# ---- pe_result_collector_flat ----
pe_result_collector_flat, cell classes on the final placement:
Scale: 2 px per um.
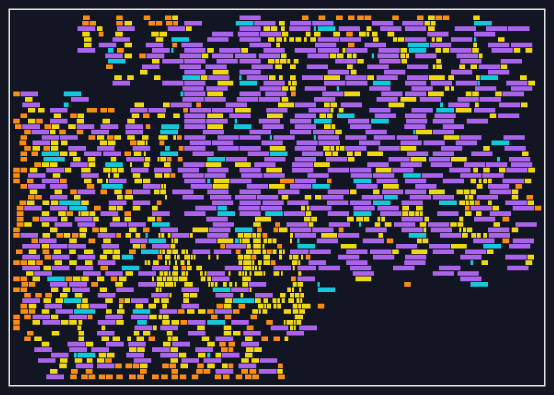

[config.mk]
export PLATFORM = sky130hd
export DESIGN_NAME = pe_result_collector_flat
export DESIGN_NICKNAME = d
export VERILOG_FILES = /design/src/rtl/pe_result_collector_if.sv /design/src/rtl/pe_result_collector.sv /design/src/flat_wrapper.sv
export SDC_FILE = /design/constraint.sdc
export NUM_CORES = 1
export LEC_CHECK = 0
export CAP_MARGIN = 20
export CORE_ASPECT_RATIO = 0.7
export CORE_MARGIN = 1
export CORE_UTILIZATION = 40
export DETAILED_ROUTE_END_ITERATION = 7
export MAX_ROUTING_LAYER = met4
export SLEW_MARGIN = 5
export SYNTH_ARGS = -nofsm -noshare
export SYNTH_HDL_FRONTEND = slang
export SYNTH_SLANG_ARGS = --single-unit
[constraint.sdc]
create_clock -name i_clock -period 8.4 [get_ports i_clock]
set_input_delay 1.68 -clock i_clock [delete_from_list [all_inputs] [get_ports i_clock]]
set_output_delay 1.68 -clock i_clock [all_outputs]
set_load 0.05 [all_outputs]
[src/rtl/pe_result_collector_if.sv]
// AXI-Stream result bus leaving the collector: data, lane index, row-complete flag, valid/ready.
interface pe_result_collector_if #(
    parameter int DATA_BITS = 16,
    parameter int USER_BITS = 3
);
    logic [DATA_BITS-1:0] tdata;
    logic [USER_BITS-1:0] tuser;
    logic                 tlast;
    logic                 tvalid;
    logic                 tready;

    modport master (output tdata, output tuser, output tlast, output tvalid, input  tready);
    modport slave  (input  tdata, input  tuser, input  tlast, input  tvalid, output tready);
endinterface

[src/rtl/pe_result_collector.sv]
// Purpose: latch each PE result on its finish rise and serialise lanes, lowest index first, into an AXI-S FIFO.
// Latency: finish rise in cycle n -> captured end of n, pushed end of n+1, tvalid in n+2.
// Backpressure: tready low fills the FIFO; when full, lanes stay pending and a repeat rise flags o_overrun.
module pe_result_collector #(
    parameter int N_LANES    = 8,
    parameter int DATA_BITS  = 16,
    parameter int FIFO_DEPTH = 16,
    localparam int LANE_W    = $clog2(N_LANES),
    localparam int PTR_W     = $clog2(FIFO_DEPTH),
    localparam int LVL_W     = PTR_W + 1
) (
    input  logic                           i_clock,
    input  logic                           i_reset,
    input  logic [N_LANES-1:0]             i_finish,
    input  logic [N_LANES*DATA_BITS-1:0]   i_c,
    input  logic                           i_clear,
    pe_result_collector_if.master          axis,
    output logic [LVL_W-1:0]               o_level,
    output logic                           o_overrun
);

    typedef struct packed {
        logic                 last;
        logic [LANE_W-1:0]    lane;
        logic [DATA_BITS-1:0] dat;
    } entry_t;

    localparam logic [LVL_W-1:0] DEPTH_L = LVL_W'(FIFO_DEPTH);

    logic [N_LANES-1:0]   finish_d;
    logic [N_LANES-1:0]   rise;
    logic [N_LANES-1:0]   pend;
    logic [DATA_BITS-1:0] cap [N_LANES];

    entry_t               mem [FIFO_DEPTH];
    logic [PTR_W-1:0]     wr_ptr;
    logic [PTR_W-1:0]     rd_ptr;
    logic [LVL_W-1:0]     level;

    logic                 sel_vld;
    logic [LANE_W-1:0]    sel_idx;
    logic                 push;
    logic                 pop;
    logic [N_LANES-1:0]   push_oh;
    entry_t               push_ent;
    entry_t               head;

    // o_finish is a level held until the next matrix, so only the rising edge is a new result
    assign rise = i_finish & ~finish_d;

    always_comb begin
        sel_vld = 1'b0;
        sel_idx = '0;
        for (int k = N_LANES - 1; k >= 0; k--) begin
            if (pend[k]) begin
                sel_vld = 1'b1;
                sel_idx = LANE_W'(k);
            end
        end
    end

    // Full blocks the push on the pre-pop level, even if the head leaves this cycle
    assign push    = sel_vld && (level < DEPTH_L) && !i_clear;
    assign pop     = axis.tvalid && axis.tready && !i_clear;
    assign push_oh = push ? (N_LANES'(1) << sel_idx) : '0;

    always_comb begin
        push_ent      = '0;
        push_ent.last = (sel_idx == LANE_W'(N_LANES - 1));
        push_ent.lane = sel_idx;
        push_ent.dat  = cap[sel_idx];
    end

    always_ff @(posedge i_clock or negedge i_reset) begin
        if (!i_reset) begin
            finish_d  <= '0;
            pend      <= '0;
            o_overrun <= 1'b0;
            for (int k = 0; k < N_LANES; k++) begin
                cap[k] <= '0;
            end
        end else begin
            finish_d <= i_finish;
            for (int k = 0; k < N_LANES; k++) begin
                if (rise[k]) begin
                    cap[k] <= i_c[k*DATA_BITS +: DATA_BITS];
                end
            end
            if (i_clear) begin
                pend      <= '0;
                o_overrun <= 1'b0;
            end else begin
                // A rise on the lane being pushed re-arms it; the old value already left
                pend <= (pend & ~push_oh) | rise;
                if (|(rise & pend & ~push_oh)) begin
                    o_overrun <= 1'b1;
                end
            end
        end
    end

    always_ff @(posedge i_clock) begin
        if (push) begin
            mem[wr_ptr] <= push_ent;
        end
    end

    always_ff @(posedge i_clock or negedge i_reset) begin
        if (!i_reset) begin
            wr_ptr <= '0;
            rd_ptr <= '0;
            level  <= '0;
        end else if (i_clear) begin
            wr_ptr <= '0;
            rd_ptr <= '0;
            level  <= '0;
        end else begin
            if (push) begin
                wr_ptr <= wr_ptr + 1'b1;
            end
            if (pop) begin
                rd_ptr <= rd_ptr + 1'b1;
            end
            case ({push, pop})
                2'b10:   level <= level + 1'b1;
                2'b01:   level <= level - 1'b1;
                default: level <= level;
            endcase
        end
    end

    assign head        = mem[rd_ptr];
    assign axis.tvalid = (level != '0);
    assign axis.tdata  = axis.tvalid ? head.dat  : '0;
    assign axis.tuser  = axis.tvalid ? head.lane : '0;
    assign axis.tlast  = axis.tvalid ? head.last : 1'b0;
    assign o_level     = level;

endmodule

[src/flat_wrapper.sv]
// flat-port wrapper written by rule: the top's interface ports become plain ports
module pe_result_collector_flat 
#(
    parameter int N_LANES    = 8,
    parameter int DATA_BITS  = 16,
    parameter int FIFO_DEPTH = 16,
    localparam int LANE_W    = $clog2(N_LANES),
    localparam int PTR_W     = $clog2(FIFO_DEPTH),
    localparam int LVL_W     = PTR_W + 1
)
  (i_clock, i_reset, i_finish, i_c, i_clear, o_level, o_overrun, axis_tdata, axis_tuser, axis_tlast, axis_tvalid, axis_tready);
  pe_result_collector_if #(.DATA_BITS(DATA_BITS), .USER_BITS(3)) axis_i ();
  input  logic i_clock;
  input  logic i_reset;
  input  logic [N_LANES-1:0] i_finish;
  input  logic [N_LANES*DATA_BITS-1:0] i_c;
  input  logic i_clear;
  output logic [LVL_W-1:0] o_level;
  output logic o_overrun;
  output wire logic [$bits(axis_i.tdata)-1:0] axis_tdata;
  output wire logic [$bits(axis_i.tuser)-1:0] axis_tuser;
  output wire logic [$bits(axis_i.tlast)-1:0] axis_tlast;
  output wire logic [$bits(axis_i.tvalid)-1:0] axis_tvalid;
  input wire logic [$bits(axis_i.tready)-1:0] axis_tready;
  assign axis_tdata = axis_i.tdata;
  assign axis_tuser = axis_i.tuser;
  assign axis_tlast = axis_i.tlast;
  assign axis_tvalid = axis_i.tvalid;
  assign axis_i.tready = axis_tready;
  pe_result_collector #(.N_LANES(N_LANES), .DATA_BITS(DATA_BITS), .FIFO_DEPTH(FIFO_DEPTH)) u_core (.i_clock(i_clock), .i_reset(i_reset), .i_finish(i_finish), .i_c(i_c), .i_clear(i_clear), .axis(axis_i), .o_level(o_level), .o_overrun(o_overrun));
endmodule
# ---- unpack_tag_wrr ----
--- config.mk ---
export PLATFORM = sky130hd
export DESIGN_NAME = unpack_tag_wrr
export DESIGN_NICKNAME = d
export VERILOG_FILES = /design/src/rtl/unpack_tag_wrr.sv
export SDC_FILE = /design/constraint.sdc
export NUM_CORES = 1
export LEC_CHECK = 0
export ABC_AREA = 1
export CORE_UTILIZATION = 41
export DETAILED_ROUTE_END_ITERATION = 16
export PLACE_DENSITY = 0.88
export RECOVER_POWER = 100
export SYNTH_ARGS = -nofsm -noshare
export SYNTH_HDL_FRONTEND = slang
export SYNTH_SLANG_ARGS = --single-unit
--- constraint.sdc ---
create_clock -name iClk -period 3.1 [get_ports iClk]
set_clock_uncertainty 0.15 [all_clocks]
set_input_delay 0.465 -clock iClk [delete_from_list [all_inputs] [get_ports iClk]]
set_output_delay 0.465 -clock iClk [all_outputs]
set_load 0.005 [all_outputs]
--- src/rtl/unpack_tag_wrr.sv ---
// Deficit-weighted round-robin merge of four per-channel packet tags into one
// registered tag stream; credit is counted in 64-byte blocks.
module unpack_tag_wrr #(
    parameter int WEIGHT0 = 16,
    parameter int WEIGHT1 = 16,
    parameter int WEIGHT2 = 8,
    parameter int WEIGHT3 = 8
) (
    input  logic        iClk,
    input  logic        iRst_n,
    input  logic        iPktTagVld0,
    input  logic        iPktTagVld1,
    input  logic        iPktTagVld2,
    input  logic        iPktTagVld3,
    input  logic [11:0] iPktFirAddr0,
    input  logic [11:0] iPktFirAddr1,
    input  logic [11:0] iPktFirAddr2,
    input  logic [11:0] iPktFirAddr3,
    input  logic [3:0]  iPktLen0,
    input  logic [3:0]  iPktLen1,
    input  logic [3:0]  iPktLen2,
    input  logic [3:0]  iPktLen3,
    input  logic [2:0]  iPktPri0,
    input  logic [2:0]  iPktPri1,
    input  logic [2:0]  iPktPri2,
    input  logic [2:0]  iPktPri3,
    input  logic [3:0]  iPktDstPort0,
    input  logic [3:0]  iPktDstPort1,
    input  logic [3:0]  iPktDstPort2,
    input  logic [3:0]  iPktDstPort3,
    output logic        oWrrRdy0,
    output logic        oWrrRdy1,
    output logic        oWrrRdy2,
    output logic        oWrrRdy3,
    output logic        oTagVld,
    output logic [11:0] oTagFirAddr,
    output logic [3:0]  oTagLen,
    output logic [2:0]  oTagPri,
    output logic [3:0]  oTagDstPort,
    output logic [1:0]  oTagSrcPort,
    input  logic        iTagRdy
);
    typedef enum logic {IDLE, SERVE} state_t;

    localparam logic [7:0] WEIGHTS [4] = '{8'(WEIGHT0), 8'(WEIGHT1), 8'(WEIGHT2), 8'(WEIGHT3)};

    state_t      state;
    logic [1:0]  rPtr;
    logic [7:0]  rCredit;

    logic [3:0]  pktVld;
    logic [11:0] pktAddr [4];
    logic [3:0]  pktLen  [4];
    logic [2:0]  pktPri  [4];
    logic [3:0]  pktDst  [4];
    logic [4:0]  cost    [4];
    logic [7:0]  reload  [4];

    logic        load;
    logic        serveHit;
    logic        switchHit;
    logic [1:0]  switchIdx;
    logic [1:0]  cand;
    logic        grant;
    logic [1:0]  grantIdx;

    assign pktVld     = {iPktTagVld3, iPktTagVld2, iPktTagVld1, iPktTagVld0};
    assign pktAddr[0] = iPktFirAddr0;
    assign pktAddr[1] = iPktFirAddr1;
    assign pktAddr[2] = iPktFirAddr2;
    assign pktAddr[3] = iPktFirAddr3;
    assign pktLen[0]  = iPktLen0;
    assign pktLen[1]  = iPktLen1;
    assign pktLen[2]  = iPktLen2;
    assign pktLen[3]  = iPktLen3;
    assign pktPri[0]  = iPktPri0;
    assign pktPri[1]  = iPktPri1;
    assign pktPri[2]  = iPktPri2;
    assign pktPri[3]  = iPktPri3;
    assign pktDst[0]  = iPktDstPort0;
    assign pktDst[1]  = iPktDstPort1;
    assign pktDst[2]  = iPktDstPort2;
    assign pktDst[3]  = iPktDstPort3;

    // A switched-to channel always gets one packet; leftover credit saturates at zero.
    for (genvar gi = 0; gi < 4; gi++) begin : gCost
        assign cost[gi]   = {1'b0, pktLen[gi]} + 5'd1;
        assign reload[gi] = (WEIGHTS[gi] > {3'b000, cost[gi]}) ? (WEIGHTS[gi] - {3'b000, cost[gi]}) : 8'd0;
    end

    always_comb begin
        load      = !oTagVld || iTagRdy;
        serveHit  = (state == SERVE) && pktVld[rPtr] && (rCredit >= {3'b000, cost[rPtr]});
        switchHit = 1'b0;
        switchIdx = rPtr;
        cand      = rPtr;
        // Descending scan so the nearest channel after rPtr wins; k=4 wraps to rPtr itself.
        for (int k = 4; k >= 1; k--) begin
            cand = rPtr + 2'(k);
            if (pktVld[cand]) begin
                switchHit = 1'b1;
                switchIdx = cand;
            end
        end
        grant    = load && (serveHit || switchHit);
        grantIdx = serveHit ? rPtr : switchIdx;
    end

    assign oWrrRdy0 = iRst_n && grant && (grantIdx == 2'd0);
    assign oWrrRdy1 = iRst_n && grant && (grantIdx == 2'd1);
    assign oWrrRdy2 = iRst_n && grant && (grantIdx == 2'd2);
    assign oWrrRdy3 = iRst_n && grant && (grantIdx == 2'd3);

    always_ff @(posedge iClk or negedge iRst_n) begin
        if (!iRst_n) begin
            state       <= IDLE;
            rPtr        <= 2'd3;
            rCredit     <= 8'd0;
            oTagVld     <= 1'b0;
            oTagFirAddr <= '0;
            oTagLen     <= '0;
            oTagPri     <= '0;
            oTagDstPort <= '0;
            oTagSrcPort <= '0;
        end else if (load) begin
            oTagVld <= grant;
            if (grant) begin
                oTagFirAddr <= pktAddr[grantIdx];
                oTagLen     <= pktLen[grantIdx];
                oTagPri     <= pktPri[grantIdx];
                oTagDstPort <= pktDst[grantIdx];
                oTagSrcPort <= grantIdx;
            end
            if (serveHit) begin
                rCredit <= rCredit - {3'b000, cost[rPtr]};
            end else if (switchHit) begin
                state   <= SERVE;
                rPtr    <= switchIdx;
                rCredit <= reload[switchIdx];
            end else begin
                state   <= IDLE;
                rCredit <= 8'd0;
            end
        end
    end
endmodule

unpack_tag_wrr, cell classes on the final placement:
Scale: 4 px per um.
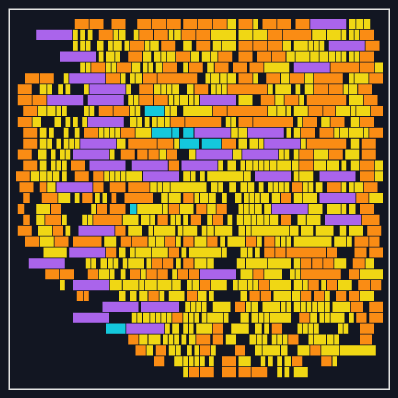
Key: purple = sequential cells [cells 37]; cyan = clock drivers and dummy loads [cells 8]; yellow = combinational and other logic [cells 504]; orange = remaining buffers and delay cells [cells 233]
Placeable Area: 8260 sq um
fraction of area in registers: 14.5%
utilization after layout: 77.6%

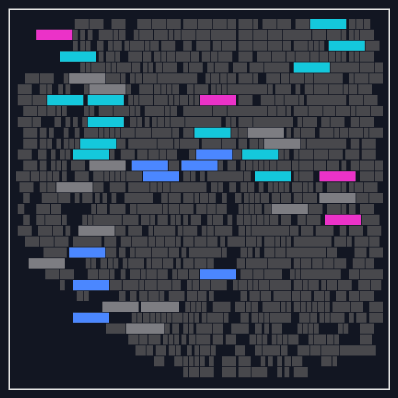
unpack_tag_wrr: sequential cells grouped by signal name
Scale: 4 px per um. Other sequential cells in the stronger grey, the rest of the logic in the fainter grey.
Key: cyan = oTagFirAddr [sequential cells 12]; blue = rCredit [sequential cells 8]; magenta = oTagDstPort [sequential cells 4]
Another 13 sequential cells are not coloured.

==> results.ini, unpack_tag_wrr <==
[die]
fp-utilization_pct=42.6

[drt]
drt-met1-wl_um=6070

[synthesis]
ys_sh_adder_pct=5.19
postSynthAreaPerCell_sq_um=6.17
aoi_share_pct=5.55
syn_area_sq_um=3520

[grt]
grt-ovfl-total=0
grt_busiest_layer=met2
grt.met2_usage_pct=59.6
grt_max_degree=47

[sta]
setup_viol=27
final_max_slew_viol_count=38
setup_ws_ns=-0.555

[job]
drv_cap=1

[min_path]
min_from=oTagDstPort[3]

[worst_setup_path]
critPathLaunch=iPktLen0[2]

[status]
violations=capacitance limit, slew limit, setup timing
status=finished, violations left

[final_layout]
nets=894

## unpack_tag_wrr: critical path, stage by stage
cell,delay [ns]
clkdlybuf4s50_1,0.53
nand3_2,0.13
xnor2_2,0.19
nor2_1,0.09
a211o_1,0.29
ha_4,0.31
nand2_1,0.05
nor2_1,0.11
a21oi_2,0.09
nand2_4,0.12
nand2_8,0.08
inv_4,0.09
nand2_4,0.06
nand2_4,0.11
inv_4,0.05
nor3_2,0.15
buf_2,0.13
## unpack_tag_wrr: final cells by class
type                            count  area (sq um)
Antenna cell                        1          2.50
Clock buffer                        5          68.8
Clock inverter                      3          17.5
Fill cell                         517          1850
Inverter                           36           148
Multi-Input combinational cell    468          2780
Sequential cell                    37           928
Tap cell                          105           131
Timing Repair Buffer              233          2330
## unpack_tag_wrr: flip-flops by register name, summed over array words and instances (netlist names)
signal       count
oTagDstPort      4
oTagFirAddr     12
oTagLen          4
oTagPri          3
oTagSrcPort      2
oTagVld          1
rCredit          8
rPtr             2
state            1
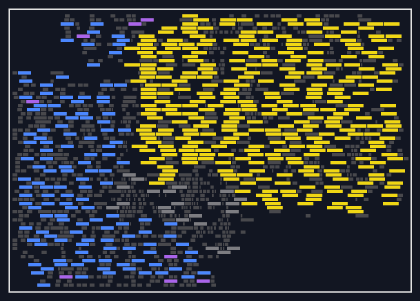
pe_result_collector_flat: sequential cells grouped by signal name
Scale: 1.5 px per um. Other sequential cells in the stronger grey, the rest of the logic in the fainter grey.
Key: blue = u_core.cap [sequential cells 128]; purple = u_core.finish_d [sequential cells 8]; yellow = u_core.mem [sequential cells 320]

## Picture notes: 'cell classes on the final placement' of pe_result_collector_flat
Key: purple = sequential cells [cells 478]; yellow = combinational and other logic [cells 616]; cyan = clock drivers and dummy loads [cells 85]; orange = remaining buffers and delay cells [cells 210]
num rows: 67
fin area: 23,900 sq um
Placeable Area: 48,200 sq um
fraction of area in registers: 56.7%

==> results.ini, pe_result_collector_flat <==
[status]
status=complete, no violations

[cts]
cts_root_buffer=clkbuf_16
cts_max_path_buffers=3
cts_made_buffers=47
holdBufCountCts=0
cts_tree=yes

[sta]
final_max_slew_viol_count=0
max_freq_ghz=0.177
fin_worst_skew_ns=0.0226
finalHoldViolCount=0

[final_layout]
comb_area_sq_um=5840

[synthesis]
postSynthCellCount=1172
postSynthAreaPerCell_sq_um=16.8
numSynthFlops=478
synthArstFlopShare_pct=33.1
ys.flop_type=edfxtp_1
synth.area.top_cells=edfxtp_1, dfrtp_1, mux2_2
fp_nets=1319
synth_seq_share_pct=69.0
ys_top_logic_family=multiplexers

[worst_setup_path]
critPathLaunch=u_core.rd_ptr[1]
worstPathArrival_ns=3.97
cp-endpoint=axis_tuser[2]
start_kind=flip-flop
crit_family=buffers and inverters
worstSetupEndpointType=output port
cp_num_buf_inv=3
cp_common_cell=buf_4

[grt]
grt_pass1_wl_um=75600
grtUsageTotal_pct=20.9

[min_path]
min_path_cells=1

[die]
fp-utilization_pct=40.8

[placed_design]
numPortBuffers=166

## pe_result_collector_flat: flip-flops by register name, indices dropped and copies added, names as in the netlist
signal            cells
u_core.mem          320
u_core.rd_ptr         4
u_core.o_level        5
u_core.o_overrun      1
u_core.pend           8
u_core.finish_d       8
u_core.cap          128
u_core.wr_ptr         4
## pe_result_collector_flat: per-layer routing
layer  global-route usage (%)  vias to the layer above  routed length (um)
met4                     4.66                        0                 903
met3                     4.50                       64                3580
met1                     30.0                     5820               23100
met5                        -                        -                   0
li1                         -                     5047                   -
met2                     30.6                      371               22200
## pe_result_collector_flat: final cells by class
type,instances,share of cell area (%)
clock buffers,59,5.37
multi-input cells,603,24.4
repair buffers,210,8.45
clock inverters,26,1.29
inverters,13,0.204
well taps,655,3.43
flip-flops and latches,478,56.7
diodes,9,0.0942
## pe_result_collector_flat: per-stage QoR
step,cells,setup WS [ns],cell area [sq um]
6_report,2053,2.75,23900
5_1_grt,2052,2.53,23900
4_1_cts,2041,2.68,23900
3_5_place_dp,1956,3.26,22300
3_3_place_gp,1955,3.34,22300
2_1_floorplan,1172,4.09,19700

==> gallery <==
Cell sizes after repair.
shot_01.png
Scale: 4 px per um.
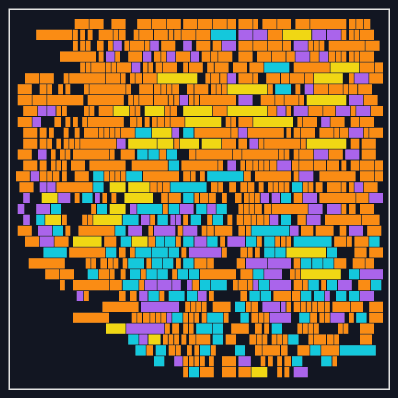
shot_02.png
Scale: 1.5 px per um.
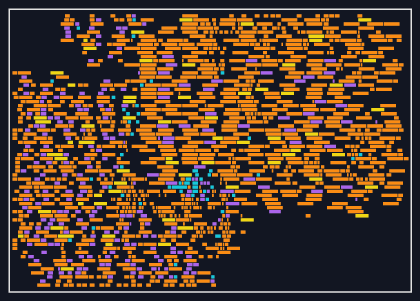
- most cells: shot_02.png
- largest die: shot_02.png
unpack_tag_wrr is shot_01.png.
pe_result_collector_flat is shot_02.png.

Key to shot_02.png:
Key: cyan = _3 and _4 cells [cells 51, most used buf_4]; orange = _0 and _1 cells [cells 1,041, most used edfxtp_1]; purple = _2 cells [cells 232, most used mux2_2]; yellow = _6 and larger [cells 65, most used clkbuf_16]


# ---- aie_stream_chain ----
aie_stream_chain, metal 3:
Scale: 1.5 px per um.
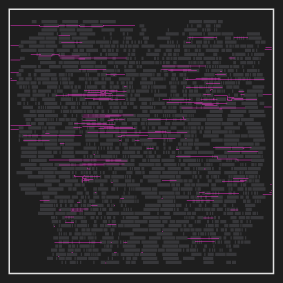

[config.mk]
export PLATFORM = sky130hd
export DESIGN_NAME = aie_stream_chain
export DESIGN_NICKNAME = d
export VERILOG_FILES = /design/src/rtl/aie_stream_chain.sv
export SDC_FILE = /design/constraint.sdc
export NUM_CORES = 1
export LEC_CHECK = 0
export CORE_MARGIN = 4
export CORE_UTILIZATION = 60
export DETAILED_ROUTE_END_ITERATION = 8
export HOLD_SLACK_MARGIN = 0.15
export PLACE_DENSITY = 0.74
export SLEW_MARGIN = 5
export SYNTH_ARGS = -nofsm -noshare
export SYNTH_HDL_FRONTEND = slang
export SYNTH_SLANG_ARGS = --single-unit
[constraint.sdc]
create_clock -name clk -period 10.1 [get_ports clk]
set_input_delay 2.02 -clock clk [delete_from_list [all_inputs] [get_ports clk]]
set_output_delay 2.02 -clock clk [all_outputs]
set_load 0.1 [all_outputs]
[src/rtl/aie_stream_chain.sv]
// Linear chain of NUM_TILES stream tiles: each tile is a FIFO feeding one registered
// compute stage with a runtime-configurable opcode, immediate and accumulator.
module aie_stream_chain #(
    parameter int unsigned NUM_TILES  = 4,
    parameter int unsigned DATA_WIDTH = 8,
    parameter int unsigned FIFO_DEPTH = 4,
    localparam int unsigned TW = (NUM_TILES > 1) ? $clog2(NUM_TILES) : 1
) (
    input  logic                  clk,
    input  logic                  reset,
    input  logic                  in_valid,
    output logic                  in_ready,
    input  logic [DATA_WIDTH-1:0] in_data,
    output logic                  out_valid,
    input  logic                  out_ready,
    output logic [DATA_WIDTH-1:0] out_data,
    input  logic                  cfg_we,
    input  logic [TW-1:0]         cfg_tile,
    input  logic [1:0]            cfg_op,
    input  logic [DATA_WIDTH-1:0] cfg_imm,
    output logic                  busy
);
    localparam int unsigned AW = $clog2(FIFO_DEPTH);
    localparam int unsigned CW = AW + 1;

    typedef enum logic [1:0] {
        OpPass  = 2'd0,
        OpAdd   = 2'd1,
        OpMul   = 2'd2,
        OpAccum = 2'd3
    } op_e;

    logic                  full_a   [NUM_TILES];
    logic                  active_a [NUM_TILES];
    logic                  rvalid_a [NUM_TILES];
    logic [DATA_WIDTH-1:0] rdata_a  [NUM_TILES];

    for (genvar i = 0; i < NUM_TILES; i++) begin : g_tile
        logic [DATA_WIDTH-1:0] mem [FIFO_DEPTH];
        logic [AW-1:0]         wptr;
        logic [AW-1:0]         rptr;
        logic [CW-1:0]         count;
        logic                  full;
        logic                  empty;
        logic                  up_valid;
        logic                  down_ready;
        logic                  push;
        logic                  load;
        logic                  cfg_hit;
        logic [DATA_WIDTH-1:0] up_data;
        logic [DATA_WIDTH-1:0] x;
        logic [DATA_WIDTH-1:0] result;
        logic [DATA_WIDTH-1:0] imm;
        logic [DATA_WIDTH-1:0] acc;
        logic [DATA_WIDTH-1:0] r_data;
        logic                  r_valid;
        op_e                   op;

        if (i == 0) begin : g_head
            assign up_valid = in_valid;
            assign up_data  = in_data;
        end else begin : g_link
            assign up_valid = rvalid_a[i-1];
            assign up_data  = rdata_a[i-1];
        end

        if (i == NUM_TILES - 1) begin : g_tail
            assign down_ready = out_ready;
        end else begin : g_mid
            assign down_ready = !full_a[i+1];
        end

        // Full ignores a same-cycle pop, so ready never combinationally depends on downstream.
        assign full    = (count == CW'(FIFO_DEPTH));
        assign empty   = (count == '0);
        assign push    = up_valid && !full;
        assign load    = !empty && (!r_valid || down_ready);
        assign cfg_hit = cfg_we && (cfg_tile == TW'(i));
        assign x       = mem[rptr];

        always_comb begin
            result = x;
            unique case (op)
                OpPass:  result = x;
                OpAdd:   result = x + imm;
                OpMul:   result = x * imm;
                OpAccum: result = acc + x;
            endcase
        end

        always_ff @(posedge clk) begin
            if (push) begin
                mem[wptr] <= up_data;
            end
        end

        always_ff @(posedge clk or posedge reset) begin
            if (reset) begin
                wptr  <= '0;
                rptr  <= '0;
                count <= '0;
            end else begin
                if (push) begin
                    wptr <= wptr + AW'(1);
                end
                if (load) begin
                    rptr <= rptr + AW'(1);
                end
                if (push && !load) begin
                    count <= count + CW'(1);
                end else if (!push && load) begin
                    count <= count - CW'(1);
                end
            end
        end

        always_ff @(posedge clk or posedge reset) begin
            if (reset) begin
                r_valid <= 1'b0;
                r_data  <= '0;
            end else if (load) begin
                r_valid <= 1'b1;
                r_data  <= result;
            end else if (down_ready) begin
                r_valid <= 1'b0;
            end
        end

        // A config write takes effect after this edge; a word loading now still sees old op/imm.
        always_ff @(posedge clk or posedge reset) begin
            if (reset) begin
                op  <= OpPass;
                imm <= '0;
                acc <= '0;
            end else if (cfg_hit) begin
                op  <= op_e'(cfg_op);
                imm <= cfg_imm;
                acc <= '0;
            end else if (load && op == OpAccum) begin
                acc <= acc + x;
            end
        end

        assign full_a[i]   = full;
        assign active_a[i] = !empty || r_valid;
        assign rvalid_a[i] = r_valid;
        assign rdata_a[i]  = r_data;
    end

    assign in_ready  = !full_a[0];
    assign out_valid = rvalid_a[NUM_TILES-1];
    assign out_data  = rdata_a[NUM_TILES-1];

    always_comb begin
        busy = 1'b0;
        for (int k = 0; k < NUM_TILES; k++) begin
            busy = busy | active_a[k];
        end
    end

endmodule

# ---- bitbang_host_if ----
<file path="src/rtl/bitbang_pkg.sv">
`default_nettype none
// ============================================================================
//  Module      : bitbang_pkg
//  Description : Shared constants, tx state encoding and the nonce frame byte
//                selector for the host bit-bang endpoint.
//  Revision    : 1.0  initial release
// ============================================================================
package bitbang_pkg;

    localparam int   WORK_BYTES  = 64;
    localparam int   NONCE_BYTES = 4;
    localparam int   NONCE_W     = 32;
    localparam logic FLAG_BIT    = 1'b1;

    typedef enum logic [1:0] {
        IDLE = 2'd0,
        BITS = 2'd1,
        NEXT = 2'd2
    } tx_state_t;

    // Byte carried by frame idx of a nonce: bytes 0..3 LSB first, idx 4 is
    // the XOR of all four (only reached when the checksum frame is enabled).
    function automatic logic [7:0] nonce_frame_byte(
        input logic [NONCE_W-1:0] word,
        input logic [2:0]         idx
    );
        logic [7:0] frame_byte;
        case (idx)
            3'd0:    frame_byte = word[7:0];
            3'd1:    frame_byte = word[15:8];
            3'd2:    frame_byte = word[23:16];
            3'd3:    frame_byte = word[31:24];
            default: frame_byte = word[7:0] ^ word[15:8] ^ word[23:16] ^ word[31:24];
        endcase
        return frame_byte;
    endfunction

endpackage
`default_nettype wire

</file>
<file path="src/rtl/bitbang_nonce_fifo.sv">
`default_nettype none
// ============================================================================
//  Module      : bitbang_nonce_fifo
//  Description : Golden-nonce queue, first-word fall-through. A push while
//                full is dropped (sticky o_dropped) unless a pop happens in
//                the same cycle, in which case the push is accepted.
//  Revision    : 1.0  initial release
// ============================================================================
module bitbang_nonce_fifo
    import bitbang_pkg::*;
#(
    parameter int FIFO_DEPTH = 4
) (
    input  logic               clk,
    input  logic               rst,
    input  logic               i_push,
    input  logic [NONCE_W-1:0] i_push_data,
    input  logic               i_pop,
    output logic [NONCE_W-1:0] o_pop_data,
    output logic               o_empty,
    output logic               o_dropped
);

    localparam int c_addr_w = $clog2(FIFO_DEPTH);

    logic [NONCE_W-1:0]  r_mem [FIFO_DEPTH];
    logic [c_addr_w-1:0] r_wr_ptr;
    logic [c_addr_w-1:0] r_rd_ptr;
    logic [c_addr_w:0]   r_count;

    logic w_full;
    logic w_do_pop;
    logic w_do_push;

    assign w_full     = (r_count == (c_addr_w + 1)'(FIFO_DEPTH));
    assign o_empty    = (r_count == '0);
    assign w_do_pop   = i_pop & ~o_empty;
    assign w_do_push  = i_push & (~w_full | w_do_pop);
    assign o_pop_data = r_mem[r_rd_ptr];

    // Pointers and occupancy; pointers wrap naturally as DEPTH is a power of two
    always_ff @(posedge clk or posedge rst) begin
        if (rst) begin
            r_wr_ptr  <= '0;
            r_rd_ptr  <= '0;
            r_count   <= '0;
            o_dropped <= 1'b0;
        end else begin
            if (w_do_push) r_wr_ptr <= r_wr_ptr + 1'b1;
            if (w_do_pop)  r_rd_ptr <= r_rd_ptr + 1'b1;
            case ({w_do_push, w_do_pop})
                2'b10:   r_count <= r_count + 1'b1;
                2'b01:   r_count <= r_count - 1'b1;
                default: r_count <= r_count;
            endcase
            if (i_push && !w_do_push) o_dropped <= 1'b1;
        end
    end

    // Storage array, no reset needed: occupancy decides what is valid
    always_ff @(posedge clk) begin
        if (w_do_push) r_mem[r_wr_ptr] <= i_push_data;
    end

endmodule
`default_nettype wire

</file>
<file path="src/rtl/bitbang_host_if.sv">
`default_nettype none
// ============================================================================
//  Module      : bitbang_host_if
//  Description : FPGA endpoint of the host bit-bang link. Deserialises 64
//                host bytes into midstate/data work and serialises queued
//                golden nonces back as flag-framed bytes clocked by TxC.
//                Define BITBANG_TX_CHECKSUM_EN to append an XOR checksum
//                frame after the four nonce bytes.
//  Revision    : 1.0  initial release
// ============================================================================
module bitbang_host_if
    import bitbang_pkg::*;
#(
    parameter int FIFO_DEPTH  = 4,
    parameter int SYNC_STAGES = 2
) (
    input  logic         clk,
    input  logic         reset,
    input  logic         RxD,
    input  logic         RxC,
    input  logic         RxTxR,
    input  logic         TxC,
    output logic         TxD,
    input  logic [31:0]  golden_nonce,
    input  logic         golden_nonce_valid,
    output logic [255:0] midstate,
    output logic [255:0] data,
    output logic         work_valid,
    output logic         rx_overflow,
    output logic         nonce_dropped
);

    localparam logic [6:0] c_work_bytes = 7'(WORK_BYTES);
`ifdef BITBANG_TX_CHECKSUM_EN
    localparam logic [2:0] c_last_byte_idx = 3'(NONCE_BYTES);
`else
    localparam logic [2:0] c_last_byte_idx = 3'(NONCE_BYTES - 1);
`endif

    // ---------------------------------------------------------------- sync
    // Bit order in the synchroniser: 0=RxD 1=RxC 2=RxTxR 3=TxC
    logic [3:0] w_pins;
    logic [3:0] r_sync [SYNC_STAGES];
    logic [3:1] r_sync_dly;
    logic [3:0] w_sync;
    logic       w_rxd;
    logic       w_rxc_rise;
    logic       w_rxtxr_rise;
    logic       w_txc_fall;

    assign w_pins = {TxC, RxTxR, RxC, RxD};
    assign w_sync = r_sync[SYNC_STAGES-1];

    // Synchronise host pins and keep a one-cycle delayed copy for edge detect
    always_ff @(posedge clk or posedge reset) begin
        if (reset) begin
            for (int i = 0; i < SYNC_STAGES; i++) r_sync[i] <= '0;
            r_sync_dly <= '0;
        end else begin
            r_sync[0] <= w_pins;
            for (int i = 1; i < SYNC_STAGES; i++) r_sync[i] <= r_sync[i-1];
            r_sync_dly <= w_sync[3:1];
        end
    end

    assign w_rxd        = w_sync[0];
    assign w_rxc_rise   =  w_sync[1] & ~r_sync_dly[1];
    assign w_rxtxr_rise =  w_sync[2] & ~r_sync_dly[2];
    assign w_txc_fall   = ~w_sync[3] &  r_sync_dly[3];

    // ------------------------------------------------------------------ rx
    logic [7:0]   r_rx_shift;
    logic [2:0]   r_rx_bit_cnt;
    logic [6:0]   r_byte_cnt;
    logic [511:0] r_work;
    logic [7:0]   w_rx_byte;

    assign w_rx_byte = {w_rxd, r_rx_shift[7:1]};

    // Receive path: bit/byte assembly, overflow tracking and work hand-off
    always_ff @(posedge clk or posedge reset) begin
        if (reset) begin
            r_rx_shift   <= '0;
            r_rx_bit_cnt <= '0;
            r_byte_cnt   <= '0;
            r_work       <= '0;
            midstate     <= '0;
            data         <= '0;
            work_valid   <= 1'b0;
            rx_overflow  <= 1'b0;
        end else begin
            work_valid <= 1'b0;
            if (w_rxtxr_rise) begin
                // Only an exact, byte-aligned 64-byte burst counts as work
                if (r_byte_cnt == c_work_bytes && r_rx_bit_cnt == 3'd0) begin
                    midstate   <= r_work[511:256];
                    data       <= r_work[255:0];
                    work_valid <= 1'b1;
                end
                r_byte_cnt   <= '0;
                r_rx_bit_cnt <= '0;
                rx_overflow  <= 1'b0;
            end else if (w_rxc_rise) begin
                r_rx_shift   <= w_rx_byte;
                r_rx_bit_cnt <= r_rx_bit_cnt + 1'b1;
                if (r_rx_bit_cnt == 3'd7) begin
                    if (r_byte_cnt < c_work_bytes)  r_work     <= {r_work[503:0], w_rx_byte};
                    if (r_byte_cnt <= c_work_bytes) r_byte_cnt <= r_byte_cnt + 1'b1;
                    if (r_byte_cnt == c_work_bytes) rx_overflow <= 1'b1;
                end
            end
        end
    end

    // ---------------------------------------------------------------- fifo
    logic [NONCE_W-1:0] w_fifo_data;
    logic               w_fifo_empty;
    logic               w_pop;

    bitbang_nonce_fifo #(
        .FIFO_DEPTH (FIFO_DEPTH)
    ) u_nonce_fifo (
        .clk         (clk),
        .rst         (reset),
        .i_push      (golden_nonce_valid),
        .i_push_data (golden_nonce),
        .i_pop       (w_pop),
        .o_pop_data  (w_fifo_data),
        .o_empty     (w_fifo_empty),
        .o_dropped   (nonce_dropped)
    );

    // ------------------------------------------------------------------ tx
    tx_state_t          r_tx_state;
    logic [NONCE_W-1:0] r_tx_word;
    logic [2:0]         r_byte_idx;
    logic [3:0]         r_tx_bit_cnt;
    logic               w_tx_last;
    logic               w_tx_idle_rule;
    logic [2:0]         w_bit_idx;
    logic [7:0]         w_cur_byte;

    assign w_tx_last      = (r_byte_idx == c_last_byte_idx);
    // IDLE, or NEXT after the final frame, both fall through to the IDLE rule
    assign w_tx_idle_rule = (r_tx_state == IDLE) || (r_tx_state == NEXT && w_tx_last);
    assign w_pop          = w_txc_fall & ~w_rxtxr_rise & w_tx_idle_rule & ~w_fifo_empty;
    assign w_bit_idx      = 3'(4'd8 - r_tx_bit_cnt);
    assign w_cur_byte     = nonce_frame_byte(r_tx_word, r_byte_idx);

    // Transmit FSM, stepped only by host TxC falling edges
    always_ff @(posedge clk or posedge reset) begin
        if (reset) begin
            r_tx_state   <= IDLE;
            r_tx_word    <= '0;
            r_byte_idx   <= '0;
            r_tx_bit_cnt <= '0;
            TxD          <= 1'b0;
        end else if (w_rxtxr_rise) begin
            r_tx_state <= IDLE;
        end else if (w_txc_fall) begin
            if (r_tx_state == BITS) begin
                TxD          <= w_cur_byte[w_bit_idx];
                r_tx_bit_cnt <= r_tx_bit_cnt - 1'b1;
                if (r_tx_bit_cnt == 4'd1) r_tx_state <= NEXT;
            end else if (r_tx_state == NEXT && !w_tx_last) begin
                r_byte_idx   <= r_byte_idx + 1'b1;
                r_tx_bit_cnt <= 4'd8;
                TxD          <= FLAG_BIT;
                r_tx_state   <= BITS;
            end else if (!w_fifo_empty) begin
                r_tx_word    <= w_fifo_data;
                r_byte_idx   <= '0;
                r_tx_bit_cnt <= 4'd8;
                TxD          <= FLAG_BIT;
                r_tx_state   <= BITS;
            end else begin
                TxD        <= 1'b0;
                r_tx_state <= IDLE;
            end
        end
    end

endmodule
`default_nettype wire

</file>
<file path="config.mk">
export PLATFORM = sky130hd
export DESIGN_NAME = bitbang_host_if
export DESIGN_NICKNAME = d
export VERILOG_FILES = /design/src/rtl/bitbang_pkg.sv /design/src/rtl/bitbang_nonce_fifo.sv /design/src/rtl/bitbang_host_if.sv
export SDC_FILE = /design/constraint.sdc
export NUM_CORES = 2
export LEC_CHECK = 0
export ABC_AREA = 1
export ABC_CLOCK_PERIOD_IN_PS = 65000
export CORE_ASPECT_RATIO = 0.8
export CORE_MARGIN = 3
export CORE_UTILIZATION = 60
export CTS_CLUSTER_SIZE = 25
export DETAILED_ROUTE_END_ITERATION = 6
export PLACE_DENSITY = 0.9
export SETUP_SLACK_MARGIN = 0.1
export SYNTH_ARGS = -nofsm -noshare
export SYNTH_HDL_FRONTEND = slang
export SYNTH_SLANG_ARGS = --single-unit
</file>
<file path="constraint.sdc">
create_clock -name clk -period 65 [get_ports clk]
set_input_delay 9.75 -clock clk [delete_from_list [all_inputs] [get_ports clk]]
set_output_delay 9.75 -clock clk [all_outputs]
set_load 0.005 [all_outputs]
</file>
# ---- instruction_fetch_flat ----
--- config.mk ---
export PLATFORM = sky130hd
export DESIGN_NAME = instruction_fetch_flat
export DESIGN_NICKNAME = d
export VERILOG_FILES = /design/src/rtl/instruction_fetch_if.sv /design/src/rtl/instruction_fetch.sv /design/src/flat_wrapper.sv
export SDC_FILE = /design/constraint.sdc
export NUM_CORES = 1
export LEC_CHECK = 0
export CAP_MARGIN = 30
export CORE_MARGIN = 8
export CORE_UTILIZATION = 45
export DETAILED_ROUTE_END_ITERATION = 10
export PLACE_DENSITY_LB_ADDON = 0.2
export SETUP_SLACK_MARGIN = 0.05
export SYNTH_ARGS = -nofsm -noshare
export SYNTH_HDL_FRONTEND = slang
export SYNTH_SLANG_ARGS = --single-unit
--- constraint.sdc ---
create_clock -name clk -period 5.5 [get_ports clk]
set_input_delay 0.825 -clock clk [delete_from_list [all_inputs] [get_ports clk]]
set_output_delay 0.825 -clock clk [all_outputs]
set_load 0.01 [all_outputs]
--- src/rtl/instruction_fetch_if.sv ---
// Fetch-unit bus bundle.
// Groups the control inputs (start, stall, redirect requests), the instruction ROM
// port and the issued-instruction outputs of instruction_fetch.
//   master : the fetch unit (drives rom_address, instr_*, running, halted)
//   slave  : the surrounding environment (drives start, stall, redirects, ROM data)
interface instruction_fetch_if;
  logic       start;
  logic       stall;
  logic       jump_en;
  logic [7:0] jump_target;
  logic       branch_en;
  logic [7:0] branch_offset;
  logic [7:0] rom_address;
  logic [8:0] rom_instruction;
  logic [8:0] instr_out;
  logic [7:0] instr_pc;
  logic       instr_valid;
  logic       running;
  logic       halted;

  modport master (
    input  start, stall, jump_en, jump_target, branch_en, branch_offset, rom_instruction,
    output rom_address, instr_out, instr_pc, instr_valid, running, halted
  );

  modport slave (
    output start, stall, jump_en, jump_target, branch_en, branch_offset, rom_instruction,
    input  rom_address, instr_out, instr_pc, instr_valid, running, halted
  );
endinterface

--- src/rtl/instruction_fetch.sv ---
// Instruction fetch unit.
// Sequences a PC through a combinational instruction ROM, issuing one registered
// instruction per cycle in FETCH. Supports stall (hold), absolute jump and PC-relative
// branch redirects (one-cycle bubble) and stops in HALTED after issuing HALT_CODE.
// Ports:
//   clk   : sole clock, rising edge
//   reset : synchronous, active-high
//   bus   : instruction_fetch_if.master (control inputs, ROM port, issued instruction)
module instruction_fetch #(
  parameter logic [7:0] START_ADDR = 8'd0,
  parameter logic [8:0] HALT_CODE  = 9'b0111_00_010
) (
  input logic                  clk,
  input logic                  reset,
  instruction_fetch_if.master  bus
);

  typedef enum logic [1:0] {StIdle, StFetch, StHalted} state_e;

  state_e     state_q, state_d;
  logic [7:0] pc_q, pc_d;
  logic [8:0] instr_q, instr_d;
  logic [7:0] ipc_q, ipc_d;
  logic       valid_q, valid_d;

  always_ff @(posedge clk) begin
    if (reset) begin
      state_q <= StIdle;
      pc_q    <= START_ADDR;
      instr_q <= '0;
      ipc_q   <= '0;
      valid_q <= 1'b0;
    end else begin
      state_q <= state_d;
      pc_q    <= pc_d;
      instr_q <= instr_d;
      ipc_q   <= ipc_d;
      valid_q <= valid_d;
    end
  end

  always_comb begin
    state_d = state_q;
    pc_d    = pc_q;
    instr_d = instr_q;
    ipc_d   = ipc_q;
    valid_d = valid_q;
    unique case (state_q)
      StIdle: begin
        valid_d = 1'b0;
        if (bus.start) begin
          pc_d    = START_ADDR;
          state_d = StFetch;
        end
      end
      StFetch: begin
        // Redirects come from the instruction currently issued, so they only count
        // while that instruction is live; they override stall and squash the issue.
        if (valid_q && bus.jump_en) begin
          pc_d    = bus.jump_target;
          valid_d = 1'b0;
        end else if (valid_q && bus.branch_en) begin
          pc_d    = ipc_q + bus.branch_offset;
          valid_d = 1'b0;
        end else if (!bus.stall) begin
          instr_d = bus.rom_instruction;
          ipc_d   = pc_q;
          valid_d = 1'b1;
          if (bus.rom_instruction == HALT_CODE) begin
            state_d = StHalted;
          end else begin
            pc_d = pc_q + 8'd1;
          end
        end
      end
      StHalted: begin
        if (bus.start) begin
          pc_d    = START_ADDR;
          valid_d = 1'b0;
          state_d = StFetch;
        end else if (!bus.stall) begin
          // The halt stays visible until downstream accepts it.
          valid_d = 1'b0;
        end
      end
      default: state_d = StIdle;
    endcase
  end

  assign bus.rom_address = pc_q;
  assign bus.instr_out   = instr_q;
  assign bus.instr_pc    = ipc_q;
  assign bus.instr_valid = valid_q;
  assign bus.running     = (state_q == StFetch);
  assign bus.halted      = (state_q == StHalted);

endmodule

--- src/flat_wrapper.sv ---
// flat-port wrapper written by rule: the top's interface ports become plain ports
module instruction_fetch_flat 
#(
  parameter logic [7:0] START_ADDR = 8'd0,
  parameter logic [8:0] HALT_CODE  = 9'b0111_00_010
)
  (clk, reset, bus_start, bus_stall, bus_jump_en, bus_jump_target, bus_branch_en, bus_branch_offset, bus_rom_instruction, bus_rom_address, bus_instr_out, bus_instr_pc, bus_instr_valid, bus_running, bus_halted);
  instruction_fetch_if bus_i ();
  input logic clk;
  input logic reset;
  input wire logic [$bits(bus_i.start)-1:0] bus_start;
  input wire logic [$bits(bus_i.stall)-1:0] bus_stall;
  input wire logic [$bits(bus_i.jump_en)-1:0] bus_jump_en;
  input wire logic [$bits(bus_i.jump_target)-1:0] bus_jump_target;
  input wire logic [$bits(bus_i.branch_en)-1:0] bus_branch_en;
  input wire logic [$bits(bus_i.branch_offset)-1:0] bus_branch_offset;
  input wire logic [$bits(bus_i.rom_instruction)-1:0] bus_rom_instruction;
  output wire logic [$bits(bus_i.rom_address)-1:0] bus_rom_address;
  output wire logic [$bits(bus_i.instr_out)-1:0] bus_instr_out;
  output wire logic [$bits(bus_i.instr_pc)-1:0] bus_instr_pc;
  output wire logic [$bits(bus_i.instr_valid)-1:0] bus_instr_valid;
  output wire logic [$bits(bus_i.running)-1:0] bus_running;
  output wire logic [$bits(bus_i.halted)-1:0] bus_halted;
  assign bus_i.start = bus_start;
  assign bus_i.stall = bus_stall;
  assign bus_i.jump_en = bus_jump_en;
  assign bus_i.jump_target = bus_jump_target;
  assign bus_i.branch_en = bus_branch_en;
  assign bus_i.branch_offset = bus_branch_offset;
  assign bus_i.rom_instruction = bus_rom_instruction;
  assign bus_rom_address = bus_i.rom_address;
  assign bus_instr_out = bus_i.instr_out;
  assign bus_instr_pc = bus_i.instr_pc;
  assign bus_instr_valid = bus_i.instr_valid;
  assign bus_running = bus_i.running;
  assign bus_halted = bus_i.halted;
  instruction_fetch #(.START_ADDR(START_ADDR), .HALT_CODE(HALT_CODE)) u_core (.clk(clk), .reset(reset), .bus(bus_i));
endmodule

==> gallery <==
Sequential cells grouped by signal name.
panel A
Scale: 1 px per um. Other sequential cells in the stronger grey, the rest of the logic in the fainter grey.
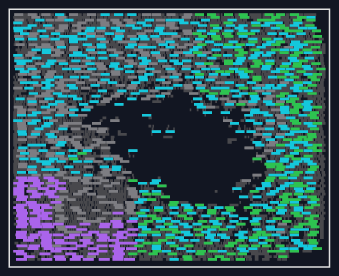
panel B
Scale: 2 px per um. Other sequential cells in the stronger grey, the rest of the logic in the fainter grey.
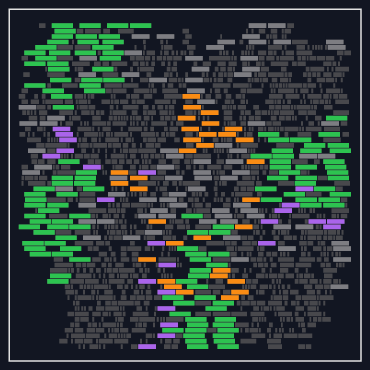
panel C
Scale: 4 px per um. Other sequential cells in the stronger grey, the rest of the logic in the fainter grey.
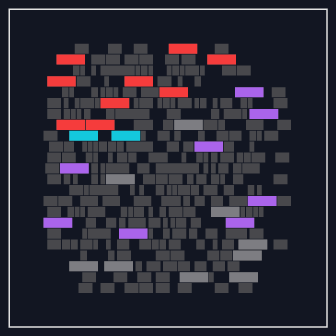
Of these, fewest sequential cells: panel C
Of these, most cells: panel A
- panel C = instruction_fetch_flat
- panel B = aie_stream_chain
- panel A = bitbang_host_if

bitbang_host_if, cell classes on the final placement:
Scale: 1.5 px per um.
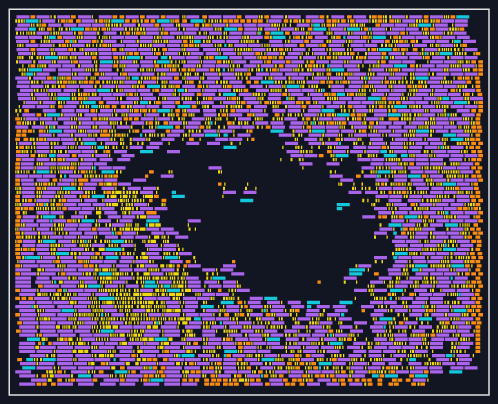
Key: orange = remaining buffers and delay cells [cells 587]; cyan = clock drivers and dummy loads [cells 200]; purple = sequential cells [cells 1,232]; yellow = combinational and other logic [cells 3,157]

==> results.ini, bitbang_host_if <==
[status]
status=finished, violations left
violations=DRC

[worst_setup_path]
critPathLaunch=reset
r2r_slack_ns=59.87
required_ns=65.67
cp_common_cell=buf_4

[synthesis]
ys_area_sq_um=47000
synth_warnings=0
synthArstFlopShare_pct=89.6
ys_sh_xor_pct=0.205

[drt]
drt-initial-drc-count=4435
finalWirelength_um=126000
drc=1

[die]
die_h_um=256
fp-utilization_pct=60.7

[sta]
slew-limit-headroom_pct=19.2

[cts]
cts_max_level=3
cts.reportedPaths.clkPinSlew_ns=0.07

[bitbang_host_if: metrics by stage]
step                util, %  area, sq um  setup slack, ns  hold WS (ns)
global route           72.6        56100            52.53         0.354
floorplan                 -        47000            24.17         0.331
CTS                    72.6        56100            52.87         0.346
finish                 72.6        56100            52.96         0.350
global placement       68.0        52600            52.14         0.334
detailed placement     68.0        52600            52.11         0.336
[bitbang_host_if: area by class of cell]
cell class / count / area (sq um) / share of cell area (%)
multi-input combinational: 2564 / 11700 / 20.9
sequential: 1232 / 31500 / 56.1
clock buffer: 168 / 3210 / 5.73
tap: 1023 / 1280 / 2.28
timing repair buffer: 587 / 5840 / 10.4
inverter: 593 / 2240 / 4.00
clock inverter: 32 / 324 / 0.578
[bitbang_host_if: per-layer routing]
metal  GRT usage (%)  vias to the layer above
met5               0                        -
met3            6.69                      499
met1            38.7                    17364
met4            18.2                        2
met2            49.2                     1929
li1                -                    15676
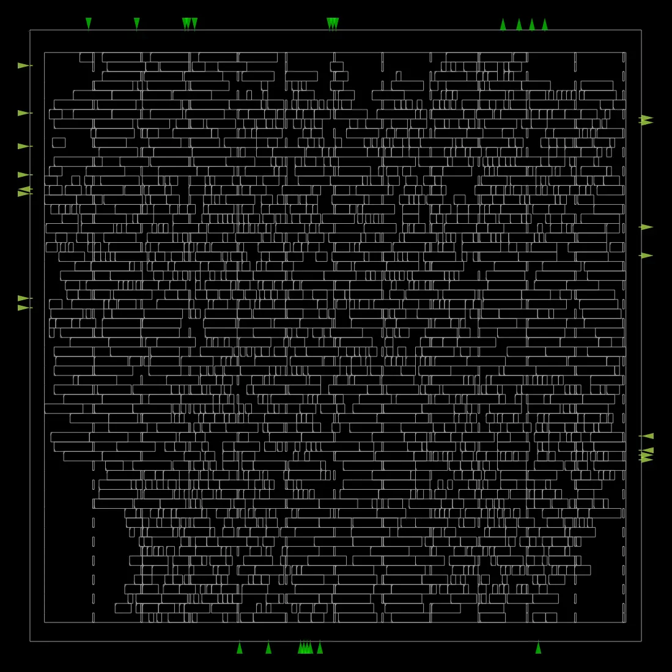
aie_stream_chain: placed standard cells
seq_cells: 264
utilization after layout: 67.5%
Placeable Area: 27,200 sq um

Notes on 'metal 3' of aie_stream_chain above:
The longest straight run is 66.2 um. 100 nets have wire on it.

==> results.ini, aie_stream_chain <==
[grt]
grt_pass1_vias=11148
grt_pass1_wl_um=58900
grt-ovfl-total=0

[final_layout]
fin_area_sq_um=18300
comb_area_share_pct=48.1
regArea_sq_um=7250
nMultiInputCombCells=1038

[worst_setup_path]
critical_path_class=reg2reg
crit_chain=mux4_1, ha_1, inv_1, fa_1, inv_1, ha_1, fa_1, inv_1, fa_1, inv_1, ha_1, a21oi_1, xnor3_1, xnor2_1, xnor2_1, a2111oi_1, a211o_1
worstSetupPathDepth=17
critPathMaxStageDelay_ns=0.74

[sta]
finalHoldViolCount=0
period_needed_ns=5.37
tightest_slew_ns=0.999
period_used_pct=53.1
final_max_slew_viol_count=0

[min_path]
hold_class=reg2reg
min_path_cells=2
min_from=out_data[5]

[synthesis]
synth_seq_share_pct=43.3
synthArstFlopShare_pct=51.5
synth.area.top_cells=edfxtp_1, dfrtp_1, ha_1
fp_nets=1705
ys.flop_type=dfrtp_1
top_cells_by_count=nand2_1, ha_1, dfrtp_1, inv_1, edfxtp_1

[drt]
vias_per_cell=5.71
finalWirelength_um=35300

[die]
fp-utilization_pct=61.6
die_width_um=175
rows=60

[cts]
cts_made_buffers=27
cts_root_buffer=clkbuf_16
clock_sinks=264
cts.reportedPaths.clkPinSlew_ns=0.06

[status]
status=complete, no violations

[placed_design]
dpl.cell_count=1852
numPortBuffers=35

==> aie_stream_chain: worst reg2reg max path: stages, from the launching register on <==
cell and delay (ns):
dfrtp_1 0.65, mux4_1 0.75, ha_1 0.29, inv_1 0.09
fa_1 0.41, inv_1 0.06, ha_1 0.23, fa_1 0.53
inv_1 0.05, fa_1 0.52, inv_1 0.04, ha_1 0.31
a21oi_1 0.19, xnor3_1 0.36, xnor2_1 0.15, xnor2_1 0.13
a2111oi_1 0.39, a211o_1 0.15
==> aie_stream_chain: kinds of logic after synthesis <==
family                   Yosys count  share of synthesized area [%]
AND/OR/NAND/NOR                  436                           11.8
buffers and inverters            178                           4.08
multiplexers                      87                           9.22
AND-OR/OR-AND                    173                           6.27
adder cells (fa/ha/maj)          200                           17.6
XOR/XNOR                         142                           7.75
flip-flops                       264                           43.3
==> aie_stream_chain: flip-flops by register name, summed over array words and instances (netlist names) <==
signal,flops
g_tile.op,8
g_tile.mem,128
g_tile.count,12
g_tile.imm,32
g_tile.acc,32
out_data,8
g_tile.r_data,24
out_valid,1
g_tile.r_valid,3
g_tile.rptr,8
g_tile.wptr,8
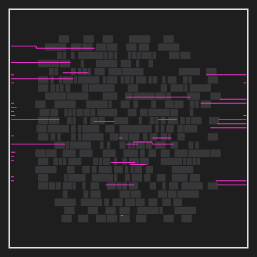
instruction_fetch_flat: metal 3
Scale: 3 px per um.
The longest straight run is 21.2 um. The layer carries 288 um of wire. The wires run mostly horizontal. 37 nets have wire on it.
WL final: 4980 um
Via Count: 1,753
met3 Use GR: 4.06%

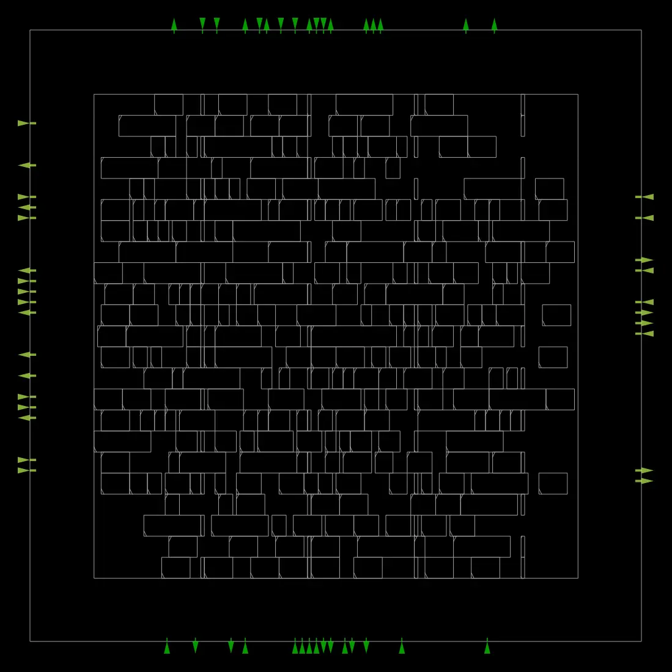
instruction_fetch_flat: placed standard cells
Placeable Area: 3910 sq um
fraction of area in registers: 22.9%
num rows: 23
utilization after layout: 62.6%

==> results.ini, instruction_fetch_flat <==
[worst_setup_path]
r2r-start=u_core.bus.instr_pc[0]
start_kind=primary input
cp_num_buf_inv=1

[synthesis]
aoi_share_pct=26.1
postSynthAreaPerCell_sq_um=8.39
synth_cell_types=63
ys_area_sq_um=1790

[grt]
antenna_found_initial=0
grtUsageTotal_pct=16.4

[sta]
period_needed_ns=2.73
period_used_pct=49.6
setup_ws_ns=2.77
final_max_slew_viol_count=0

[drt]
route.met2.wl_um=2430

[min_path]
min_path_cells=2

[status]
status=complete, no violations

[final_layout]
layout_top_cells=clkdlybuf4s50_1, nand2_1, dfxtp_1, a21oi_1

[job]
log.warning_count=26
drv_cap=0

[cts]
holdBufCountCts=0
cts_setup_buffers=0
cts_max_level=1

[die]
die-area_sq_um=6250

-- instruction_fetch_flat: worst max-delay path by stage --
stage | to | cells after the start
global placement | u_core.bus.rom_address[6] | 8
detailed placement | u_core.bus.rom_address[6] | 8
floorplan | u_core.bus.rom_address[6] | 7
CTS | u_core.bus.rom_address[6] | 8
global route | u_core.bus.rom_address[6] | 8
finish | u_core.bus.rom_address[6] | 8
-- instruction_fetch_flat: state kept, by name, indices dropped and copies added (netlist names) --
| register | count |
|---|---|
| u_core.bus.instr_valid | 1 |
| u_core.bus.rom_address | 8 |
| u_core.state_q | 2 |
| u_core.bus.instr_pc | 8 |
| u_core.bus.instr_out | 9 |
-- instruction_fetch_flat: cell families after synthesis --
family,count (synthesis)
XOR/XNOR,8
AND/OR/NAND/NOR,86
AND-OR/OR-AND,67
flip-flops,28
multiplexers,3
buffers and inverters,12
adder cells (fa/ha/maj),9
-- instruction_fetch_flat: final cells by class --
cell class,count,area [sq um]
clock buffers,3,41.3
clock inverters,1,30.0
fillers,379,1460
inverters,4,15.0
multi-input cells,173,1150
flip-flops and latches,28,561
well taps,50,62.6
repair buffers,59,588

# ---- cmp_share_arb_flat ----
--- src/rtl/cmp_share_arb_pkg.sv ---
// ---------------------------------------------------------------------------
// cmp_share_arb_pkg: constants and helpers for the shared-comparator arbiter.
//   CMP_ARB_MAX_REQ : largest supported number of requesters.
//   rr_wrap         : index of the k-th candidate when scanning from ptr.
//   rr_next         : pointer value following winner w.
// No ports.
// ---------------------------------------------------------------------------
package cmp_share_arb_pkg;

  localparam int CMP_ARB_MAX_REQ = 8;

  // Candidate index ptr+k folded back into 0..n-1 (k < n, ptr < n).
  function automatic int rr_wrap(input int ptr, input int k, input int n);
    int sum;
    sum = ptr + k;
    if (sum >= n) begin
      rr_wrap = sum - n;
    end else begin
      rr_wrap = sum;
    end
  endfunction

  // Requester after w, wrapping at n-1 to 0.
  function automatic int rr_next(input int w, input int n);
    if (w + 1 >= n) begin
      rr_next = 0;
    end else begin
      rr_next = w + 1;
    end
  endfunction

endpackage

--- src/rtl/core_pack.sv ---
// ---------------------------------------------------------------------------
// CorePack: core-wide shared types.
//   data_t      : 64-bit datapath word.
//   cmp_op_enum : comparator opcode (NO/EQ/NE/LT/GE/LTU/GEU, CMP7 reserved).
// No ports; imported by the execute-stage blocks.
// ---------------------------------------------------------------------------
package CorePack;

  typedef logic [63:0] data_t;

  typedef enum logic [2:0] {
    CMP_NO  = 3'd0,
    CMP_EQ  = 3'd1,
    CMP_NE  = 3'd2,
    CMP_LT  = 3'd3,
    CMP_GE  = 3'd4,
    CMP_LTU = 3'd5,
    CMP_GEU = 3'd6,
    CMP7    = 3'd7
  } cmp_op_enum;

endpackage

--- src/rtl/cmp_share_arb_if.sv ---
// ---------------------------------------------------------------------------
// cmp_share_arb_if: request/response bundle between NUM_REQ requesters and
// the shared comparator arbiter.
//   req_valid/req_ready : per-requester request handshake.
//   req_a/req_b/req_op  : operands and opcode per requester.
//   resp_valid/resp_ready : per-requester response handshake.
//   resp_res            : single result bit, owned by the resp_valid holder.
// Modports: master = requester side, slave = arbiter side.
// ---------------------------------------------------------------------------
interface cmp_share_arb_if #(
  parameter int NUM_REQ = 2
);
  import CorePack::*;

  logic       [NUM_REQ-1:0] req_valid;
  logic       [NUM_REQ-1:0] req_ready;
  data_t      [NUM_REQ-1:0] req_a;
  data_t      [NUM_REQ-1:0] req_b;
  cmp_op_enum [NUM_REQ-1:0] req_op;
  logic       [NUM_REQ-1:0] resp_valid;
  logic                     resp_res;
  logic       [NUM_REQ-1:0] resp_ready;

  modport master (
    output req_valid, req_a, req_b, req_op, resp_ready,
    input  req_ready, resp_valid, resp_res
  );

  modport slave (
    input  req_valid, req_a, req_b, req_op, resp_ready,
    output req_ready, resp_valid, resp_res
  );

endinterface

--- src/rtl/cmp_share_arb_rr_arbiter.sv ---
// ---------------------------------------------------------------------------
// rr_arbiter: combinational round-robin pick.
//   req    : request vector
//   rr_ptr : first index examined; scan ascends and wraps NUM_REQ-1 -> 0
//   enable : when low, no grant is issued (winner index is still reported)
//   grant  : one-hot grant, all-zero if nothing requests or !enable
//   win_id : index of the first requester found (0 when none)
// ---------------------------------------------------------------------------
module rr_arbiter
  import cmp_share_arb_pkg::*;
#(
  parameter  int NUM_REQ = 2,
  localparam int ID_W    = $clog2(NUM_REQ)
) (
  input  logic [NUM_REQ-1:0] req,
  input  logic [ID_W-1:0]    rr_ptr,
  input  logic               enable,
  output logic [NUM_REQ-1:0] grant,
  output logic [ID_W-1:0]    win_id
);

  logic found_s;

  // Scan from rr_ptr upward; the first active request wins.
  always_comb begin
    found_s = 1'b0;
    win_id  = '0;
    grant   = '0;
    for (int k = 0; k < NUM_REQ; k++) begin
      if (!found_s && req[rr_wrap(int'(rr_ptr), k, NUM_REQ)]) begin
        found_s = 1'b1;
        win_id  = ID_W'(rr_wrap(int'(rr_ptr), k, NUM_REQ));
      end else begin
        found_s = found_s;
      end
    end
    if (enable && found_s) begin
      grant[win_id] = 1'b1;
    end else begin
      grant = '0;
    end
  end

endmodule

--- src/rtl/comparator.sv ---
// ---------------------------------------------------------------------------
// comparator: single combinational 64-bit compare unit.
//   a, b : operands
//   op   : cmp_op_enum opcode
//   res  : 1 when the relation holds; 0 for CMP_NO, CMP7 and anything unknown.
// ---------------------------------------------------------------------------
module comparator
  import CorePack::*;
(
  input  data_t      a,
  input  data_t      b,
  input  cmp_op_enum op,
  output logic       res
);

  // Opcode decode into the selected relation.
  always_comb begin
    res = 1'b0;
    case (op)
      CMP_EQ:  res = (a == b);
      CMP_NE:  res = (a != b);
      CMP_LT:  res = ($signed(a) <  $signed(b));
      CMP_GE:  res = ($signed(a) >= $signed(b));
      CMP_LTU: res = (a <  b);
      CMP_GEU: res = (a >= b);
      default: res = 1'b0;
    endcase
  end

endmodule

--- src/rtl/cmp_share_arb.sv ---
// ---------------------------------------------------------------------------
// cmp_share_arb: shares one comparator among NUM_REQ requesters.
// Round-robin arbitration, one registered result stage, per-requester
// response handshake. One compare per cycle when results drain back-to-back.
//
// Ports:
//   clk  : clock, rising edge
//   rst  : synchronous active-high reset (drops any held result)
//   bus  : cmp_share_arb_if.slave (request and response handshakes)
//   perf_grant_cnt / perf_stall_cnt : only with CMP_SHARE_ARB_PERF_EN
//     defined; per-requester grant count and cycles spent valid-but-not-ready,
//     both wrapping modulo 2^32.
//
// Optional feature macro: CMP_SHARE_ARB_PERF_EN
// ---------------------------------------------------------------------------
module cmp_share_arb
  import CorePack::*;
  import cmp_share_arb_pkg::*;
#(
  parameter  int NUM_REQ = 2,
  localparam int ID_W    = $clog2(NUM_REQ)
) (
  input  logic clk,
  input  logic rst,
  cmp_share_arb_if.slave bus
`ifdef CMP_SHARE_ARB_PERF_EN
  ,
  output logic [NUM_REQ-1:0][31:0] perf_grant_cnt,
  output logic [NUM_REQ-1:0][31:0] perf_stall_cnt
`endif
);

  logic               out_valid_r;
  logic [ID_W-1:0]    out_id_r;
  logic               out_res_r;
  logic [ID_W-1:0]    rr_ptr_r;

  logic               drain_s;
  logic               can_accept_s;
  logic               any_grant_s;
  logic [NUM_REQ-1:0] grant_s;
  logic [ID_W-1:0]    win_id_s;
  data_t              a_sel_s;
  data_t              b_sel_s;
  cmp_op_enum         op_sel_s;
  logic               cmp_res_s;

  // Only the current holder's resp_ready matters; others cannot stall us.
  assign drain_s      = out_valid_r & bus.resp_ready[out_id_r];
  assign can_accept_s = ~out_valid_r | drain_s;
  assign any_grant_s  = |grant_s;

  rr_arbiter #(.NUM_REQ(NUM_REQ)) u_arb (
    .req    (bus.req_valid),
    .rr_ptr (rr_ptr_r),
    .enable (can_accept_s),
    .grant  (grant_s),
    .win_id (win_id_s)
  );

  assign bus.req_ready = grant_s;

  // Operands of the winner feed the single comparator instance.
  assign a_sel_s  = bus.req_a[win_id_s];
  assign b_sel_s  = bus.req_b[win_id_s];
  assign op_sel_s = bus.req_op[win_id_s];

  comparator u_cmp (
    .a   (a_sel_s),
    .b   (b_sel_s),
    .op  (op_sel_s),
    .res (cmp_res_s)
  );

  // Result register and round-robin pointer. A grant in the same cycle as a
  // drain simply overwrites the result; drain alone clears only the valid.
  always_ff @(posedge clk) begin
    if (rst) begin
      out_valid_r <= 1'b0;
      out_id_r    <= '0;
      out_res_r   <= 1'b0;
      rr_ptr_r    <= '0;
    end else if (any_grant_s) begin
      out_valid_r <= 1'b1;
      out_id_r    <= win_id_s;
      out_res_r   <= cmp_res_s;
      rr_ptr_r    <= ID_W'(rr_next(int'(win_id_s), NUM_REQ));
    end else if (drain_s) begin
      out_valid_r <= 1'b0;
    end else begin
      out_valid_r <= out_valid_r;
    end
  end

  // Response valid decoded from the held owner.
  always_comb begin
    bus.resp_valid = '0;
    if (out_valid_r) begin
      bus.resp_valid[out_id_r] = 1'b1;
    end else begin
      bus.resp_valid = '0;
    end
  end

  assign bus.resp_res = out_res_r;

`ifdef CMP_SHARE_ARB_PERF_EN
  // Per-requester grant and stall counters, free-running with natural wrap.
  always_ff @(posedge clk) begin
    if (rst) begin
      perf_grant_cnt <= '0;
      perf_stall_cnt <= '0;
    end else begin
      for (int i = 0; i < NUM_REQ; i++) begin
        perf_grant_cnt[i] <= perf_grant_cnt[i] + {31'd0, grant_s[i]};
        perf_stall_cnt[i] <= perf_stall_cnt[i] + {31'd0, bus.req_valid[i] & ~grant_s[i]};
      end
    end
  end
`endif

endmodule
--- src/flat_wrapper.sv ---
// flat-port wrapper written by rule: the top's interface ports become plain ports
module cmp_share_arb_flat import CorePack::*; import cmp_share_arb_pkg::*;
#(
  parameter  int NUM_REQ = 2,
  localparam int ID_W    = $clog2(NUM_REQ)
)
  (clk, rst, bus_req_valid, bus_req_a, bus_req_b, bus_req_op, bus_resp_ready, bus_req_ready, bus_resp_valid, bus_resp_res);
  cmp_share_arb_if #(.NUM_REQ(NUM_REQ)) bus_i ();
  input  logic clk;
  input  logic rst;
  input wire logic [$bits(bus_i.req_valid)-1:0] bus_req_valid;
  input wire logic [$bits(bus_i.req_a)-1:0] bus_req_a;
  input wire logic [$bits(bus_i.req_b)-1:0] bus_req_b;
  input wire logic [$bits(bus_i.req_op)-1:0] bus_req_op;
  input wire logic [$bits(bus_i.resp_ready)-1:0] bus_resp_ready;
  output wire logic [$bits(bus_i.req_ready)-1:0] bus_req_ready;
  output wire logic [$bits(bus_i.resp_valid)-1:0] bus_resp_valid;
  output wire logic [$bits(bus_i.resp_res)-1:0] bus_resp_res;
  assign bus_i.req_valid = bus_req_valid;
  assign bus_i.req_a = bus_req_a;
  assign bus_i.req_b = bus_req_b;
  assign bus_i.req_op = bus_req_op;
  assign bus_i.resp_ready = bus_resp_ready;
  assign bus_req_ready = bus_i.req_ready;
  assign bus_resp_valid = bus_i.resp_valid;
  assign bus_resp_res = bus_i.resp_res;
  cmp_share_arb #(.NUM_REQ(NUM_REQ)) u_core (.clk(clk), .rst(rst), .bus(bus_i));
endmodule
--- config.mk ---
export PLATFORM = sky130hd
export DESIGN_NAME = cmp_share_arb_flat
export DESIGN_NICKNAME = d
export VERILOG_FILES = /design/src/rtl/cmp_share_arb_pkg.sv /design/src/rtl/core_pack.sv /design/src/rtl/cmp_share_arb_if.sv /design/src/rtl/cmp_share_arb_rr_arbiter.sv /design/src/rtl/comparator.sv /design/src/rtl/cmp_share_arb.sv /design/src/flat_wrapper.sv
export SDC_FILE = /design/constraint.sdc
export NUM_CORES = 1
export LEC_CHECK = 0
export ABC_AREA = 1
export CAP_MARGIN = 30
export CORE_MARGIN = 4
export CORE_UTILIZATION = 36
export CTS_CLUSTER_SIZE = 20
export DETAILED_ROUTE_END_ITERATION = 10
export PLACE_DENSITY = 0.92
export SKIP_LAST_GASP = 1
export SLEW_MARGIN = 10
export SYNTH_ARGS = -nofsm -noshare
export SYNTH_HDL_FRONTEND = slang
export SYNTH_HIERARCHICAL = 1
export SYNTH_SLANG_ARGS = --single-unit
--- constraint.sdc ---
create_clock -name clk -period 3.9 [get_ports clk]
set_clock_uncertainty 0.2 [all_clocks]
set_input_delay 0.78 -clock clk [delete_from_list [all_inputs] [get_ports clk]]
set_output_delay 0.78 -clock clk [all_outputs]
set_load 0.01 [all_outputs]
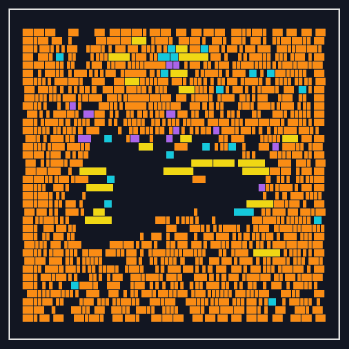
cmp_share_arb_flat: cell sizes after repair
Scale: 3 px per um.
Key: cyan = _3 and _4 cells [cells 20, most used buf_4]; orange = _0 and _1 cells [cells 985, most used nand2_1]; purple = _2 cells [cells 12, most used nor2_2]; yellow = _6 and larger [cells 21, most used clkbuf_16]
Non-clk bufs: 306
fin area: 6960 sq um

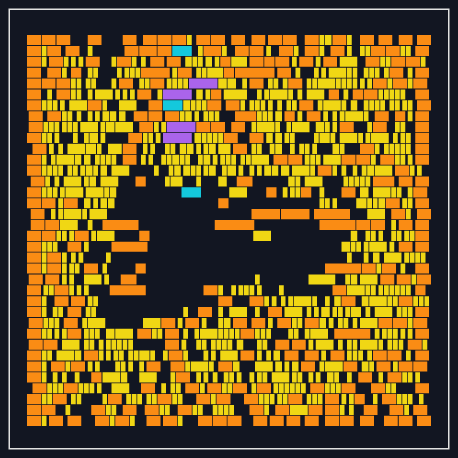
cmp_share_arb_flat: cell classes on the final placement
Scale: 4 px per um.
Key: yellow = combinational and other logic [cells 725]; cyan = clock drivers [cells 3]; purple = sequential cells [cells 4]; orange = remaining buffers and delay cells [cells 306]
utilization after layout: 70.2%
fraction of area in registers: 1.15%

==> results.ini <==
[worst_setup_path]
cp_num_buf_inv=7
required_ns=3.81
worstPathArrival_ns=3.41

[drt]
route.met2.wl_um=8230
drc=0

[min_path]
min_from=u_core/rr_ptr_r

[power]
leakage_nw=3.87
switching_power_uw=466
total_power_mw=1.10

[job]
log.warning_count=26

[grt]
grt_pass1_vias=4881
antenna_found_initial=0

[cts]
cts_root_buffer=clkbuf_8
cts_setup_buffers=0
cts_max_level=1

[status]
status=complete, no violations

[synthesis]
postSynthAreaPerCell_sq_um=4.89

[final_layout]
nets=1372
layout_top_cell=nand2_1

[placed_design]
placed_area_sq_um=6590
pre_cts_slack_ns=-0.183
dpl.cell_count=1152

[die]
die-area_sq_um=12000

[sta]
rsz0062_at_grt=false
tns_ns=0

cell type report:
type / count / area [sq um]
clock buffers: 3 / 41.3
repair buffers: 306 / 3210
multi-input cells: 633 / 3100
flip-flops and latches: 4 / 80.1
inverters: 92 / 365
fillers: 844 / 2950
well taps: 133 / 166
final timing paths:
check | endpoint | depth (start not counted) | slack (ns)
setup / recovery | u_core/bus.resp_res | 26 | 0.40
hold / removal | u_core/rr_ptr_r | 2 | 0.29
setup reg to reg | u_core/bus.resp_res | 26 | 0.71
hold reg to reg | u_core/rr_ptr_r | 2 | 0.29
power by group through the flow:
stage	clock network [mW]	logic [mW]	registers, mW
after global routing	0.0938	1.07	0.0520
after detailed placement	0	0.867	0.0515
after floorplan	0	0.466	0.0513
final	0.0911	0.954	0.0515
after CTS	0.0918	0.873	0.0512
after global placement	0	0.849	0.0514
cells by family after synthesis:
| kind of cell | Yosys count | share of synthesized area (%) |
|---|---|---|
| AND-OR/OR-AND | 49 | 7.05 |
| adder cells (fa/ha/maj) | 64 | 21.6 |
| buffers and inverters | 121 | 14.9 |
| flip-flops | 4 | 2.16 |
| AND/OR/NAND/NOR | 520 | 54.3 |


==> layout pictures side by side <==
Metal 3.
picture 1
Scale: 3 px per um.
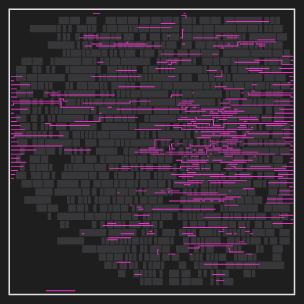
picture 2
Scale: 1 px per um.
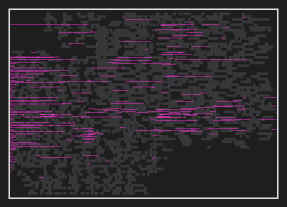
picture 3
Scale: 1 px per um.
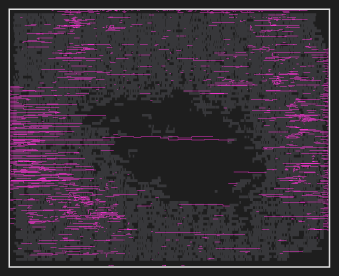
picture 4
Scale: 2 px per um.
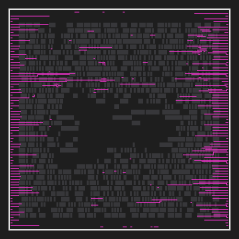
The one with the largest die is picture 3.
The one with the smallest die is picture 1.
For bitbang_host_if, see picture 3.
For unpack_tag_wrr, see picture 1.
For pe_result_collector_flat, see picture 2.
For cmp_share_arb_flat, see picture 4.

Key to picture 1:
183 nets have wire on it. The layer carries 1,700 um of wire.


==> gallery <==
Placed standard cells.
(a)
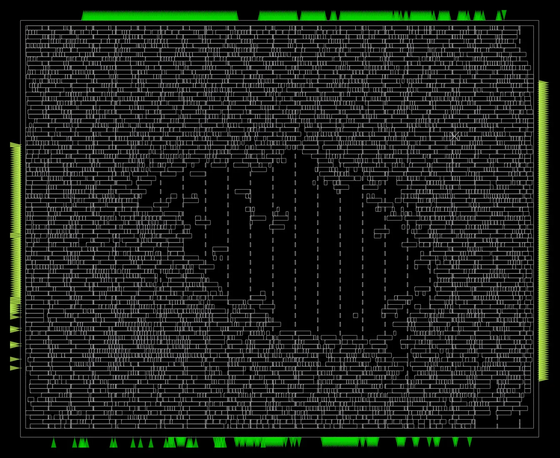
(b)
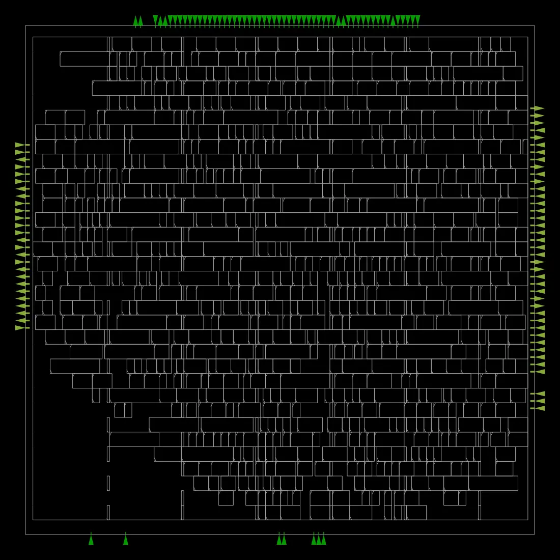
(c)
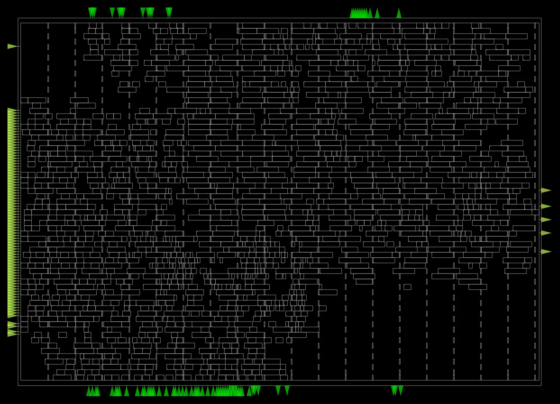
(d)
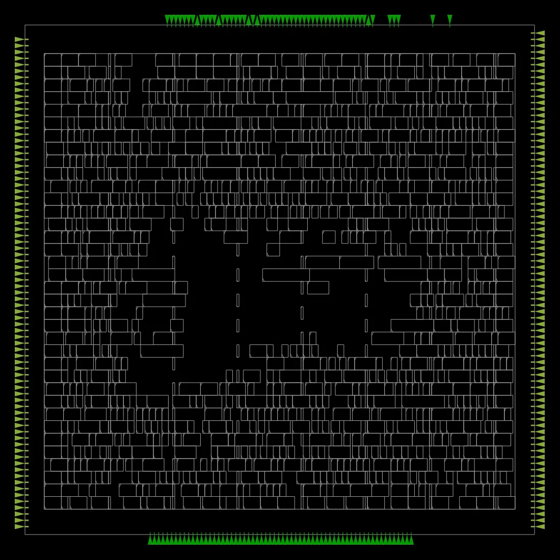
| from | picture |
|---|---|
| unpack_tag_wrr | (b) |
| bitbang_host_if | (a) |
| cmp_share_arb_flat | (d) |
| pe_result_collector_flat | (c) |

Power is estimated from default activity; no workload was simulated.
